# block 1

===== config.mk =====
export PLATFORM = sky130hd
export DESIGN_NAME = ram
export DESIGN_NICKNAME = d
export VERILOG_FILES = /design/src/rtl/ram.sv
export SDC_FILE = /design/constraint.sdc
export NUM_CORES = 2
export LEC_CHECK = 0
export CELL_PAD_IN_SITES_DETAIL_PLACEMENT = 1
export CELL_PAD_IN_SITES_GLOBAL_PLACEMENT = 2
export CORE_AREA = 2 2 472 474
export CTS_CLUSTER_SIZE = 10
export DETAILED_ROUTE_END_ITERATION = 12
export DIE_AREA = 0 0 474 476
export HOLD_SLACK_MARGIN = 0.1
export MAX_ROUTING_LAYER = met4
export PLACE_DENSITY = 0.8
export REMOVE_ABC_BUFFERS = 1
export SLEW_MARGIN = 10
export SYNTH_ARGS = -nofsm -noshare
export SYNTH_HDL_FRONTEND = slang
export SYNTH_SLANG_ARGS = --single-unit

===== constraint.sdc =====
create_clock -name clk -period 72 [get_ports clk]
set_input_delay 18 -clock clk [delete_from_list [all_inputs] [get_ports clk]]
set_output_delay 18 -clock clk [all_outputs]
set_load 0.02 [all_outputs]

===== src/rtl/ram.sv =====
// rtl/ram.sv - 256x8 single-port synchronous RAM with write-through, registered read and async clear
module ram #(
  parameter int DATA_WIDTH = 8,
  parameter int ADDR_WIDTH = 8,
  parameter int DEPTH      = 2 ** ADDR_WIDTH
) (
  input  logic                  clk,
  input  logic                  rst,
  input  logic [DATA_WIDTH-1:0] data,
  input  logic [ADDR_WIDTH-1:0] addr,
  input  logic                  we,
  output logic [DATA_WIDTH-1:0] Qout
);

  // Flop-based array so the whole memory can be cleared asynchronously.
  logic [DATA_WIDTH-1:0] r_mem [DEPTH];
  logic [DATA_WIDTH-1:0] r_qout;
  logic [DATA_WIDTH-1:0] w_rd_word;

  // Read mux; addr width matches log2(DEPTH) so every address is in range.
  assign w_rd_word = r_mem[addr];

  // Array update: reset clears every word and overrides a coincident write.
  always_ff @(posedge clk or posedge rst) begin
    if (rst) begin
      for (int i = 0; i < DEPTH; i++) begin
        r_mem[i] <= '0;
      end
    end else if (we) begin
      r_mem[addr] <= data;
    end
  end

  // Output register: a write shows the new data, a read shows the stored word one edge later.
  always_ff @(posedge clk or posedge rst) begin
    if (rst) begin
      r_qout <= '0;
    end else if (we) begin
      r_qout <= data;
    end else begin
      r_qout <= w_rd_word;
    end
  end

  assign Qout = r_qout;

endmodule


# block 2

[config.mk]
export PLATFORM = sky130hd
export DESIGN_NAME = sync_fifo_param
export DESIGN_NICKNAME = d
export VERILOG_FILES = /design/src/rtl/sync_fifo_param.sv
export SDC_FILE = /design/constraint.sdc
export NUM_CORES = 1
export LEC_CHECK = 0
export CAP_MARGIN = 10
export CORE_AREA = 2 2 188 190
export CTS_CLUSTER_DIAMETER = 40
export DETAILED_ROUTE_END_ITERATION = 8
export DIE_AREA = 0 0 190 192
export PLACE_DENSITY = 0.78
export SLEW_MARGIN = 20
export SYNTH_ARGS = -nofsm -noshare
export SYNTH_HDL_FRONTEND = slang
export SYNTH_SLANG_ARGS = --single-unit
export TNS_END_PERCENT = 100
[constraint.sdc]
create_clock -name clock -period 5.4 [get_ports clock]
set_clock_uncertainty 0.1 [all_clocks]
set_input_delay 1.08 -clock clock [delete_from_list [all_inputs] [get_ports clock]]
set_output_delay 1.08 -clock clock [all_outputs]
set_load 0.02 [all_outputs]
[src/rtl/sync_fifo_param.sv]
// Parametrised single-clock FIFO with first-word-fall-through output, occupancy count,
// almost-full/almost-empty thresholds and sticky overflow/underflow flags.
module sync_fifo_param #(
    parameter int unsigned WIDTH         = 32,
    parameter int unsigned DEPTH         = 16,
    parameter int unsigned AFULL_THRESH  = DEPTH - 2,
    parameter int unsigned AEMPTY_THRESH = 2
) (
    input  logic                   clock,
    input  logic                   reset,
    input  logic [WIDTH-1:0]       data_in,
    input  logic                   we,
    input  logic                   re,
    input  logic                   clear_err,
    output logic [WIDTH-1:0]       data_out,
    output logic                   full,
    output logic                   empty,
    output logic                   almost_full,
    output logic                   almost_empty,
    output logic [$clog2(DEPTH):0] count,
    output logic                   overflow,
    output logic                   underflow
);

    localparam int unsigned PtrW = $clog2(DEPTH);
    localparam int unsigned CntW = PtrW + 1;

    localparam logic [CntW-1:0] DepthCnt  = CntW'(DEPTH);
    localparam logic [CntW-1:0] AfullCnt  = CntW'(AFULL_THRESH);
    localparam logic [CntW-1:0] AemptyCnt = CntW'(AEMPTY_THRESH);

    logic [WIDTH-1:0] mem [DEPTH];

    logic [PtrW-1:0] wr_ptr_q, wr_ptr_d;
    logic [PtrW-1:0] rd_ptr_q, rd_ptr_d;
    logic [CntW-1:0] count_q, count_d;
    logic            overflow_q, overflow_d;
    logic            underflow_q, underflow_d;

    logic wr_accept;
    logic rd_accept;

    assign full         = (count_q == DepthCnt);
    assign empty        = (count_q == '0);
    assign almost_full  = (count_q >= AfullCnt);
    assign almost_empty = (count_q <= AemptyCnt);
    assign count        = count_q;
    assign overflow     = overflow_q;
    assign underflow    = underflow_q;

    // Storage slots are never read while empty, so data_out is forced to zero there.
    assign data_out = empty ? '0 : mem[rd_ptr_q];

    // A pop in the same cycle frees a slot, so a write to a full FIFO still lands.
    assign rd_accept = re && !empty;
    assign wr_accept = we && (!full || rd_accept);

    always_comb begin
        wr_ptr_d    = wr_ptr_q;
        rd_ptr_d    = rd_ptr_q;
        count_d     = count_q;
        overflow_d  = overflow_q;
        underflow_d = underflow_q;

        if (wr_accept) begin
            wr_ptr_d = wr_ptr_q + PtrW'(1);
        end
        if (rd_accept) begin
            rd_ptr_d = rd_ptr_q + PtrW'(1);
        end

        unique case ({wr_accept, rd_accept})
            2'b10:   count_d = count_q + CntW'(1);
            2'b01:   count_d = count_q - CntW'(1);
            default: count_d = count_q;
        endcase

        // Clear first so a same-cycle error event overrides it.
        if (clear_err) begin
            overflow_d  = 1'b0;
            underflow_d = 1'b0;
        end
        if (we && full && !re) begin
            overflow_d = 1'b1;
        end
        if (re && empty) begin
            underflow_d = 1'b1;
        end
    end

    always_ff @(posedge clock or posedge reset) begin
        if (reset) begin
            wr_ptr_q    <= '0;
            rd_ptr_q    <= '0;
            count_q     <= '0;
            overflow_q  <= 1'b0;
            underflow_q <= 1'b0;
        end else begin
            wr_ptr_q    <= wr_ptr_d;
            rd_ptr_q    <= rd_ptr_d;
            count_q     <= count_d;
            overflow_q  <= overflow_d;
            underflow_q <= underflow_d;
        end
    end

    always_ff @(posedge clock) begin
        if (wr_accept) begin
            mem[wr_ptr_q] <= data_in;
        end
    end

endmodule

==> block_2/detail.png <==
Bar = 5 µm. Region (132, 134) to (152, 154) µm. Cells in gray, sequential cells in the stronger gray; small squares are vias.
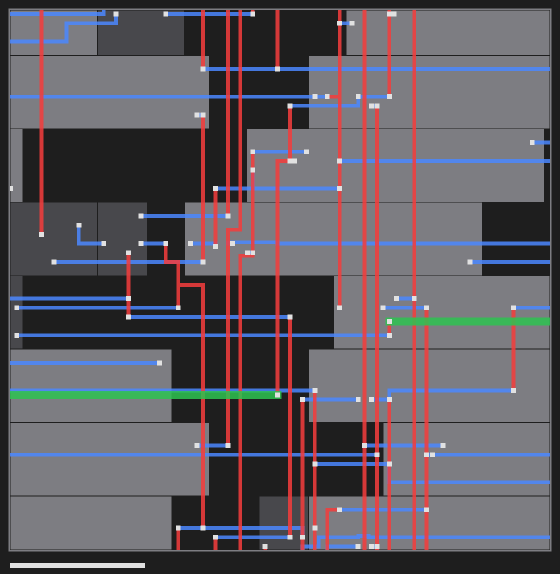
metal 1 -> blue
metal 2 -> red
metal 3 -> green
sequential cells in the window = 12
netlist names of flops here include = mem (12)
cells with their middle in the window = 15
most frequent = edfxtp_1 (12), nand3_1 (2), clkinv_4 (1)

==> block_2/metal_density.png <==
38 x 38 tiles, from white (low) to dark blue (high), scaled to the fullest tile. Values are wire area over tile area, all layers added.
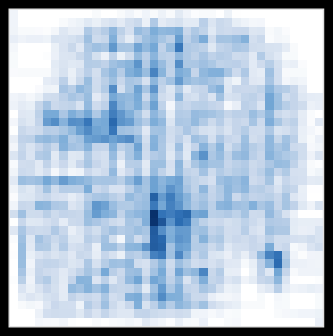
nearly empty tiles = 9.8%
tiles over half the peak = 7.3%
fullest tile = 0.82
densest ninth of the die = center
mean over tiles = 0.20

==> datasheet_impl.txt, block 2 <==
Summary of implementation characteristics

Parameter                              Value

Outcome
  Run status    complete, no violations

Synth
  Post-synthesis cell count from yosys    between 900 and 1,000
  Area fraction in and, or, nand and nor cells    under 10%
  Top cells by count, synth    sky130_fd_sc_hd__edfxtp_1, sky130_fd_sc_hd__mux4_2, sky130_fd_sc_hd__nand2_1
  Ranking of synthesized cells by area    sky130_fd_sc_hd__edfxtp_1, sky130_fd_sc_hd__mux4_2, sky130_fd_sc_hd__dfrtp_1, sky130_fd_sc_hd__mux2i_1, sky130_fd_sc_hd__o211ai_1
  Cell with the most instances after synthesis    sky130_fd_sc_hd__edfxtp_1
  Area of the mapped netlist    approximately 20,000 µm²
  Number of nets at floorplan    978
  Number of distinct standard cells referenced by the synthesized netlist    roughly 46

Die
  Horizontal die dimension    190 µm

Run
  OpenROAD warnings    29

Setup path
  Slowest library cell on the worst path    sky130_fd_sc_hd__nand2b_2
  Data required time at the worst endpoint    ~4.2 ns
  Largest delay share family, worst path    simple AND/OR/NAND/NOR gates
  Termination of the worst setup path    data_out[10]
  Critical path startpoint category    flip-flop

Cells and area
  Area taken by flip-flops and latches    15,800 µm²
  Layout-stage area growth over the synthesis result    16.0%
  Largest cell class by area    flip-flops and latches
  Final non-filler cell area    23,700 µm²
  Clock Network Area Fraction    about 7.5%
  Number of nets in the layout    ~1,100
  Max FFs per register    approximately 510
  Total area of multi-input combinational cells    between 4000 and 5000 µm²
  Logic Gate Count    around 340
  Diode insertion count for antenna repair    0

Power and ir drop
  Combinational power    4.05 mW
  Leak Pwr    7.55 nW
  Power share of the clock group    between 20% and 30%
  Internal power    roughly 9.1 mW
  Combinational Power Share    31.0%
  IR Drop Worst-Case VDD    a little over 0.4 mV
  Power drawn by the clock network    ~3.8 mW
  Power density cells    between 500 and 600 nW/µm²

Drt
  Total via count after detailed routing    ~10,000
  DR WL met3    approximately 4100 µm
  Residual antenna-violating net count after detailed routing    0
  DRC marker count from the first detailed-route iteration    ~1,300
  Met1 layer wirelength in the final routing    approximately 17,000 µm

Final timing
  Unrepaired setup endpoints after global routing    no
  Final-report hold violation count    0
  Final critical-path required period    approximately 4.9 ns
  Slew Limit Fails    0

Global routing
  Gr ovfl total    0
  Initial antenna violation count    0
  Most heavily used metal layer in global routing    met2

Clock network
  Buffer type at the clock tree root    sky130_fd_sc_hd__clkbuf_16
  Clock tree sinks    around 530

Worst hold path
  Class of the tightest hold or removal check    flip-flop to flip-flop
==> block_1/wires.png <==
Bar = 100 µm. Only two layers are drawn.
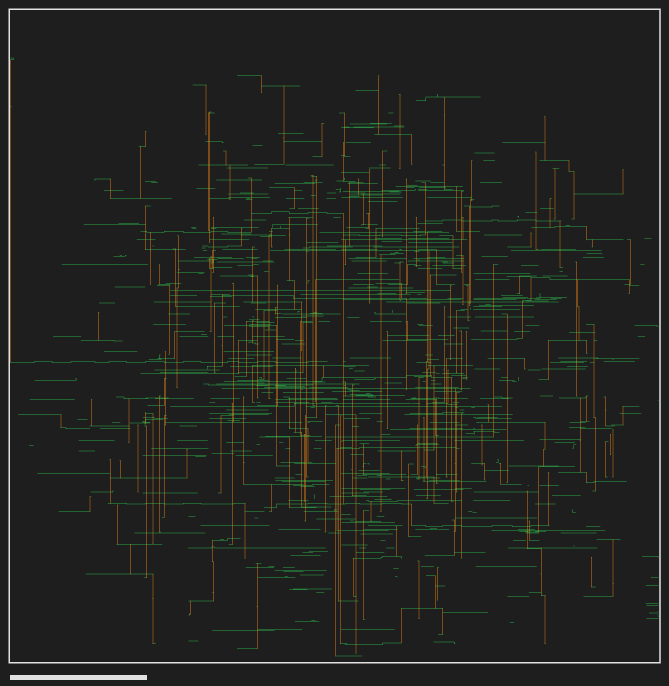
metal 3 -> green  # wire length 15,000 µm
metal 4 -> orange  # wire length 10,300 µm

==> block_1/detail.png <==
Bar = 5 µm. Region (346, 347) to (366, 367) µm. Cells in gray, sequential cells in the stronger gray; small squares are vias.
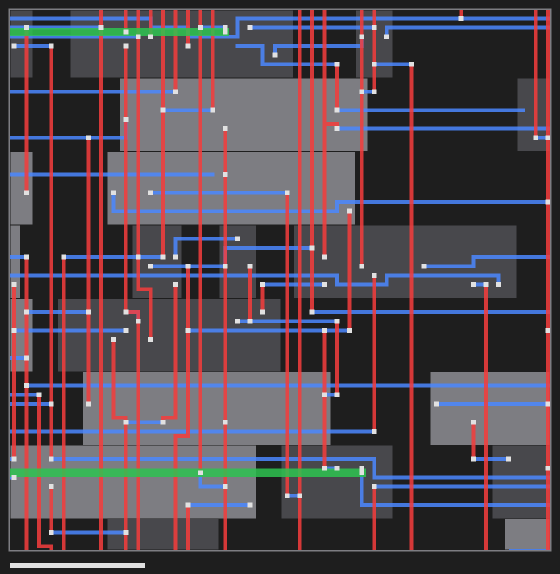
metal 2 -> red
metal 3 -> green
metal 1 -> blue
sequential cells in the window = 4
cells with their middle in the window = 12
netlist names of flops here include = r_mem (4)
most frequent = dfrtp_1 (4), mux4_2 (3)

==> datasheet_impl.txt, block 1 <==
Summary of implementation characteristics

Parameter                              Value

Drt
  Met1 layer wirelength in the final routing    126,000 µm
  DR WL met3    roughly 15,000 µm
  Wire length on met2    136,000 µm

Clock network
  Buffer type at the clock tree root    sky130_fd_sc_hd__clkbuf_16
  # Post-CTS Setup Buffers    0
  # resized after CTS    0

Cells and area
  Largest cell class by area    flip-flops and latches
  Fin util    a little under half
  Fraction of layout instances using a drive strength above 1    ~44%

Final timing
  Final period utilization    between 30% and 40%

Synth
  Mean Syn Cell Area    roughly 15 µm²
  Post-synthesis cell type with the largest combined area    sky130_fd_sc_hd__dfrtp_1
  Syn Inst Count    ~6,500
  Synth mux share    between 30% and 40%
  Area share of xor/xnor cells in the synthesized design    0%

Outcome
  Run status    complete, no violations

Setup path
  Worst reg-to-reg path cell count    7
  Startpoint of the lowest-slack register-to-register path    r_mem[458]
  Buffer-and-inverter tally for the worst setup path    7
  Largest delay share family, worst path    buffers and inverters
  Termination of the worst setup path    r_mem[504]
  Data required time at the worst endpoint    around 73 ns

Power and ir drop
  IR Drop Worst-Case VDD    about 0.023 mV
  Power drawn by the clock network    1.04 mW
  Part of the total power dissipated in sequential elements    ~50%

Placement
  Count of placed standard cells including taps    9,044

Die
  Floorplan die height    ~480 µm
  Count of pins on the block boundary    27

# block 3

==> block_3/metal_density.png <==
19 x 19 tiles, from white (low) to dark blue (high), scaled to the fullest tile. Values are wire area over tile area, all layers added.
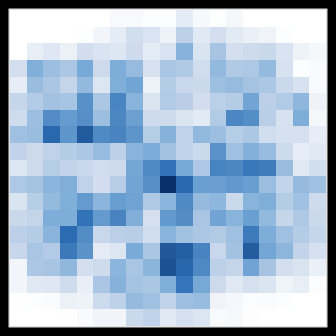

[src/rtl/timer_pkg.sv]
// Shared types and helpers for the tick timer scheduler: channel state encoding,
// default clock rate and the prescaler divide-ratio derivation.
package timer_pkg;

    typedef enum logic [1:0] {
        IDLE = 2'd0,
        RUN  = 2'd1,
        PEND = 2'd2
    } ch_state_t;

    localparam int DEFAULT_CLK_HZ = 100_000_000;

    function automatic int calc_div(input int clk_hz, input int tick_hz);
        return clk_hz / tick_hz;
    endfunction

endpackage

[src/rtl/tick_timer_scheduler_rr_arbiter.sv]
// Combinational round-robin picker: first set bit of req at or after ptr,
// wrapping around to index 0.
module rr_arbiter
    import timer_pkg::*;
#(
    parameter int N = 4
) (
    input  logic [N-1:0]         req,
    input  logic [$clog2(N)-1:0] ptr,
    output logic [$clog2(N)-1:0] grant,
    output logic                 any
);

    localparam int W = $clog2(N);

    // Two passes: upper segment [ptr..N-1] has priority over the wrapped [0..ptr-1].
    always_comb begin
        grant = W'(0);
        any   = 1'b0;
        for (int c = 0; c < N; c++) begin
            if (!any && req[c] && (c >= int'(ptr))) begin
                any   = 1'b1;
                grant = W'(c);
            end else begin
                any   = any;
            end
        end
        for (int c = 0; c < N; c++) begin
            if (!any && req[c] && (c < int'(ptr))) begin
                any   = 1'b1;
                grant = W'(c);
            end else begin
                any   = any;
            end
        end
    end

endmodule

[src/rtl/tick_timer_scheduler.sv]
// Multi-channel tick-based countdown timers sharing one prescaler, with expiry
// events serialized through a round-robin valid/ready port. Optional macro: TIMER_PAUSE_EN.
module tick_timer_scheduler
    import timer_pkg::*;
#(
    parameter int CLK_HZ  = DEFAULT_CLK_HZ,
    parameter int TICK_HZ = 1,
    parameter int NCH     = 4,
    parameter int DUR_W   = 8
) (
    input  logic                   clk,
    input  logic                   reset,
    input  logic [NCH-1:0]         start,
    input  logic [NCH*DUR_W-1:0]   dur,
    input  logic [NCH-1:0]         cancel,
`ifdef TIMER_PAUSE_EN
    input  logic                   pause,
`endif
    output logic [NCH-1:0]         busy,
    output logic [NCH*DUR_W-1:0]   remain,
    output logic                   tick,
    output logic                   evt_valid,
    output logic [$clog2(NCH)-1:0] evt_ch,
    input  logic                   evt_ready
);

    localparam int DIV   = calc_div(CLK_HZ, TICK_HZ);
    localparam int CNT_W = $clog2(DIV);
    localparam int CH_W  = $clog2(NCH);

    logic [CNT_W-1:0] cnt_r;
    logic             pause_s;
    logic             wrap_s;
    logic             tick_s;

    ch_state_t        state_r      [NCH];
    ch_state_t        state_nxt_s  [NCH];
    logic [DUR_W-1:0] remain_r     [NCH];
    logic [DUR_W-1:0] remain_nxt_s [NCH];
    logic [NCH-1:0]   busy_r;
    logic [NCH-1:0]   req_s;

    logic             evt_valid_r;
    logic [CH_W-1:0]  evt_ch_r;
    logic [CH_W-1:0]  ptr_r;
    logic [CH_W-1:0]  nxt_ptr_s;
    logic [CH_W-1:0]  arb_ptr_s;
    logic [CH_W-1:0]  grant_s;
    logic             any_s;
    logic             hs_s;

`ifdef TIMER_PAUSE_EN
    assign pause_s = pause;
`else
    assign pause_s = 1'b0;
`endif

    // Tick decode: pause masks the tick immediately, not just the count.
    always_comb begin
        wrap_s = (cnt_r == CNT_W'(DIV - 1));
        if (pause_s) begin
            tick_s = 1'b0;
        end else begin
            tick_s = wrap_s;
        end
    end

    // Prescaler counter, held while paused.
    always_ff @(posedge clk or posedge reset) begin
        if (reset) begin
            cnt_r <= CNT_W'(0);
        end else if (pause_s) begin
            cnt_r <= cnt_r;
        end else if (wrap_s) begin
            cnt_r <= CNT_W'(0);
        end else begin
            cnt_r <= cnt_r + CNT_W'(1);
        end
    end

    assign hs_s = evt_valid_r & evt_ready;

    // Per-channel next state; the presented channel is locked until its handshake.
    always_comb begin
        for (int i = 0; i < NCH; i++) begin
            state_nxt_s[i]  = state_r[i];
            remain_nxt_s[i] = remain_r[i];
            req_s[i]        = 1'b0;
            if (evt_valid_r && (evt_ch_r == CH_W'(i))) begin
                if (evt_ready) begin
                    state_nxt_s[i]  = IDLE;
                    remain_nxt_s[i] = DUR_W'(0);
                end else begin
                    state_nxt_s[i]  = state_r[i];
                end
            end else begin
                // A channel being cancelled this cycle must not win arbitration.
                req_s[i] = (state_r[i] == PEND) && !cancel[i];
                case (state_r[i])
                    IDLE: begin
                        if (start[i] && !cancel[i]) begin
                            remain_nxt_s[i] = dur[i*DUR_W +: DUR_W];
                            state_nxt_s[i]  = (dur[i*DUR_W +: DUR_W] == DUR_W'(0)) ? PEND : RUN;
                        end else begin
                            state_nxt_s[i]  = IDLE;
                        end
                    end
                    RUN: begin
                        if (cancel[i]) begin
                            state_nxt_s[i]  = IDLE;
                            remain_nxt_s[i] = DUR_W'(0);
                        end else if (start[i]) begin
                            remain_nxt_s[i] = dur[i*DUR_W +: DUR_W];
                            state_nxt_s[i]  = (dur[i*DUR_W +: DUR_W] == DUR_W'(0)) ? PEND : RUN;
                        end else if (tick_s) begin
                            if (remain_r[i] <= DUR_W'(1)) begin
                                remain_nxt_s[i] = DUR_W'(0);
                                state_nxt_s[i]  = PEND;
                            end else begin
                                remain_nxt_s[i] = remain_r[i] - DUR_W'(1);
                            end
                        end else begin
                            state_nxt_s[i]  = RUN;
                        end
                    end
                    PEND: begin
                        if (cancel[i]) begin
                            state_nxt_s[i]  = IDLE;
                            remain_nxt_s[i] = DUR_W'(0);
                        end else begin
                            state_nxt_s[i]  = PEND;
                        end
                    end
                    default: begin
                        state_nxt_s[i]  = IDLE;
                        remain_nxt_s[i] = DUR_W'(0);
                    end
                endcase
            end
        end
    end

    // Channel state, remaining count and busy flags.
    always_ff @(posedge clk or posedge reset) begin
        if (reset) begin
            for (int i = 0; i < NCH; i++) begin
                state_r[i]  <= IDLE;
                remain_r[i] <= DUR_W'(0);
            end
            busy_r <= NCH'(0);
        end else begin
            for (int i = 0; i < NCH; i++) begin
                state_r[i]  <= state_nxt_s[i];
                remain_r[i] <= remain_nxt_s[i];
                busy_r[i]   <= (state_nxt_s[i] != IDLE);
            end
        end
    end

    // On a handshake the search already starts past the channel just retired.
    always_comb begin
        if (evt_ch_r == CH_W'(NCH - 1)) begin
            nxt_ptr_s = CH_W'(0);
        end else begin
            nxt_ptr_s = evt_ch_r + CH_W'(1);
        end
        if (hs_s) begin
            arb_ptr_s = nxt_ptr_s;
        end else begin
            arb_ptr_s = ptr_r;
        end
    end

    rr_arbiter #(
        .N (NCH)
    ) u_arb (
        .req   (req_s),
        .ptr   (arb_ptr_s),
        .grant (grant_s),
        .any   (any_s)
    );

    // Event output register and round-robin pointer.
    always_ff @(posedge clk or posedge reset) begin
        if (reset) begin
            evt_valid_r <= 1'b0;
            evt_ch_r    <= CH_W'(0);
            ptr_r       <= CH_W'(0);
        end else begin
            if (hs_s) begin
                ptr_r <= nxt_ptr_s;
            end else begin
                ptr_r <= ptr_r;
            end
            if (!evt_valid_r || hs_s) begin
                evt_valid_r <= any_s;
                if (any_s) begin
                    evt_ch_r <= grant_s;
                end else begin
                    evt_ch_r <= evt_ch_r;
                end
            end else begin
                evt_valid_r <= evt_valid_r;
            end
        end
    end

    // Output packing.
    always_comb begin
        for (int i = 0; i < NCH; i++) begin
            remain[i*DUR_W +: DUR_W] = remain_r[i];
        end
    end

    assign busy      = busy_r;
    assign tick      = tick_s;
    assign evt_valid = evt_valid_r;
    assign evt_ch    = evt_ch_r;

endmodule

[config.mk]
export PLATFORM = sky130hd
export DESIGN_NAME = tick_timer_scheduler
export DESIGN_NICKNAME = d
export VERILOG_FILES = /design/src/rtl/timer_pkg.sv /design/src/rtl/tick_timer_scheduler_rr_arbiter.sv /design/src/rtl/tick_timer_scheduler.sv
export SDC_FILE = /design/constraint.sdc
export NUM_CORES = 1
export LEC_CHECK = 0
export CORE_UTILIZATION = 54
export CTS_BUF_LIST = sky130_fd_sc_hd__clkbuf_4 sky130_fd_sc_hd__clkbuf_8 sky130_fd_sc_hd__clkbuf_16
export DETAILED_ROUTE_END_ITERATION = 6
export GPL_TIMING_DRIVEN = 1
export PLACE_DENSITY = 0.92
export SKIP_LAST_GASP = 1
export SLEW_MARGIN = 20
export SYNTH_ARGS = -nofsm -noshare
export SYNTH_HDL_FRONTEND = slang
export SYNTH_SLANG_ARGS = --single-unit
[constraint.sdc]
create_clock -name clk -period 3.4 [get_ports clk]
set_input_delay 0.85 -clock clk [delete_from_list [all_inputs] [get_ports clk]]
set_output_delay 0.85 -clock clk [all_outputs]
set_load 0.01 [all_outputs]
# block 4

### config.mk
export PLATFORM = sky130hd
export DESIGN_NAME = gnrl_arb_mux
export DESIGN_NICKNAME = d
export VERILOG_FILES = /design/src/rtl/gnrl_arb_mux_pkg.sv /design/src/rtl/gnrl_rr_arbiter.sv /design/src/rtl/gnrl_arb_mux.sv
export SDC_FILE = /design/constraint.sdc
export NUM_CORES = 1
export LEC_CHECK = 0
export ABC_CLOCK_PERIOD_IN_PS = 2900
export CORE_MARGIN = 2
export CORE_UTILIZATION = 35
export DETAILED_ROUTE_END_ITERATION = 12
export GPL_ROUTABILITY_DRIVEN = 0
export PLACE_DENSITY_LB_ADDON = 0.15
export SLEW_MARGIN = 25
export SYNTH_ARGS = -nofsm -noshare
export SYNTH_HDL_FRONTEND = slang
export SYNTH_SLANG_ARGS = --single-unit
### constraint.sdc
create_clock -name clk -period 2.9 [get_ports clk]
set_input_delay 0.87 -clock clk [delete_from_list [all_inputs] [get_ports clk]]
set_output_delay 0.87 -clock clk [all_outputs]
set_load 0.01 [all_outputs]
### src/rtl/gnrl_arb_mux_pkg.sv
// rtl/gnrl_arb_mux_pkg.sv - arbitration mode encodings and channel-count bounds
package gnrl_arb_mux_pkg;

  localparam int ARB_RR      = 0;
  localparam int ARB_FIXED   = 1;

  localparam int CHN_NUM_MIN = 2;
  localparam int CHN_NUM_MAX = 16;

endpackage

### src/rtl/gnrl_rr_arbiter.sv
// rtl/gnrl_rr_arbiter.sv - combinational round-robin / fixed-priority one-hot arbiter
module gnrl_rr_arbiter
  import gnrl_arb_mux_pkg::*;
#(
  parameter int CHN_NUM  = 5,
  parameter int ARB_MODE = ARB_RR
) (
  input  logic [CHN_NUM-1:0] req,
  input  logic [CHN_NUM-1:0] last_grant,
  output logic [CHN_NUM-1:0] grant
);

  localparam int DW = 2 * CHN_NUM;

  logic [CHN_NUM-1:0] lg_shl;
  logic [CHN_NUM-1:0] mask;
  logic [DW-1:0]      dbl;
  logic [DW-1:0]      dbl_first;

  // Low half holds requests above the last winner; high half is the wrapped
  // copy, so the lowest set bit of the concatenation is the round-robin winner.
  // A zero mask collapses this to plain lowest-index priority.
  always_comb begin
    lg_shl    = last_grant << 1;
    mask      = (ARB_MODE == ARB_RR) ? ~(lg_shl - CHN_NUM'(1)) : '0;
    dbl       = {req, req & mask};
    dbl_first = dbl & (~dbl + DW'(1));
    grant     = dbl_first[DW-1:CHN_NUM] | dbl_first[CHN_NUM-1:0];
  end

endmodule

### src/rtl/gnrl_arb_mux.sv
// rtl/gnrl_arb_mux.sv - N-channel arbitrated valid/ready mux with registered output
module gnrl_arb_mux
  import gnrl_arb_mux_pkg::*;
#(
  parameter int DATA_WIDTH = 32,
  parameter int CHN_NUM    = 5,
  parameter int ARB_MODE   = ARB_RR
) (
  input  logic                          clk,
  input  logic                          rst_n,
  input  logic [CHN_NUM-1:0]            in_valid,
  input  logic [CHN_NUM*DATA_WIDTH-1:0] in_data,
  output logic [CHN_NUM-1:0]            in_ready,
  output logic                          out_valid,
  output logic [DATA_WIDTH-1:0]         out_data,
  output logic [CHN_NUM-1:0]            out_sel,
  input  logic                          out_ready
);

  if (CHN_NUM < CHN_NUM_MIN || CHN_NUM > CHN_NUM_MAX) begin : g_cfg_err
    $error("gnrl_arb_mux: CHN_NUM must be within 2..16");
  end

  // Channel CHN_NUM-1 counts as the previous winner so channel 0 goes first.
  localparam logic [CHN_NUM-1:0] LG_RST = CHN_NUM'(1) << (CHN_NUM - 1);

  logic [CHN_NUM-1:0]    last_grant;
  logic [CHN_NUM-1:0]    grant;
  logic [DATA_WIDTH-1:0] sel_data;
  logic                  free;
  logic                  accept;

  gnrl_rr_arbiter #(
    .CHN_NUM  (CHN_NUM),
    .ARB_MODE (ARB_MODE)
  ) u_arb (
    .req        (in_valid),
    .last_grant (last_grant),
    .grant      (grant)
  );

  assign free     = ~out_valid | out_ready;
  assign in_ready = grant & {CHN_NUM{free & rst_n}};
  assign accept   = |(in_valid & in_ready);

  always_comb begin
    sel_data = '0;
    for (int i = 0; i < CHN_NUM; i++) begin
      sel_data = sel_data | (in_data[i*DATA_WIDTH +: DATA_WIDTH] & {DATA_WIDTH{grant[i]}});
    end
  end

  always_ff @(posedge clk or negedge rst_n) begin
    if (!rst_n) begin
      out_valid  <= 1'b0;
      out_data   <= '0;
      out_sel    <= '0;
      last_grant <= LG_RST;
    end else if (accept) begin
      out_valid <= 1'b1;
      out_data  <= sel_data;
      out_sel   <= grant;
      if (ARB_MODE == ARB_RR) begin
        last_grant <= grant;
      end
    end else if (out_ready) begin
      out_valid <= 1'b0;
    end
  end

endmodule


==> gallery <==
M1 wires.
Bar = 20 µm.
panel A
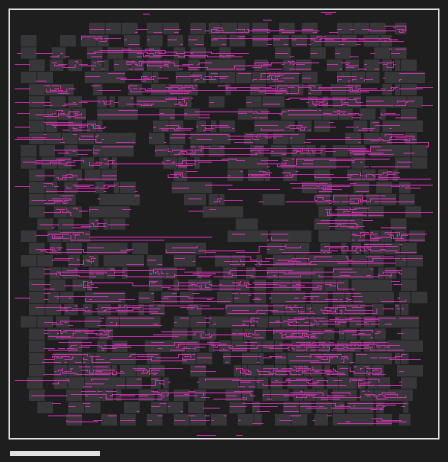
panel B
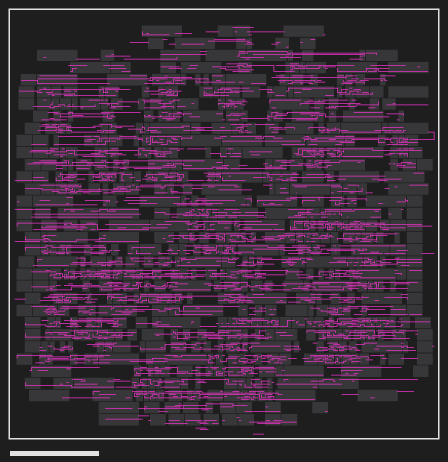
panel B: block 3
panel A: block 4

Key to panel B:
longest straight run = 25.3 µm
nets with wire on the layer = 610
main direction = horizontal
share of all routed wire = 44%

==> block_3/detail.png <==
Bar = 5 µm. Region (62, 62) to (82, 82) µm. Cells in gray, sequential cells in the stronger gray; small squares are vias.
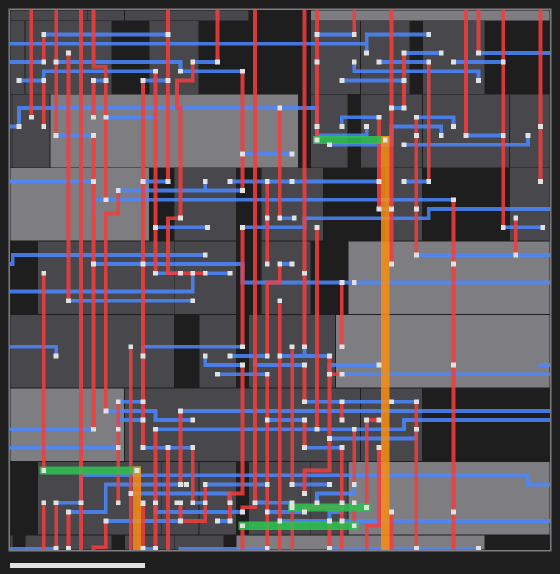
metal 1 -> blue
metal 3 -> green
metal 4 -> orange
metal 2 -> red
most frequent = dfrtp_1 (5), nand4_1 (4), nand2_1 (4)
sequential cells in the window = 5
cells with their middle in the window = 31
netlist names of flops here include = cnt_r (5)

About block_3/metal_density.png:
nearly empty tiles = 11%
densest ninth of the die = center
emptiest ninth of the die = upper right
mean over tiles = 0.22
tiles over half the peak = 17%
fullest tile = 0.71

==> datasheet_impl.txt, block 3 <==
Summary of implementation characteristics

Parameter                              Value

Placement
  Count of placed standard cells including taps    730
  Estimated wirelength of the detail-placed design    a little under 9000 µm
  Placement-stage worst setup slack    a little over 0.4 ns

Cells and area
  Layout-stage area growth over the synthesis result    23.9%
  Number of nets in the layout    between 600 and 700
  Logic Gate Count    ~430
  Layout non-clock buf frac    ~15%

Clock network
  Number of buffers on the longest clock path    2
  Clk latency late pin    approximately 0.36 ns
  Clock buffer count from CTS    9

Power and ir drop
  Switching portion of total power    about 37%
  Switching pwr    1.09 mW
  Combinational power    about 1.1 mW
  IR Drop Worst-Case VDD    about 0.35 mV

Setup path
  Critical Setup Path Class    flip-flop to output port
  Slowest library cell on the worst path    sky130_fd_sc_hd__clkdlybuf4s50_1
  Arrival time of the worst setup path    2.38 ns
  Critical path startpoint category    flip-flop
  Worst reg-to-reg path cell count    9
  Termination of the worst setup path    tick

Final timing
  Final critical-path required period    3.23 ns
  Relative slew slack    between 50% and 60%

Synth
  Synth mux share    0.421%
  Proportion of synthesized chip area in sequential cells    around two fifths
  Synthesis warning total    0
  Post-synthesis cell type with the largest combined area    sky130_fd_sc_hd__dfrtp_1
  Top cells by count, synth    sky130_fd_sc_hd__dfrtp_1, sky130_fd_sc_hd__nand2_1, sky130_fd_sc_hd__nor2_1
  Area fraction in and, or, nand and nor cells    26.8%

Global routing
  Maximum number of pins on one net before global-route repair    approximately 50
  Gr ovfl total    0
  GRT met2 Usage    between 40 and 50%
  Initial antenna violation count    0

Worst hold path
  Worst hold stages    1

Drt
  Detail-routed net length per standard cell    between 15 and 20 µm
  Total via count after detailed routing    between 4,000 and 5,000
  Highest metal layer with signal wires    met4

Outcome
  Run status    complete, no violations

Run
  OpenROAD warnings    33

Die
  Tap Cells    between 100 and 150
  Number of rows in the core area    33
  Overall chip area    just over 9000 µm²
  Count of pins on the block boundary    between 80 and 90
==> block_4/wires.png <==
Bar = 20 µm. Only two layers are drawn.
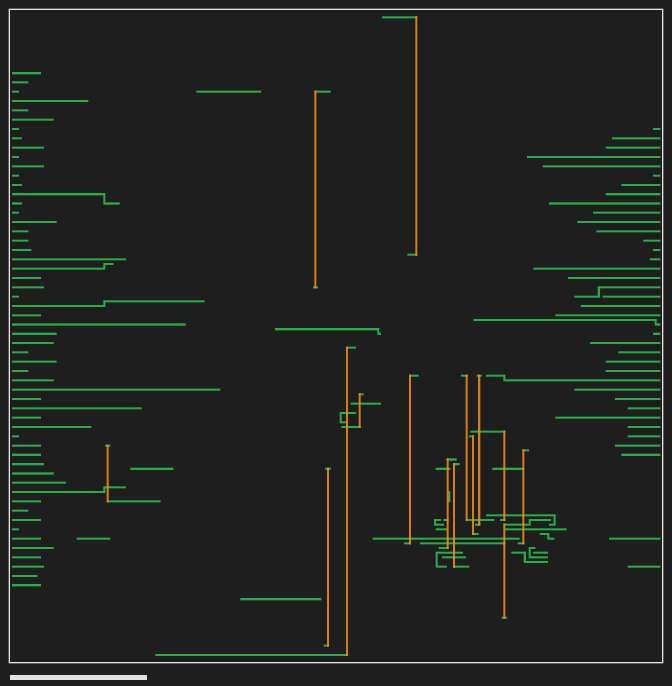
metal 3 -> green  # wire length 916 µm
metal 4 -> orange  # wire length 297 µm

==> datasheet_impl.txt, block 4 <==
Summary of implementation characteristics

Parameter                              Value

Die
  Count of pins on the block boundary    211
  Core area    roughly 8000 µm²
  Horizontal die dimension    95.2 µm

Synth
  Area fraction in and, or, nand and nor cells    roughly 9.0%
  Registers, synthesis    38
  Area of the mapped netlist    around 2900 µm²
  Mean Syn Cell Area    about 9 µm²
  Synth mux share    under 10%
  Fraction of the mapped netlist area in compound gates    just under 50%
  Synthesis warning total    0
  Ranking of synthesized cells by area    sky130_fd_sc_hd__dfrtp_1, sky130_fd_sc_hd__a22o_1, sky130_fd_sc_hd__a221oi_1, sky130_fd_sc_hd__a22oi_1, sky130_fd_sc_hd__a31oi_1
  Yosys top cell area share    between 30% and 40%
  Post-synthesis cell type with the largest combined area    sky130_fd_sc_hd__dfrtp_1

Cells and area
  Number of buffers outside the clock class in the layout    ~260
  Fin util    68.1%
  Max FFs per register    32
  Combinational fraction of the cell area    33.5%
  Most common logic cells in the final layout    sky130_fd_sc_hd__clkdlybuf4s50_1, sky130_fd_sc_hd__a22o_1, sky130_fd_sc_hd__buf_4
  Diode insertion count for antenna repair    0
  Final std cells w/o fill    661
  Area taken by flip-flops and latches    ~950 µm²
  Number of nets in the layout    about 720
  Largest reg by FF count    out_data
  Total area of multi-input combinational cells    between 1500 and 2000 µm²
  Final non-filler cell area    5540 µm²
  Sequential cell count    38

Setup path
  Critical-path maximum fanout    2
  Buffer-and-inverter tally for the worst setup path    3
  Startpoint of the lowest-slack register-to-register path    out_sel[0]
  Launching instance or port of the critical path    out_ready
  Arrival time of the worst setup path    about 2 ns

Final timing
  Worst setup skew after layout    0.00932 ns
  Fin Setup TNS    0 ns
  Worst-Margin Slew    about 0.53 ns
  Count of endpoints failing setup in the final report    0
  Final-report hold violation count    0

Worst hold path
  Class of the tightest hold or removal check    flip-flop to flip-flop
  Worst hold stages    1
  Endpoint of the worst hold-timing path    out_sel[4]

Drt
  Wire length on met2    ~6500 µm
  DRC marker count from the first detailed-route iteration    roughly 130
  DR WL met3    approximately 920 µm
  Met1 layer wirelength in the final routing    between 4000 and 5000 µm
  Detail-routed net length per standard cell    roughly 19 µm
  Detail-routed via count per cell    just under 6

Global routing
  Most heavily used metal layer in global routing    met2
  Via count of the first global-routing pass    between 3,000 and 4,000
  Global-route wire length before repair    17,800 µm
  Met1 demand-to-capacity share in global routing    27.2%
  Combined global-route utilization of all metal layers    25.2%

Clock network
  Number of buffers on the longest clock path    2
  Clk latency late pin    roughly 0.28 ns
  TritonCTS clock tree    yes
  Cts hold-fix bufs    0
  Depth of the CTS H-tree    2
  Clock tree sinks    38

Power and ir drop
  Power drawn by the clock network    about 0.39 mW
  Power density cells    about 810 nW/µm²
  Combinational Power Share    a little over two thirds
  Switching pwr    1.87 mW

Placement
  Port Buf Inserts    approximately 210
  Estimated wirelength of the detail-placed design    roughly 8500 µm

Outcome
  Run status    complete, no violations

# block 5

==> block_5/detail.png <==
Bar = 5 µm. Region (84, 85) to (104, 105) µm. Cells in gray, sequential cells in the stronger gray; small squares are vias.
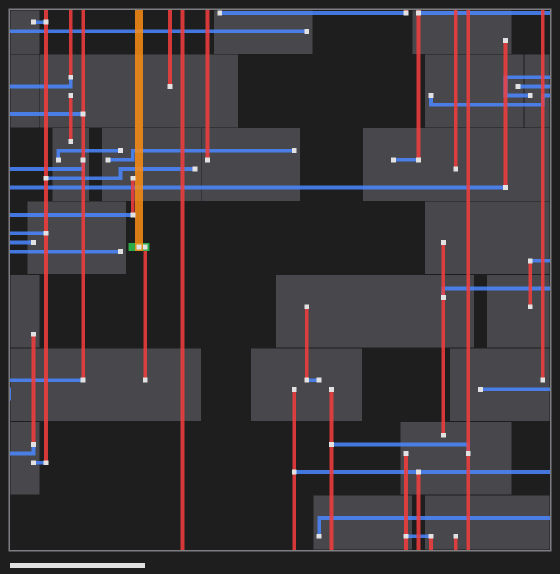

--- src/rtl/wb_psram_arbiter.sv ---
// rtl/wb_psram_arbiter.sv - two-master Wishbone round-robin arbiter for the shared PSRAM controller port
// One transfer per registered grant; a watchdog terminates stuck transfers with ERR_DATA.
module wb_psram_arbiter #(
    parameter int              AW       = 32,
    parameter int              DW       = 32,
    parameter int              TIMEOUT  = 256,
    parameter logic [DW-1:0]   ERR_DATA = 32'hDEADBEEF
) (
    input  logic              wb_clk_i,
    input  logic              wb_rst_i,
    input  logic              m0_cyc_i,
    input  logic              m0_stb_i,
    input  logic              m0_we_i,
    input  logic [DW/8-1:0]   m0_sel_i,
    input  logic [AW-1:0]     m0_adr_i,
    input  logic [DW-1:0]     m0_dat_i,
    output logic [DW-1:0]     m0_dat_o,
    output logic              m0_ack_o,
    input  logic              m1_cyc_i,
    input  logic              m1_stb_i,
    input  logic              m1_we_i,
    input  logic [DW/8-1:0]   m1_sel_i,
    input  logic [AW-1:0]     m1_adr_i,
    input  logic [DW-1:0]     m1_dat_i,
    output logic [DW-1:0]     m1_dat_o,
    output logic              m1_ack_o,
    output logic              s_cyc_o,
    output logic              s_stb_o,
    output logic              s_we_o,
    output logic [DW/8-1:0]   s_sel_o,
    output logic [AW-1:0]     s_adr_o,
    output logic [DW-1:0]     s_dat_o,
    input  logic [DW-1:0]     s_dat_i,
    input  logic              s_ack_i,
    output logic [1:0]        gnt_o,
    output logic              tmo_o
);
    localparam int CW = (TIMEOUT < 1) ? 1 : $clog2(TIMEOUT + 1);
    localparam logic [CW-1:0] CNT_LAST = CW'((TIMEOUT < 1) ? 0 : TIMEOUT - 1);

    typedef enum logic {ST_IDLE, ST_BUSY} state_t;

    state_t          r_state, w_state_nxt;
    logic            r_owner, w_owner_nxt;
    logic            r_last, w_last_nxt;
    logic [CW-1:0]   r_cnt, w_cnt_nxt;

    logic            w_req0, w_req1;
    logic            w_own_cyc, w_own_stb, w_own_we;
    logic [DW/8-1:0] w_own_sel;
    logic [AW-1:0]   w_own_adr;
    logic [DW-1:0]   w_own_dat, w_rdat;
    logic            w_busy, w_ack, w_tmo, w_rack;

    assign w_req0    = m0_cyc_i & m0_stb_i;
    assign w_req1    = m1_cyc_i & m1_stb_i;
    assign w_own_cyc = r_owner ? m1_cyc_i : m0_cyc_i;
    assign w_own_stb = r_owner ? m1_stb_i : m0_stb_i;
    assign w_own_we  = r_owner ? m1_we_i  : m0_we_i;
    assign w_own_sel = r_owner ? m1_sel_i : m0_sel_i;
    assign w_own_adr = r_owner ? m1_adr_i : m0_adr_i;
    assign w_own_dat = r_owner ? m1_dat_i : m0_dat_i;

    // Outputs are held quiet during reset so an abandoned transfer never sees an ack.
    assign w_busy = (r_state == ST_BUSY) && !wb_rst_i;
    assign w_ack  = w_busy && w_own_cyc && w_own_stb && s_ack_i;
    assign w_tmo  = (TIMEOUT != 0) && w_busy && w_own_cyc && !w_ack && (r_cnt == CNT_LAST);
    assign w_rack = w_tmo || (w_busy && w_own_cyc && s_ack_i);
    assign w_rdat = w_tmo ? ERR_DATA : s_dat_i;

    always_ff @(posedge wb_clk_i) begin
        if (wb_rst_i) begin
            r_state <= ST_IDLE;
            r_owner <= 1'b0;
            r_last  <= 1'b1;
            r_cnt   <= '0;
        end else begin
            r_state <= w_state_nxt;
            r_owner <= w_owner_nxt;
            r_last  <= w_last_nxt;
            r_cnt   <= w_cnt_nxt;
        end
    end

    always_comb begin
        w_state_nxt = r_state;
        w_owner_nxt = r_owner;
        w_last_nxt  = r_last;
        w_cnt_nxt   = r_cnt;
        case (r_state)
            ST_IDLE: begin
                if (w_req0 || w_req1) begin
                    w_state_nxt = ST_BUSY;
                    w_owner_nxt = (w_req0 && w_req1) ? ~r_last : w_req1;
                    w_cnt_nxt   = '0;
                end
            end
            ST_BUSY: begin
                if (!w_own_cyc || w_ack || w_tmo) begin
                    w_state_nxt = ST_IDLE;
                    w_last_nxt  = r_owner;
                end else if (TIMEOUT != 0 && r_cnt != CNT_LAST) begin
                    w_cnt_nxt = r_cnt + 1'b1;
                end
            end
            default: w_state_nxt = ST_IDLE;
        endcase
    end

    always_comb begin
        gnt_o    = 2'b00;
        s_cyc_o  = 1'b0;
        s_stb_o  = 1'b0;
        s_we_o   = 1'b0;
        s_sel_o  = '0;
        s_adr_o  = '0;
        s_dat_o  = '0;
        m0_ack_o = 1'b0;
        m1_ack_o = 1'b0;
        m0_dat_o = '0;
        m1_dat_o = '0;
        tmo_o    = w_tmo;
        if (r_state == ST_BUSY) begin
            gnt_o = r_owner ? 2'b10 : 2'b01;
        end
        if (w_busy) begin
            s_cyc_o = w_own_cyc && !w_tmo;
            s_stb_o = w_own_cyc && w_own_stb && !w_tmo;
            s_we_o  = w_own_we;
            s_sel_o = w_own_sel;
            s_adr_o = w_own_adr;
            s_dat_o = w_own_dat;
            if (r_owner) begin
                m1_ack_o = w_rack;
                m1_dat_o = w_rdat;
            end else begin
                m0_ack_o = w_rack;
                m0_dat_o = w_rdat;
            end
        end
    end
endmodule

--- config.mk ---
export PLATFORM = sky130hd
export DESIGN_NAME = wb_psram_arbiter
export DESIGN_NICKNAME = d
export VERILOG_FILES = /design/src/rtl/wb_psram_arbiter.sv
export SDC_FILE = /design/constraint.sdc
export NUM_CORES = 1
export LEC_CHECK = 0
export CAP_MARGIN = 20
export CORE_AREA = 2 2 123 125
export DETAILED_ROUTE_END_ITERATION = 10
export DIE_AREA = 0 0 125 127
export SLEW_MARGIN = 20
export SYNTH_ARGS = -nofsm -noshare
export SYNTH_HDL_FRONTEND = slang
export SYNTH_SLANG_ARGS = --single-unit
--- constraint.sdc ---
create_clock -name wb_clk_i -period 3 [get_ports wb_clk_i]
set_input_delay 0.6 -clock wb_clk_i [delete_from_list [all_inputs] [get_ports wb_clk_i]]
set_output_delay 0.6 -clock wb_clk_i [all_outputs]
set_load 0.05 [all_outputs]
# block 6

**config.mk**
```make
export PLATFORM = sky130hd
export DESIGN_NAME = fpadd_rr_scheduler
export DESIGN_NICKNAME = d
export VERILOG_FILES = /design/src/rtl/fpadd_rr_scheduler.sv
export SDC_FILE = /design/constraint.sdc
export NUM_CORES = 1
export LEC_CHECK = 0
export CAP_MARGIN = 20
export CORE_MARGIN = 3
export CORE_UTILIZATION = 24
export DETAILED_ROUTE_END_ITERATION = 8
export GPL_ROUTABILITY_DRIVEN = 1
export PLACE_DENSITY_LB_ADDON = 0.1
export SLEW_MARGIN = 40
export SYNTH_ARGS = -nofsm -noshare
export SYNTH_HDL_FRONTEND = slang
export SYNTH_SLANG_ARGS = --single-unit
export TNS_END_PERCENT = 50
```
**constraint.sdc**
```tcl
create_clock -name clk -period 2.2 [get_ports clk]
set_input_delay 0.33 -clock clk [delete_from_list [all_inputs] [get_ports clk]]
set_output_delay 0.33 -clock clk [all_outputs]
set_load 0.05 [all_outputs]
```
**src/rtl/fpadd_rr_scheduler.sv**
```systemverilog
// fpadd_rr_scheduler
//
// Purpose:
//   Shares one pipelined 16-bit FP adder between two requesters using
//   round-robin arbitration. The adder has two internal registers
//   (align->calc and calc->norm), so the result appears combinationally
//   at fa_s two enabled clock edges after the operands are presented.
//   This block drives the adder operands and enable, tracks in-flight
//   operations in a 2-deep tag pipeline that mirrors the adder registers,
//   and returns results on a valid/ready channel tagged with the
//   requester id and the requester's opaque tag. Backpressure on the
//   result channel stalls the whole adder through fa_e.
//
// Ports:
//   clk, clrn                 clock (rising edge), async active-low reset
//                             (shared with the adder)
//   req_valid/req_ready [1:0] per-requester handshake, bit i = requester i
//   req_a, req_b [31:0]       {req1, req0} fp16 operands
//   req_sub [1:0]             per-requester subtract flag
//   req_rm [3:0]              {req1 rm, req0 rm}, 2 bits each
//   req_tag [2*TAG_W-1:0]     per-requester opaque tag
//   flush                     synchronous discard of all in-flight ops
//   fa_a, fa_b, fa_sub, fa_rm adder operand/control inputs
//   fa_e                      adder pipeline enable
//   fa_s                      adder result
//   res_valid/res_ready       result channel handshake
//   res_data, res_id, res_tag result value, issuing requester, its tag
//   busy                      any operation in flight
//
// Optional feature (macro FPADD_SCHED_STATS_EN):
//   Adds saturating 16-bit counters stat_issued0, stat_issued1 (issues per
//   requester) and stat_stall (cycles with fa_e=0). They clear only on
//   clrn, never on flush.

module fpadd_rr_scheduler #(
    parameter int TAG_W = 4
) (
    input  logic               clk,
    input  logic               clrn,
    input  logic [1:0]         req_valid,
    output logic [1:0]         req_ready,
    input  logic [31:0]        req_a,
    input  logic [31:0]        req_b,
    input  logic [1:0]         req_sub,
    input  logic [3:0]         req_rm,
    input  logic [2*TAG_W-1:0] req_tag,
    input  logic               flush,
    output logic [15:0]        fa_a,
    output logic [15:0]        fa_b,
    output logic               fa_sub,
    output logic [1:0]         fa_rm,
    output logic               fa_e,
    input  logic [15:0]        fa_s,
    output logic               res_valid,
    input  logic               res_ready,
    output logic [15:0]        res_data,
    output logic               res_id,
    output logic [TAG_W-1:0]   res_tag,
`ifdef FPADD_SCHED_STATS_EN
    output logic [15:0]        stat_issued0,
    output logic [15:0]        stat_issued1,
    output logic [15:0]        stat_stall,
`endif
    output logic               busy
);

    // Tag pipeline: stage 1 mirrors the adder align->calc register,
    // stage 2 mirrors the calc->norm register.
    logic             v1, v2;
    logic             id1, id2;
    logic [TAG_W-1:0] tag1, tag2;
    logic             rr;

    logic             can_grant;
    logic [1:0]       grant;
    logic             issue;
    logic             grant_id;
    logic [TAG_W-1:0] grant_tag;

    // The adder only stalls when a finished result is waiting and the
    // consumer refuses it.
    assign fa_e = !(v2 && !res_ready);

    // Grants are also withheld while clrn is low so that req_ready reads
    // zero during reset even if requesters are already asserting valid.
    assign can_grant = fa_e && !flush && clrn;

    // Round-robin arbitration: on contention the requester that was not
    // granted last wins; rr resets to 1 so requester 0 wins first.
    always_comb begin
        grant = 2'b00;
        if (can_grant) begin
            case (req_valid)
                2'b01:   grant = 2'b01;
                2'b10:   grant = 2'b10;
                2'b11:   grant = rr ? 2'b01 : 2'b10;
                default: grant = 2'b00;
            endcase
        end
    end

    assign req_ready = grant;
    assign issue     = |(req_valid & grant);
    assign grant_id  = grant[1];

    // Operand mux towards the adder; everything is zero when nobody is
    // granted so the adder never sees stale operands.
    always_comb begin
        fa_a      = 16'h0000;
        fa_b      = 16'h0000;
        fa_sub    = 1'b0;
        fa_rm     = 2'b00;
        grant_tag = '0;
        if (grant[0]) begin
            fa_a      = req_a[15:0];
            fa_b      = req_b[15:0];
            fa_sub    = req_sub[0];
            fa_rm     = req_rm[1:0];
            grant_tag = req_tag[TAG_W-1:0];
        end else if (grant[1]) begin
            fa_a      = req_a[31:16];
            fa_b      = req_b[31:16];
            fa_sub    = req_sub[1];
            fa_rm     = req_rm[3:2];
            grant_tag = req_tag[2*TAG_W-1:TAG_W];
        end
    end

    // Flush overrides a stall: both valid bits clear even if fa_e=0. The
    // id/tag registers are left alone since they are meaningless without
    // their valid bits. No grant happens in a flush cycle, so rr holds.
    always_ff @(posedge clk or negedge clrn) begin
        if (!clrn) begin
            v1   <= 1'b0;
            v2   <= 1'b0;
            id1  <= 1'b0;
            id2  <= 1'b0;
            tag1 <= '0;
            tag2 <= '0;
            rr   <= 1'b1;
        end else if (flush) begin
            v1 <= 1'b0;
            v2 <= 1'b0;
        end else if (fa_e) begin
            v2   <= v1;
            id2  <= id1;
            tag2 <= tag1;
            v1   <= issue;
            id1  <= grant_id;
            tag1 <= grant_tag;
            if (issue) begin
                rr <= grant_id;
            end
        end
    end

    assign res_valid = v2;
    assign res_data  = fa_s;
    assign res_id    = id2;
    assign res_tag   = tag2;
    assign busy      = v1 | v2;

`ifdef FPADD_SCHED_STATS_EN
    // Saturating counters; flush does not clear them.
    always_ff @(posedge clk or negedge clrn) begin
        if (!clrn) begin
            stat_issued0 <= 16'h0000;
            stat_issued1 <= 16'h0000;
            stat_stall   <= 16'h0000;
        end else begin
            if (issue && !grant_id && stat_issued0 != 16'hFFFF) begin
                stat_issued0 <= stat_issued0 + 16'd1;
            end
            if (issue && grant_id && stat_issued1 != 16'hFFFF) begin
                stat_issued1 <= stat_issued1 + 16'd1;
            end
            if (!fa_e && stat_stall != 16'hFFFF) begin
                stat_stall <= stat_stall + 16'd1;
            end
        end
    end
`endif

endmodule
```
# block 7

`src/rtl/sic_dispatch_queue_pkg.sv`:
```
// sic_dispatch_queue_pkg: shared packet types for the dispatch queue and the
// sub-SICs it feeds. Packet field widths come from the localparams below.
package sic_dispatch_queue_pkg;

   localparam int SIC_NUM_PHY_REGS = 64;
   localparam int SIC_NUM_ECRS     = 8;
   localparam int SIC_ID_WIDTH     = 6;
   localparam int SIC_PREG_W       = $clog2(SIC_NUM_PHY_REGS);
   localparam int SIC_ECR_W        = $clog2(SIC_NUM_ECRS);

   // Execution class of a decoded instruction; selects which sub-SIC may take it.
   typedef enum logic [1:0] {
      SIC_CLS_IMM,
      SIC_CLS_ALU,
      SIC_CLS_BR,
      SIC_CLS_MEM
   } sic_class_e;

   typedef struct packed {
      sic_class_e             sic_class;
      logic [7:0]             opcode;
      logic [SIC_ECR_W-1:0]   ecr;
      logic [15:0]            imm;
   } sic_info_t;

   typedef struct packed {
      logic                    valid;
      logic [SIC_ID_WIDTH-1:0] id;
      sic_info_t               info;
      logic [SIC_PREG_W-1:0]   rd;
      logic [SIC_PREG_W-1:0]   rs1;
      logic [SIC_PREG_W-1:0]   rs2;
   } sic_packet_t;

   // Round-robin successor of slot idx among n slots.
   function automatic int sic_rr_next(input int idx, input int n);
      return (idx + 1 >= n) ? 0 : idx + 1;
   endfunction

endpackage

```
`src/rtl/sic_dispatch_queue_rr_pick.sv`:
```
// sic_rr_pick: combinational round-robin finder. Returns a one-hot grant for
// the first set mask bit at or after i_ptr, wrapping modulo N.
module sic_rr_pick #(
   parameter int N  = 4,
   parameter int PW = (N > 1) ? $clog2(N) : 1
) (
   input  logic [N-1:0]  i_mask,
   input  logic [PW-1:0] i_ptr,
   output logic [N-1:0]  o_grant,
   output logic          o_valid
);

   logic [PW-1:0] w_idx;

   // Scan from the pointer outward; the first hit wins.
   always_comb begin
      o_grant = '0;
      o_valid = 1'b0;
      w_idx   = '0;
      for (int i = 0; i < N; i++) begin
         w_idx = PW'((int'(i_ptr) + i) % N);
         if (!o_valid && i_mask[w_idx]) begin
            o_grant[w_idx] = 1'b1;
            o_valid        = 1'b1;
         end
      end
   end

endmodule

```
`src/rtl/sic_dispatch_queue.sv`:
```
// sic_dispatch_queue: in-order packet queue feeding the sub-SICs. The head
// packet goes to one idle, requesting sub-SIC of its class per cycle, chosen
// round-robin, as a registered one-cycle valid pulse.
// Optional: define SIC_DISPATCH_STATS_EN to add stall_cycles / dispatched counters.
module sic_dispatch_queue
   import sic_dispatch_queue_pkg::*;
#(
   parameter int         NUM_PHY_REGS         = SIC_NUM_PHY_REGS,
   parameter int         NUM_ECRS             = SIC_NUM_ECRS,
   parameter int         ID_WIDTH             = SIC_ID_WIDTH,
   parameter int         DEPTH                = 4,
   parameter int         NUM_SUBS             = 4,
   parameter sic_class_e SLOT_CLASS [NUM_SUBS] = '{SIC_CLS_IMM, SIC_CLS_ALU, SIC_CLS_BR, SIC_CLS_MEM}
) (
   input  logic                   clk,
   input  logic                   rst_n,
   input  sic_packet_t            enq_pkt,
   output logic                   enq_ready,
   input  logic [NUM_SUBS-1:0]    sub_req,
   output sic_packet_t            sub_pkt [NUM_SUBS],
   input  logic                   flush,
   output logic [$clog2(DEPTH):0] count
`ifdef SIC_DISPATCH_STATS_EN
   ,
   output logic [31:0]            stall_cycles,
   output logic [31:0]            dispatched
`endif
);

   localparam int AW = $clog2(DEPTH);
   localparam int CW = AW + 1;
   localparam int PW = (NUM_SUBS > 1) ? $clog2(NUM_SUBS) : 1;

   // The packet layout is fixed by the package; reject a mismatched build early.
   if (NUM_PHY_REGS != SIC_NUM_PHY_REGS || NUM_ECRS != SIC_NUM_ECRS ||
       ID_WIDTH != SIC_ID_WIDTH || DEPTH < 2 || (DEPTH & (DEPTH - 1)) != 0) begin : g_cfg_err
      $error("sic_dispatch_queue: unsupported parameter combination");
   end

   sic_packet_t          r_mem [DEPTH];
   logic [AW-1:0]        r_head;
   logic [AW-1:0]        r_tail;
   logic [CW-1:0]        r_count;
   logic [PW-1:0]        r_rr;
   sic_packet_t          r_out [NUM_SUBS];

   sic_packet_t          w_head;
   sic_packet_t          w_head_out;
   logic                 w_push;
   logic                 w_pop;
   logic                 w_disp_any;
   logic [NUM_SUBS-1:0]  w_elig;
   logic [NUM_SUBS-1:0]  w_grant;
   logic [PW-1:0]        w_grant_idx;

   // Ready looks only at registered occupancy, so a same-cycle pop never frees a slot early.
   assign enq_ready = (r_count < CW'(DEPTH));
   assign w_push    = enq_pkt.valid && enq_ready && !flush;
   assign w_pop     = w_disp_any && !flush;
   assign count     = r_count;

   // Head packet as it will appear on the chosen sub-SIC port.
   always_comb begin
      w_head           = r_mem[r_head];
      w_head_out       = w_head;
      w_head_out.valid = 1'b1;
   end

   // A slot is eligible when it asks for work, is not mid-pulse, and matches the head's class.
   always_comb begin
      w_elig = '0;
      for (int k = 0; k < NUM_SUBS; k++)
         w_elig[k] = sub_req[k] && !r_out[k].valid &&
                     (SLOT_CLASS[k] == w_head.info.sic_class) && (r_count != '0);
   end

   sic_rr_pick #(
      .N  (NUM_SUBS),
      .PW (PW)
   ) u_pick (
      .i_mask  (w_elig),
      .i_ptr   (r_rr),
      .o_grant (w_grant),
      .o_valid (w_disp_any)
   );

   // One-hot grant to slot index for the round-robin update.
   always_comb begin
      w_grant_idx = '0;
      for (int k = 0; k < NUM_SUBS; k++)
         if (w_grant[k]) w_grant_idx = PW'(k);
   end

   // Queue pointers, occupancy and round-robin pointer; flush empties but keeps the RR position.
   always_ff @(posedge clk or negedge rst_n) begin
      if (!rst_n) begin
         r_head  <= '0;
         r_tail  <= '0;
         r_count <= '0;
         r_rr    <= '0;
      end else if (flush) begin
         r_head  <= r_tail;
         r_count <= '0;
      end else begin
         if (w_push) r_tail <= r_tail + AW'(1);
         if (w_pop) begin
            r_head <= r_head + AW'(1);
            r_rr   <= PW'(sic_rr_next(int'(w_grant_idx), NUM_SUBS));
         end
         case ({w_push, w_pop})
            2'b10:   r_count <= r_count + CW'(1);
            2'b01:   r_count <= r_count - CW'(1);
            default: ;
         endcase
      end
   end

   // Packet storage needs no reset; occupancy tracks which entries are live.
   always_ff @(posedge clk) begin
      if (w_push) r_mem[r_tail] <= enq_pkt;
   end

   // Output pulses: the granted slot gets the head, every other slot drops valid.
   always_ff @(posedge clk or negedge rst_n) begin
      if (!rst_n) begin
         for (int k = 0; k < NUM_SUBS; k++) r_out[k] <= '0;
      end else begin
         for (int k = 0; k < NUM_SUBS; k++) begin
            if (w_pop && w_grant[k]) r_out[k]       <= w_head_out;
            else                     r_out[k].valid <= 1'b0;
         end
      end
   end

   assign sub_pkt = r_out;

`ifdef SIC_DISPATCH_STATS_EN
   logic [31:0] r_stall;
   logic [31:0] r_disp;

   // Stall counts cycles with queued work but nothing leaving; flush leaves both counters alone.
   always_ff @(posedge clk or negedge rst_n) begin
      if (!rst_n) begin
         r_stall <= '0;
         r_disp  <= '0;
      end else begin
         if ((r_count != '0) && !w_pop && (r_stall != 32'hFFFF_FFFF)) r_stall <= r_stall + 32'd1;
         if (w_pop) r_disp <= r_disp + 32'd1;
      end
   end

   assign stall_cycles = r_stall;
   assign dispatched   = r_disp;
`endif

endmodule
```
`config.mk`:
```
export PLATFORM = sky130hd
export DESIGN_NAME = sic_dispatch_queue
export DESIGN_NICKNAME = d
export VERILOG_FILES = /design/src/rtl/sic_dispatch_queue_pkg.sv /design/src/rtl/sic_dispatch_queue_rr_pick.sv /design/src/rtl/sic_dispatch_queue.sv
export SDC_FILE = /design/constraint.sdc
export NUM_CORES = 1
export LEC_CHECK = 0
export ABC_AREA = 1
export CAP_MARGIN = 30
export CORE_MARGIN = 3
export CORE_UTILIZATION = 45
export CTS_CLUSTER_DIAMETER = 40
export DETAILED_ROUTE_END_ITERATION = 10
export PLACE_DENSITY = 0.71
export SETUP_SLACK_MARGIN = 0.15
export SLEW_MARGIN = 10
export SYNTH_ARGS = -nofsm -noshare
export SYNTH_HDL_FRONTEND = slang
export SYNTH_SLANG_ARGS = --single-unit
```
`constraint.sdc`:
```
create_clock -name clk -period 3.6 [get_ports clk]
set_input_delay 0.54 -clock clk [delete_from_list [all_inputs] [get_ports clk]]
set_output_delay 0.54 -clock clk [all_outputs]
set_load 0.005 [all_outputs]
```
# block 8

--- src/rtl/uart_tx_framer_if.sv ---
// uart_tx_framer_if: message handshake (valid/ready plus opt, len, data) into uart_tx_framer.
interface uart_tx_framer_if #(
    parameter int BYTE_SIZE  = 8,
    parameter int DATA_BYTES = 8
);
    logic                            i_valid;
    logic                            o_ready;
    logic [BYTE_SIZE-1:0]            i_opt;
    logic [BYTE_SIZE-1:0]            i_len;
    logic [DATA_BYTES*BYTE_SIZE-1:0] i_data;
    modport master (output i_valid, i_opt, i_len, i_data, input o_ready);
    modport slave  (input i_valid, i_opt, i_len, i_data, output o_ready);
endinterface

--- src/rtl/uart_tx_framer.sv ---
// uart_tx_framer: serialises init pattern, opt, len, data and CRC-32 onto o_bit.
// Define UART_TX_STOP_BIT_EN to follow every byte with a 1 stop bit.
module uart_tx_framer #(
    parameter int         BYTE_SIZE    = 8,
    parameter int         DATA_BYTES   = 8,
    parameter int         CLKS_PER_BIT = 1,
    parameter logic [6:0] INIT_PATTERN = 7'h7e
) (
    input  logic            CLK,
    input  logic            RST_N,
    uart_tx_framer_if.slave s,
    output logic            o_bit,
    output logic            o_busy,
    output logic            o_done
);
    localparam int DW = DATA_BYTES * BYTE_SIZE;
`ifdef UART_TX_STOP_BIT_EN
    localparam int BLEN = BYTE_SIZE + 2;
`else
    localparam int BLEN = BYTE_SIZE + 1;
`endif
    localparam int PW = $clog2(BLEN + 1);
    localparam int CW = CLKS_PER_BIT > 1 ? $clog2(CLKS_PER_BIT) : 1;
    localparam logic [31:0] POLY = 32'h04C11DB7;
    typedef enum logic [2:0] {IDLE, INIT, OPT, LEN, DATA, CSM} state_t;
    state_t st, nxt;
    logic [CW-1:0] clk_cnt;
    logic [PW-1:0] pos;
    logic [BYTE_SIZE-1:0] byte_cnt, opt_q, len_q, len_c, cur, sel;
    logic [DW-1:0] data_q;
    logic [31:0] crc;
    logic [6:0] ini;
    logic acc, wrap, last, end_bit, dbit, crc_en;
    assign acc = s.i_valid && s.o_ready;
    assign s.o_ready = st == IDLE;
    assign o_busy = st != IDLE;
    assign len_c = s.i_len > BYTE_SIZE'(DATA_BYTES) ? BYTE_SIZE'(DATA_BYTES) : s.i_len;
    assign wrap = clk_cnt == CW'(CLKS_PER_BIT - 1);
    assign last = st == INIT ? pos == PW'(6) : pos == PW'(BLEN - 1);
    assign end_bit = wrap && last;
    // pos 0 is the start bit, pos 1..BYTE_SIZE the data bits MSB first
    assign cur = st == OPT ? opt_q : st == LEN ? len_q : st == DATA ? data_q[DW-1 -: BYTE_SIZE] : crc[31 -: BYTE_SIZE];
    assign sel = cur << (pos - PW'(1));
    assign ini = INIT_PATTERN << pos;
    assign dbit = sel[BYTE_SIZE-1];
    assign crc_en = wrap && (st == OPT || st == LEN || st == DATA) && pos != '0 && pos <= PW'(BYTE_SIZE);
    assign o_bit = st == IDLE ? 1'b1 : st == INIT ? ini[6] : pos == '0 ? 1'b0 : pos > PW'(BYTE_SIZE) ? 1'b1 : dbit;
    always_ff @(posedge CLK or negedge RST_N)
        if (!RST_N) st <= IDLE;
        else st <= nxt;
    always_comb begin
        nxt = st;
        case (st)
            IDLE:    nxt = acc ? INIT : IDLE;
            INIT:    nxt = end_bit ? OPT : INIT;
            OPT:     nxt = end_bit ? LEN : OPT;
            LEN:     nxt = !end_bit ? LEN : len_q == '0 ? CSM : DATA;
            DATA:    nxt = end_bit && byte_cnt == len_q - BYTE_SIZE'(1) ? CSM : DATA;
            CSM:     nxt = end_bit && byte_cnt == BYTE_SIZE'(3) ? IDLE : CSM;
            default: nxt = IDLE;
        endcase
    end
    always_ff @(posedge CLK or negedge RST_N)
        if (!RST_N) begin
            clk_cnt  <= '0;
            pos      <= '0;
            byte_cnt <= '0;
            opt_q    <= '0;
            len_q    <= '0;
            data_q   <= '0;
            crc      <= '0;
            o_done   <= 1'b0;
        end else begin
            o_done <= st == CSM && nxt == IDLE;
            if (acc) begin
                opt_q    <= s.i_opt;
                len_q    <= len_c;
                data_q   <= s.i_data << (BYTE_SIZE * (DATA_BYTES - 32'(len_c)));
                crc      <= '1;
                clk_cnt  <= '0;
                pos      <= '0;
                byte_cnt <= '0;
            end else if (st != IDLE) begin
                clk_cnt <= wrap ? '0 : clk_cnt + CW'(1);
                if (wrap) pos <= last ? '0 : pos + PW'(1);
                if (crc_en) crc <= {crc[30:0], 1'b0} ^ (crc[31] ^ dbit ? POLY : '0);
                if (end_bit) begin
                    byte_cnt <= nxt != st ? '0 : byte_cnt + BYTE_SIZE'(1);
                    if (st == DATA) data_q <= data_q << BYTE_SIZE;
                    if (st == CSM) crc <= crc << BYTE_SIZE;
                end
            end
        end
endmodule

--- src/flat_wrapper.sv ---
// flat-port wrapper written by rule: the top's interface ports become plain ports
module uart_tx_framer_flat 
#(
    parameter int         BYTE_SIZE    = 8,
    parameter int         DATA_BYTES   = 8,
    parameter int         CLKS_PER_BIT = 1,
    parameter logic [6:0] INIT_PATTERN = 7'h7e
)
  (CLK, RST_N, o_bit, o_busy, o_done, s_i_valid, s_i_opt, s_i_len, s_i_data, s_o_ready);
  uart_tx_framer_if #(.BYTE_SIZE(BYTE_SIZE), .DATA_BYTES(DATA_BYTES)) s_i ();
  input  logic CLK;
  input  logic RST_N;
  output logic o_bit;
  output logic o_busy;
  output logic o_done;
  input wire logic [$bits(s_i.i_valid)-1:0] s_i_valid;
  input wire logic [$bits(s_i.i_opt)-1:0] s_i_opt;
  input wire logic [$bits(s_i.i_len)-1:0] s_i_len;
  input wire logic [$bits(s_i.i_data)-1:0] s_i_data;
  output wire logic [$bits(s_i.o_ready)-1:0] s_o_ready;
  assign s_i.i_valid = s_i_valid;
  assign s_i.i_opt = s_i_opt;
  assign s_i.i_len = s_i_len;
  assign s_i.i_data = s_i_data;
  assign s_o_ready = s_i.o_ready;
  uart_tx_framer #(.BYTE_SIZE(BYTE_SIZE), .DATA_BYTES(DATA_BYTES), .CLKS_PER_BIT(CLKS_PER_BIT), .INIT_PATTERN(INIT_PATTERN)) u_core (.CLK(CLK), .RST_N(RST_N), .s(s_i), .o_bit(o_bit), .o_busy(o_busy), .o_done(o_done));
endmodule
--- config.mk ---
export PLATFORM = sky130hd
export DESIGN_NAME = uart_tx_framer_flat
export DESIGN_NICKNAME = d
export VERILOG_FILES = /design/src/rtl/uart_tx_framer_if.sv /design/src/rtl/uart_tx_framer.sv /design/src/flat_wrapper.sv
export SDC_FILE = /design/constraint.sdc
export NUM_CORES = 1
export LEC_CHECK = 0
export CORE_MARGIN = 4
export CORE_UTILIZATION = 40
export DETAILED_ROUTE_END_ITERATION = 10
export GPL_TIMING_DRIVEN = 0
export MAX_ROUTING_LAYER = met4
export PLACE_DENSITY_LB_ADDON = 0.15
export SYNTH_ARGS = -nofsm -noshare
export SYNTH_HDL_FRONTEND = slang
export SYNTH_SLANG_ARGS = --single-unit
--- constraint.sdc ---
create_clock -name CLK -period 4.9 [get_ports CLK]
set_input_delay 0.98 -clock CLK [delete_from_list [all_inputs] [get_ports CLK]]
set_output_delay 0.98 -clock CLK [all_outputs]
set_load 0.02 [all_outputs]

==> screenshots <==
Close-up of the layout.
Plate I
Bar = 5 µm. Region (139, 139) to (159, 159) µm. Cells in gray, sequential cells in the stronger gray; small squares are vias.
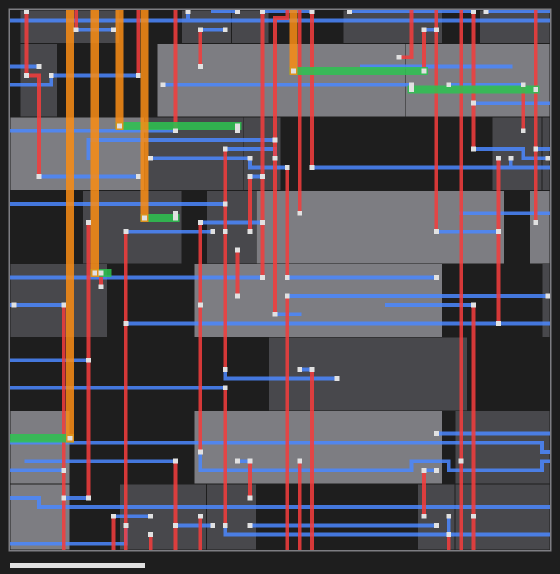
Plate II
Bar = 5 µm. Region (104, 104) to (124, 124) µm. Cells in gray, sequential cells in the stronger gray; small squares are vias.
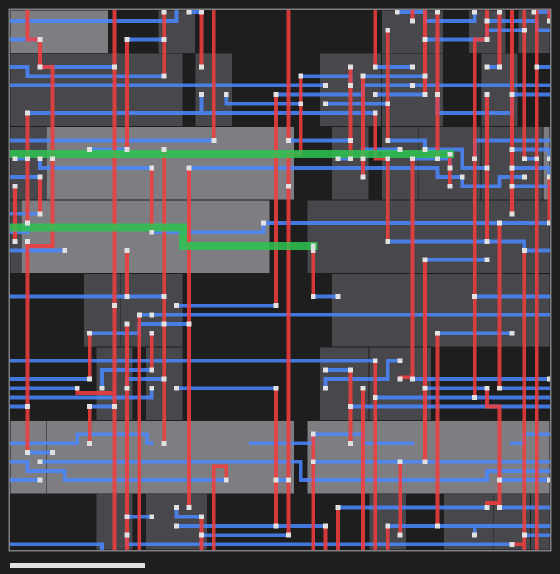
Plate III
Bar = 5 µm. Region (45, 45) to (65, 65) µm. Cells in gray, sequential cells in the stronger gray; small squares are vias.
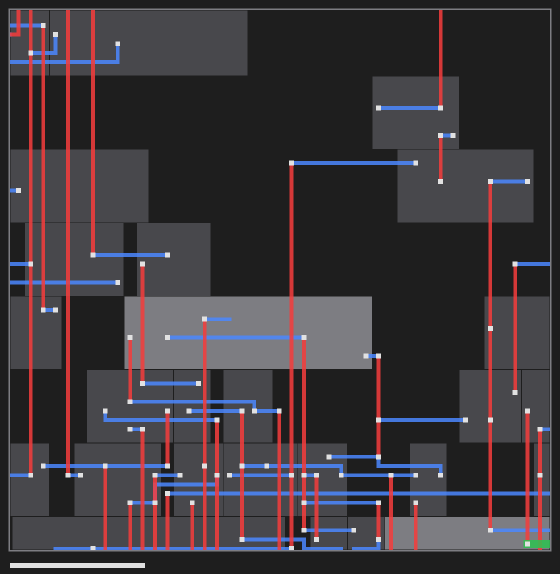
Of these, smallest die: Plate III
Of these, largest die: Plate I
block 7: Plate I
block 8: Plate II
block 6: Plate III

==> block_6/layer_met1.png <==
Bar = 20 µm.
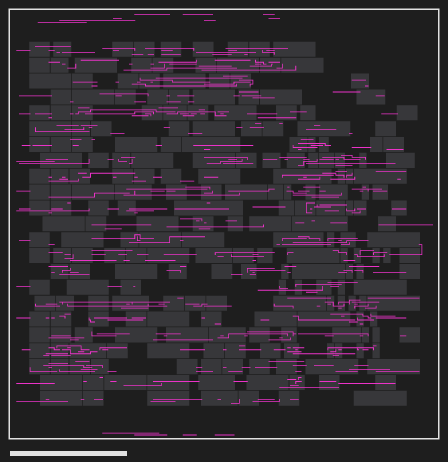
wire length on this layer = 1,560 µm
longest straight run = 19.8 µm
share of all routed wire = 30%

==> block_6/congestion.png <==
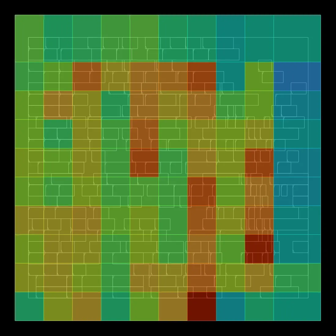
most heavily used metal layer in global routing: met2
global routing met3 resource utilization: 8.34%
detail-routed net length per standard cell: 17.8 µm
GRT met2 Usage: 36.4%

==> datasheet_impl.txt, block 6 <==
Summary of implementation characteristics

Parameter                              Value

Power and ir drop
  Internal power    around 0.77 mW

Die
  Overall chip area    between 5000 and 6000 µm²
  Floorplan die height    73.4 µm

Synth
  Summed standard-cell area reported by yosys    between 1000 and 1500 µm²
  Fraction of the mapped netlist area in compound gates    35.9%
  Number of distinct standard cells referenced by the synthesized netlist    22
  Top_reg_cell synth    sky130_fd_sc_hd__dfrtp_1

Drt
  Wire length on met2    3010 µm
  Highest metal layer with signal wires    met4
  DR WL met3    521 µm

Final timing
  Worst-Margin Slew    0.511 ns
  Unrepaired setup endpoints after global routing    no

Run
  OpenROAD warnings    28

Cells and area
  Number of clock-tree buffers in the layout    3
  Sequential cell count    13

Outcome
  Run status    complete, no violations

Clock network
  Depth of the CTS H-tree    1
  Clock input transition at the sequential cells of the worst setup and hold paths    around 0.060 ns
  Number of buffers on the longest clock path    2

Setup path
  Cells along the critical path    nor2b_2, nor4b_4, buf_4, buf_12, a22o_1, buf_12
  Internal reg-to-reg setup slack    roughly 0.72 ns

Placement
  Port Buf Inserts    128
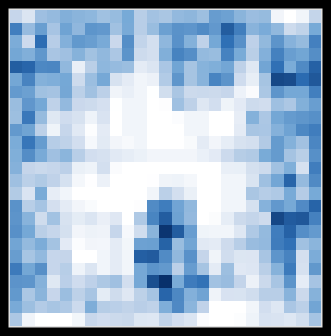
(block_5/metal_density.png)
25 x 25 tiles, from white (low) to dark blue (high), scaled to the fullest tile. Values are wire area over tile area, all layers added.
tiles over half the peak = 24%
fullest tile = 0.46
nearly empty tiles = 10%
emptiest ninth of the die = center
mean over tiles = 0.15

About block_5/detail.png:
metal 4 -> orange
metal 2 -> red
metal 3 -> green
metal 1 -> blue
sequential cells in the window = 0
most frequent = buf_12 (7), clkdlybuf4s50_1 (6), nor2_4 (3)
cells with their middle in the window = 18

==> datasheet_impl.txt, block 5 <==
Summary of implementation characteristics

Parameter                              Value

Setup path
  Critical-path maximum fanout    8
  Cells along the critical path    clkdlybuf4s50_1, mux2i_4, a2111oi_4, buf_4, buf_12, buf_12, nor2_4, and2_4, buf_8
  Cell repeated most along the worst path    sky130_fd_sc_hd__buf_12
  Startpoint of the lowest-slack register-to-register path    r_cnt[0]
  Critical Setup Path Class    primary input to output port

Clock network
  Clock input transition at the sequential cells of the worst setup and hold paths    roughly 0.04 ns
  Depth of the CTS H-tree    1
  Clk latency late pin    roughly 0.24 ns

Placement
  Placed Area    between 6000 and 7000 µm²
  Placement-stage worst setup slack    -0.171 ns
  Count of placed standard cells including taps    ~830

Cells and area
  Leading cell type in the layout, fill and taps excluded    sky130_fd_sc_hd__clkdlybuf4s50_1
  Number of filler cells placed in the layout    between 1,000 and 1,500
  Area taken by flip-flops and latches    246 µm²
  Final non-filler cell area    7660 µm²
  Sequential cell count    12

Final timing
  Worst-Margin Slew    roughly 0.63 ns
  Worst setup skew after layout    approximately 0.0030 ns

Global routing
  GRT met2 Usage    around a third
  Met1 demand-to-capacity share in global routing    about 18%

Drt
  Wire length on met2    approximately 8400 µm
  DR WL met3    approximately 1100 µm
  Aggregate routed wire length    about 15,000 µm
  Detail-routed via count per cell    between 4 and 5
  Residual antenna-violating net count after detailed routing    0
  Detail-routed net length per standard cell    ~17 µm

Power and ir drop
  Switching pwr    a little over 0.5 mW
  Power group with the largest share    combinational cells
  Combinational power    between 0.9 and 1 mW
  Switching portion of total power    approximately 38%
  P_seq    approximately 0.17 mW

Outcome
  Run status    complete, no violations

Run
  OpenROAD warnings    29

Synth
  Synth mux share    roughly 34%

Die
  Core Density at Floorplan    between 10% and 20%
  Count of pins on the block boundary    between 300 and 400
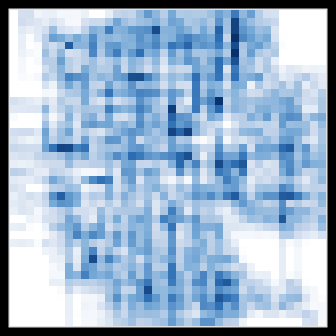
(block_7/metal_density.png)
40 x 40 tiles, from white (low) to dark blue (high), scaled to the fullest tile. Values are wire area over tile area, all layers added.
nearly empty tiles = 12%
tiles over half the peak = 21%
densest ninth of the die = top center
fullest tile = 0.55
mean over tiles = 0.18

==> datasheet_impl.txt, block 7 <==
Summary of implementation characteristics

Parameter                              Value

Power and ir drop
  Switching portion of total power    36.9%
  Combinational Power Share    40.2%
  P_seq    ~7.6 mW
  Switching pwr    about 7.7 mW
  IR Drop Worst-Case VDD    ~0.48 mV
  Post-route total power    about 21 mW

Setup path
  Termination of the worst setup path    sub_pkt[82]
  WP depth    14
  Data required time at the worst endpoint    between 4 and 5 ns

Outcome
  Run status    complete, no violations

Global routing
  Combined global-route utilization of all metal layers    a little over a fifth
  Global routing met3 resource utilization    4.08%
  Maximum number of pins on one net before global-route repair    87
  Gr ovfl total    0

Cells and area
  Final non-filler cell area    around 22,000 µm²
  Fraction of layout instances using a drive strength above 1    around a tenth
  Most common logic cells in the final layout    sky130_fd_sc_hd__clkdlybuf4s50_1, sky130_fd_sc_hd__o21ai_0, sky130_fd_sc_hd__nand2_1

Clock network
  Clk latency late pin    around 0.55 ns
  TritonCTS clock tree    yes
  Clock buffer count from CTS    49

Die
  Core Density at Floorplan    around 46%
  Overall chip area    between 30,000 and 40,000 µm²
  Core area    approximately 37,000 µm²

Final timing
  Worst-Margin Slew    between 0.8 and 0.9 ns
  Fin Setup TNS    0 ns

Synth
  Synthesis warning total    0
  Mean Syn Cell Area    around 12 µm²
  Top_reg_cell synth    sky130_fd_sc_hd__dfrtp_1

Run
  OpenROAD warnings    37
  # Max-Cap Violations    0

Worst hold path
  Endpoint of the worst hold-timing path    sub_pkt[126]

Placement
  Placed Area    ~20,000 µm²

Drt
  DRC marker count from the first detailed-route iteration    ~1,000
==> block_8/metal_density.png <==
30 x 30 tiles, from white (low) to dark blue (high), scaled to the fullest tile. Values are wire area over tile area, all layers added.
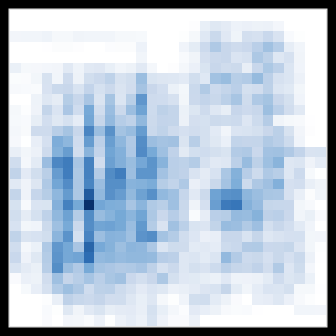
fullest tile = 0.93
emptiest ninth of the die = upper left
nearly empty tiles = 18%

==> block_8/layer_met1.png <==
Bar = 50 µm.
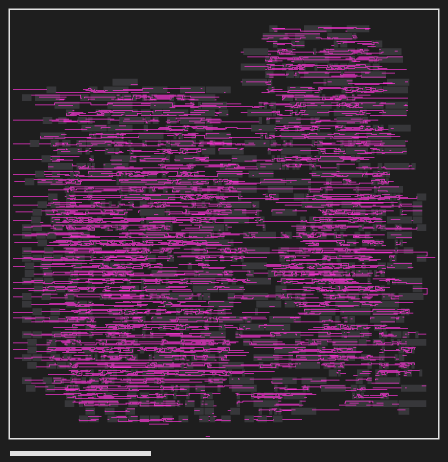
longest straight run = 43.2 µm
nets with wire on the layer = 1,089
wire length on this layer = 12,800 µm
main direction = horizontal
share of all routed wire = 46%

==> datasheet_impl.txt, block 8 <==
Summary of implementation characteristics

Parameter                              Value

Placement
  Placed Area    about 9500 µm²
  Placement-stage worst setup slack    -0.0584 ns
  Last weighted congestion value of the routability-driven placer    just over 0.9

Final timing
  Min setup slack post-route    roughly 0.16 ns
  Final critical-path required period    about 4.7 ns
  Final-report hold violation count    0

Global routing
  Gr ovfl total    0

Drt
  Highest metal layer with signal wires    met4
  Detail-routed via count per cell    between 5 and 6
  DR WL met3    between 1000 and 1500 µm

Clock network
  Buffer type at the clock tree root    sky130_fd_sc_hd__clkbuf_16
  # Post-CTS Setup Buffers    0
  Clk latency late pin    ~0.42 ns

Setup path
  Largest delay share family, worst path    buffers and inverters
  Cells along the critical path    buf_2, inv_1, ha_2, mux4_2, nand2_1, o21ai_0, o32a_1, buf_4, maj3_1, nor2_1, a31oi_1, clkdlybuf4s50_1
  WP depth    12
  Termination of the worst setup path    o_bit

Synth
  Post-synthesis cell count from yosys    975
  Registers, synthesis    around 130
  Synthesis warning total    0

Power and ir drop
  Internal power    roughly 3.4 mW

Outcome
  Run status    complete, no violations

Cells and area
  Final non-filler cell area    10,100 µm²
  Most common logic cells in the final layout    sky130_fd_sc_hd__nand2_1, sky130_fd_sc_hd__dfrtp_1, sky130_fd_sc_hd__o21ai_0
  Seq area share    31.6%
  Largest cell class by area    logic gates

Worst hold path
  Endpoint of the worst hold-timing path    u_core.opt_q[1]

Die
  Horizontal die dimension    152 µm


## Gallery

Track usage over the die.
(a)
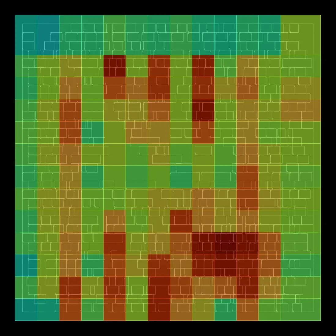
(b)
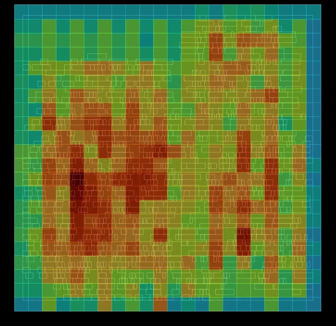
(c)
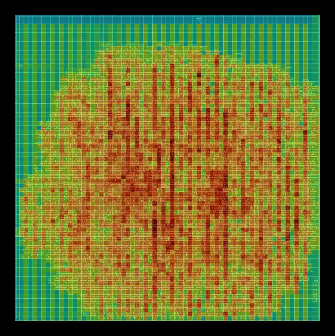
(d)
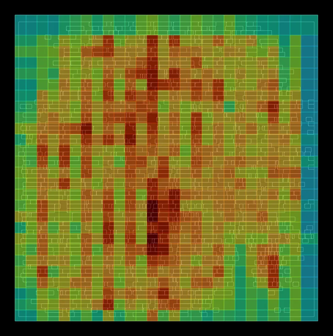
(e)
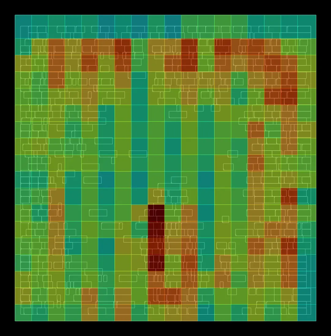
(f)
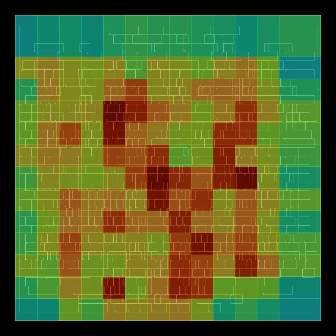
The one with the lowest track usage is (e).
| from | picture |
|---|---|
| block 4 | (a) |
| block 5 | (e) |
| block 2 | (d) |
| block 1 | (c) |
| block 3 | (f) |
| block 8 | (b) |


## Gallery

Signal wires by layer.
shot_01.png
Bar = 50 µm. Only two layers are drawn.
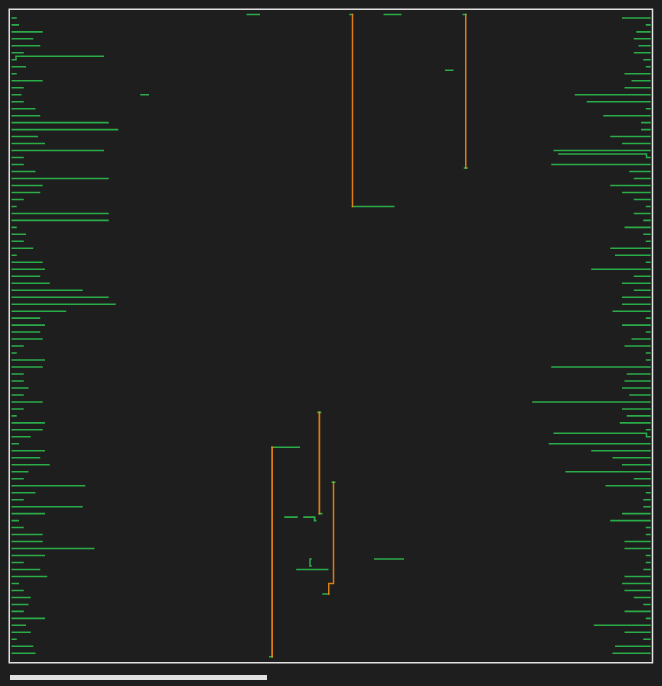
shot_02.png
Bar = 50 µm. Only two layers are drawn.
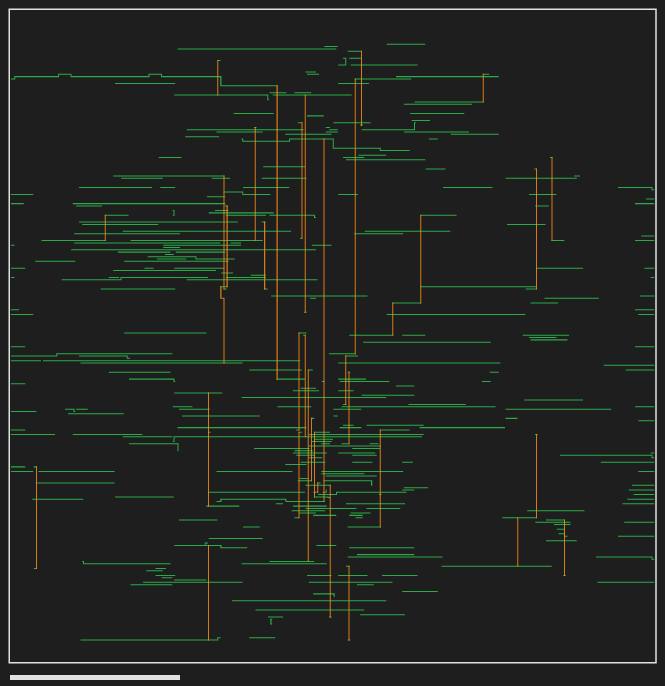
shot_03.png
Bar = 20 µm. Only two layers are drawn.
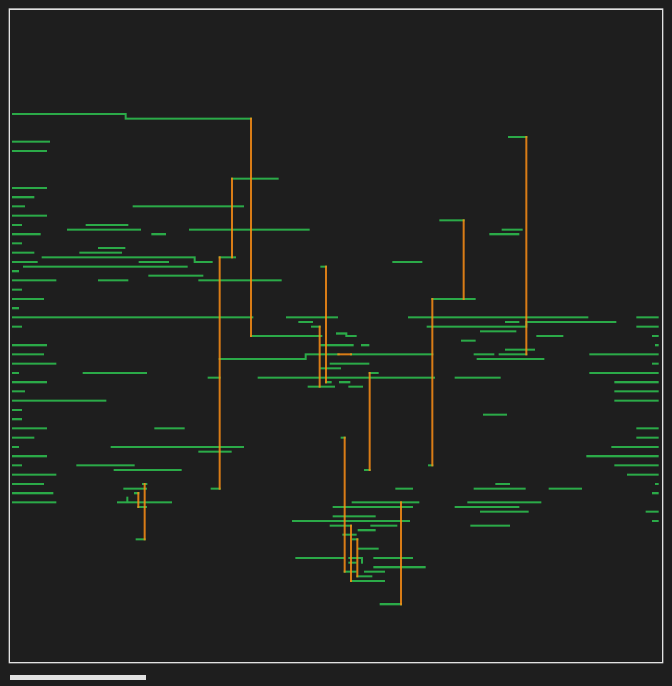
shot_04.png
Bar = 50 µm. Only two layers are drawn.
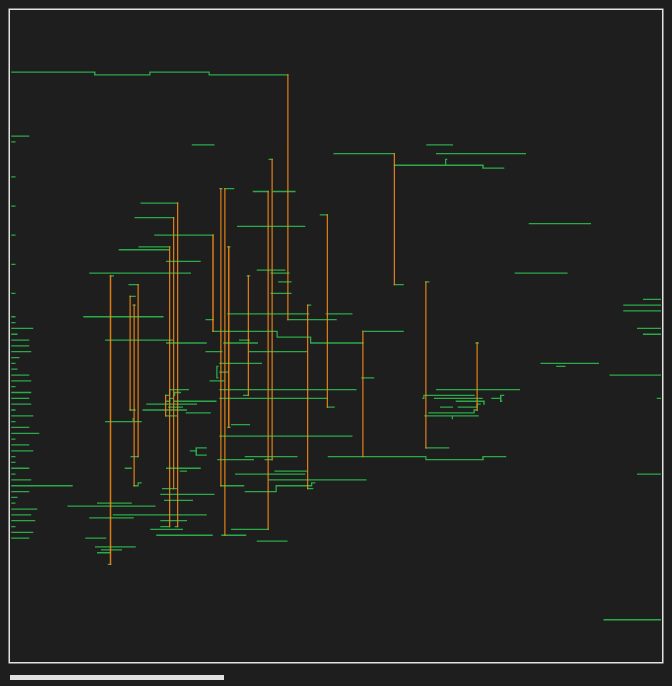
shot_05.png
Bar = 20 µm. Only two layers are drawn.
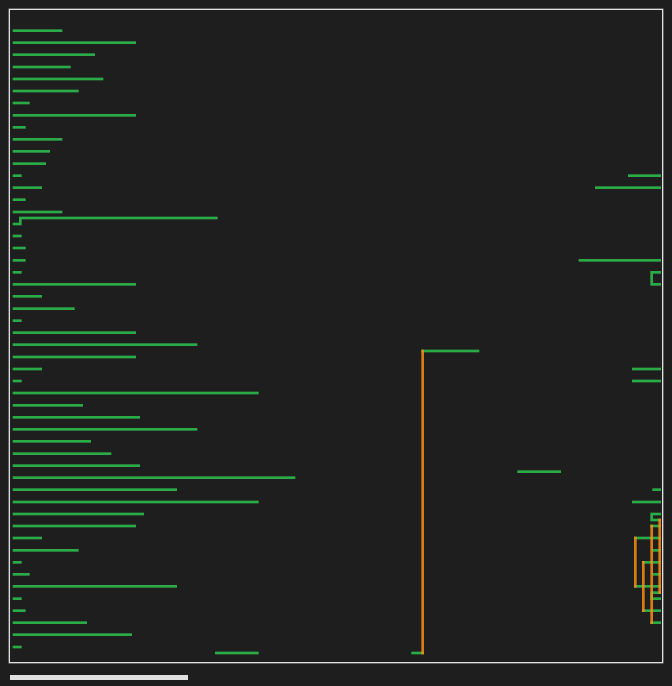
shot_06.png
Bar = 50 µm. Only two layers are drawn.
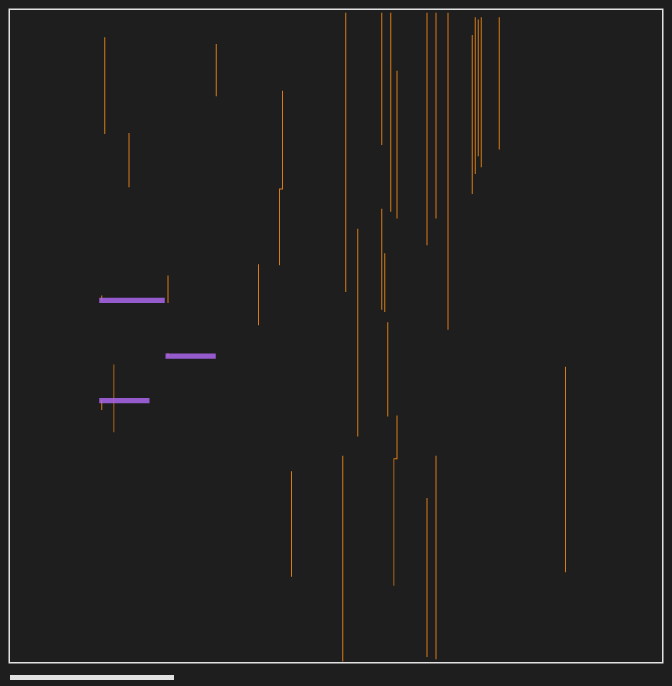
shot_03.png: block 3
shot_01.png: block 5
shot_04.png: block 8
shot_05.png: block 6
shot_06.png: block 7
shot_02.png: block 2
- smallest die: shot_05.png

Key to shot_05.png:
metal 4 -> orange  # wire length 63.9 µm
metal 3 -> green  # wire length 521 µm

Power and IR drop assume default switching activity.
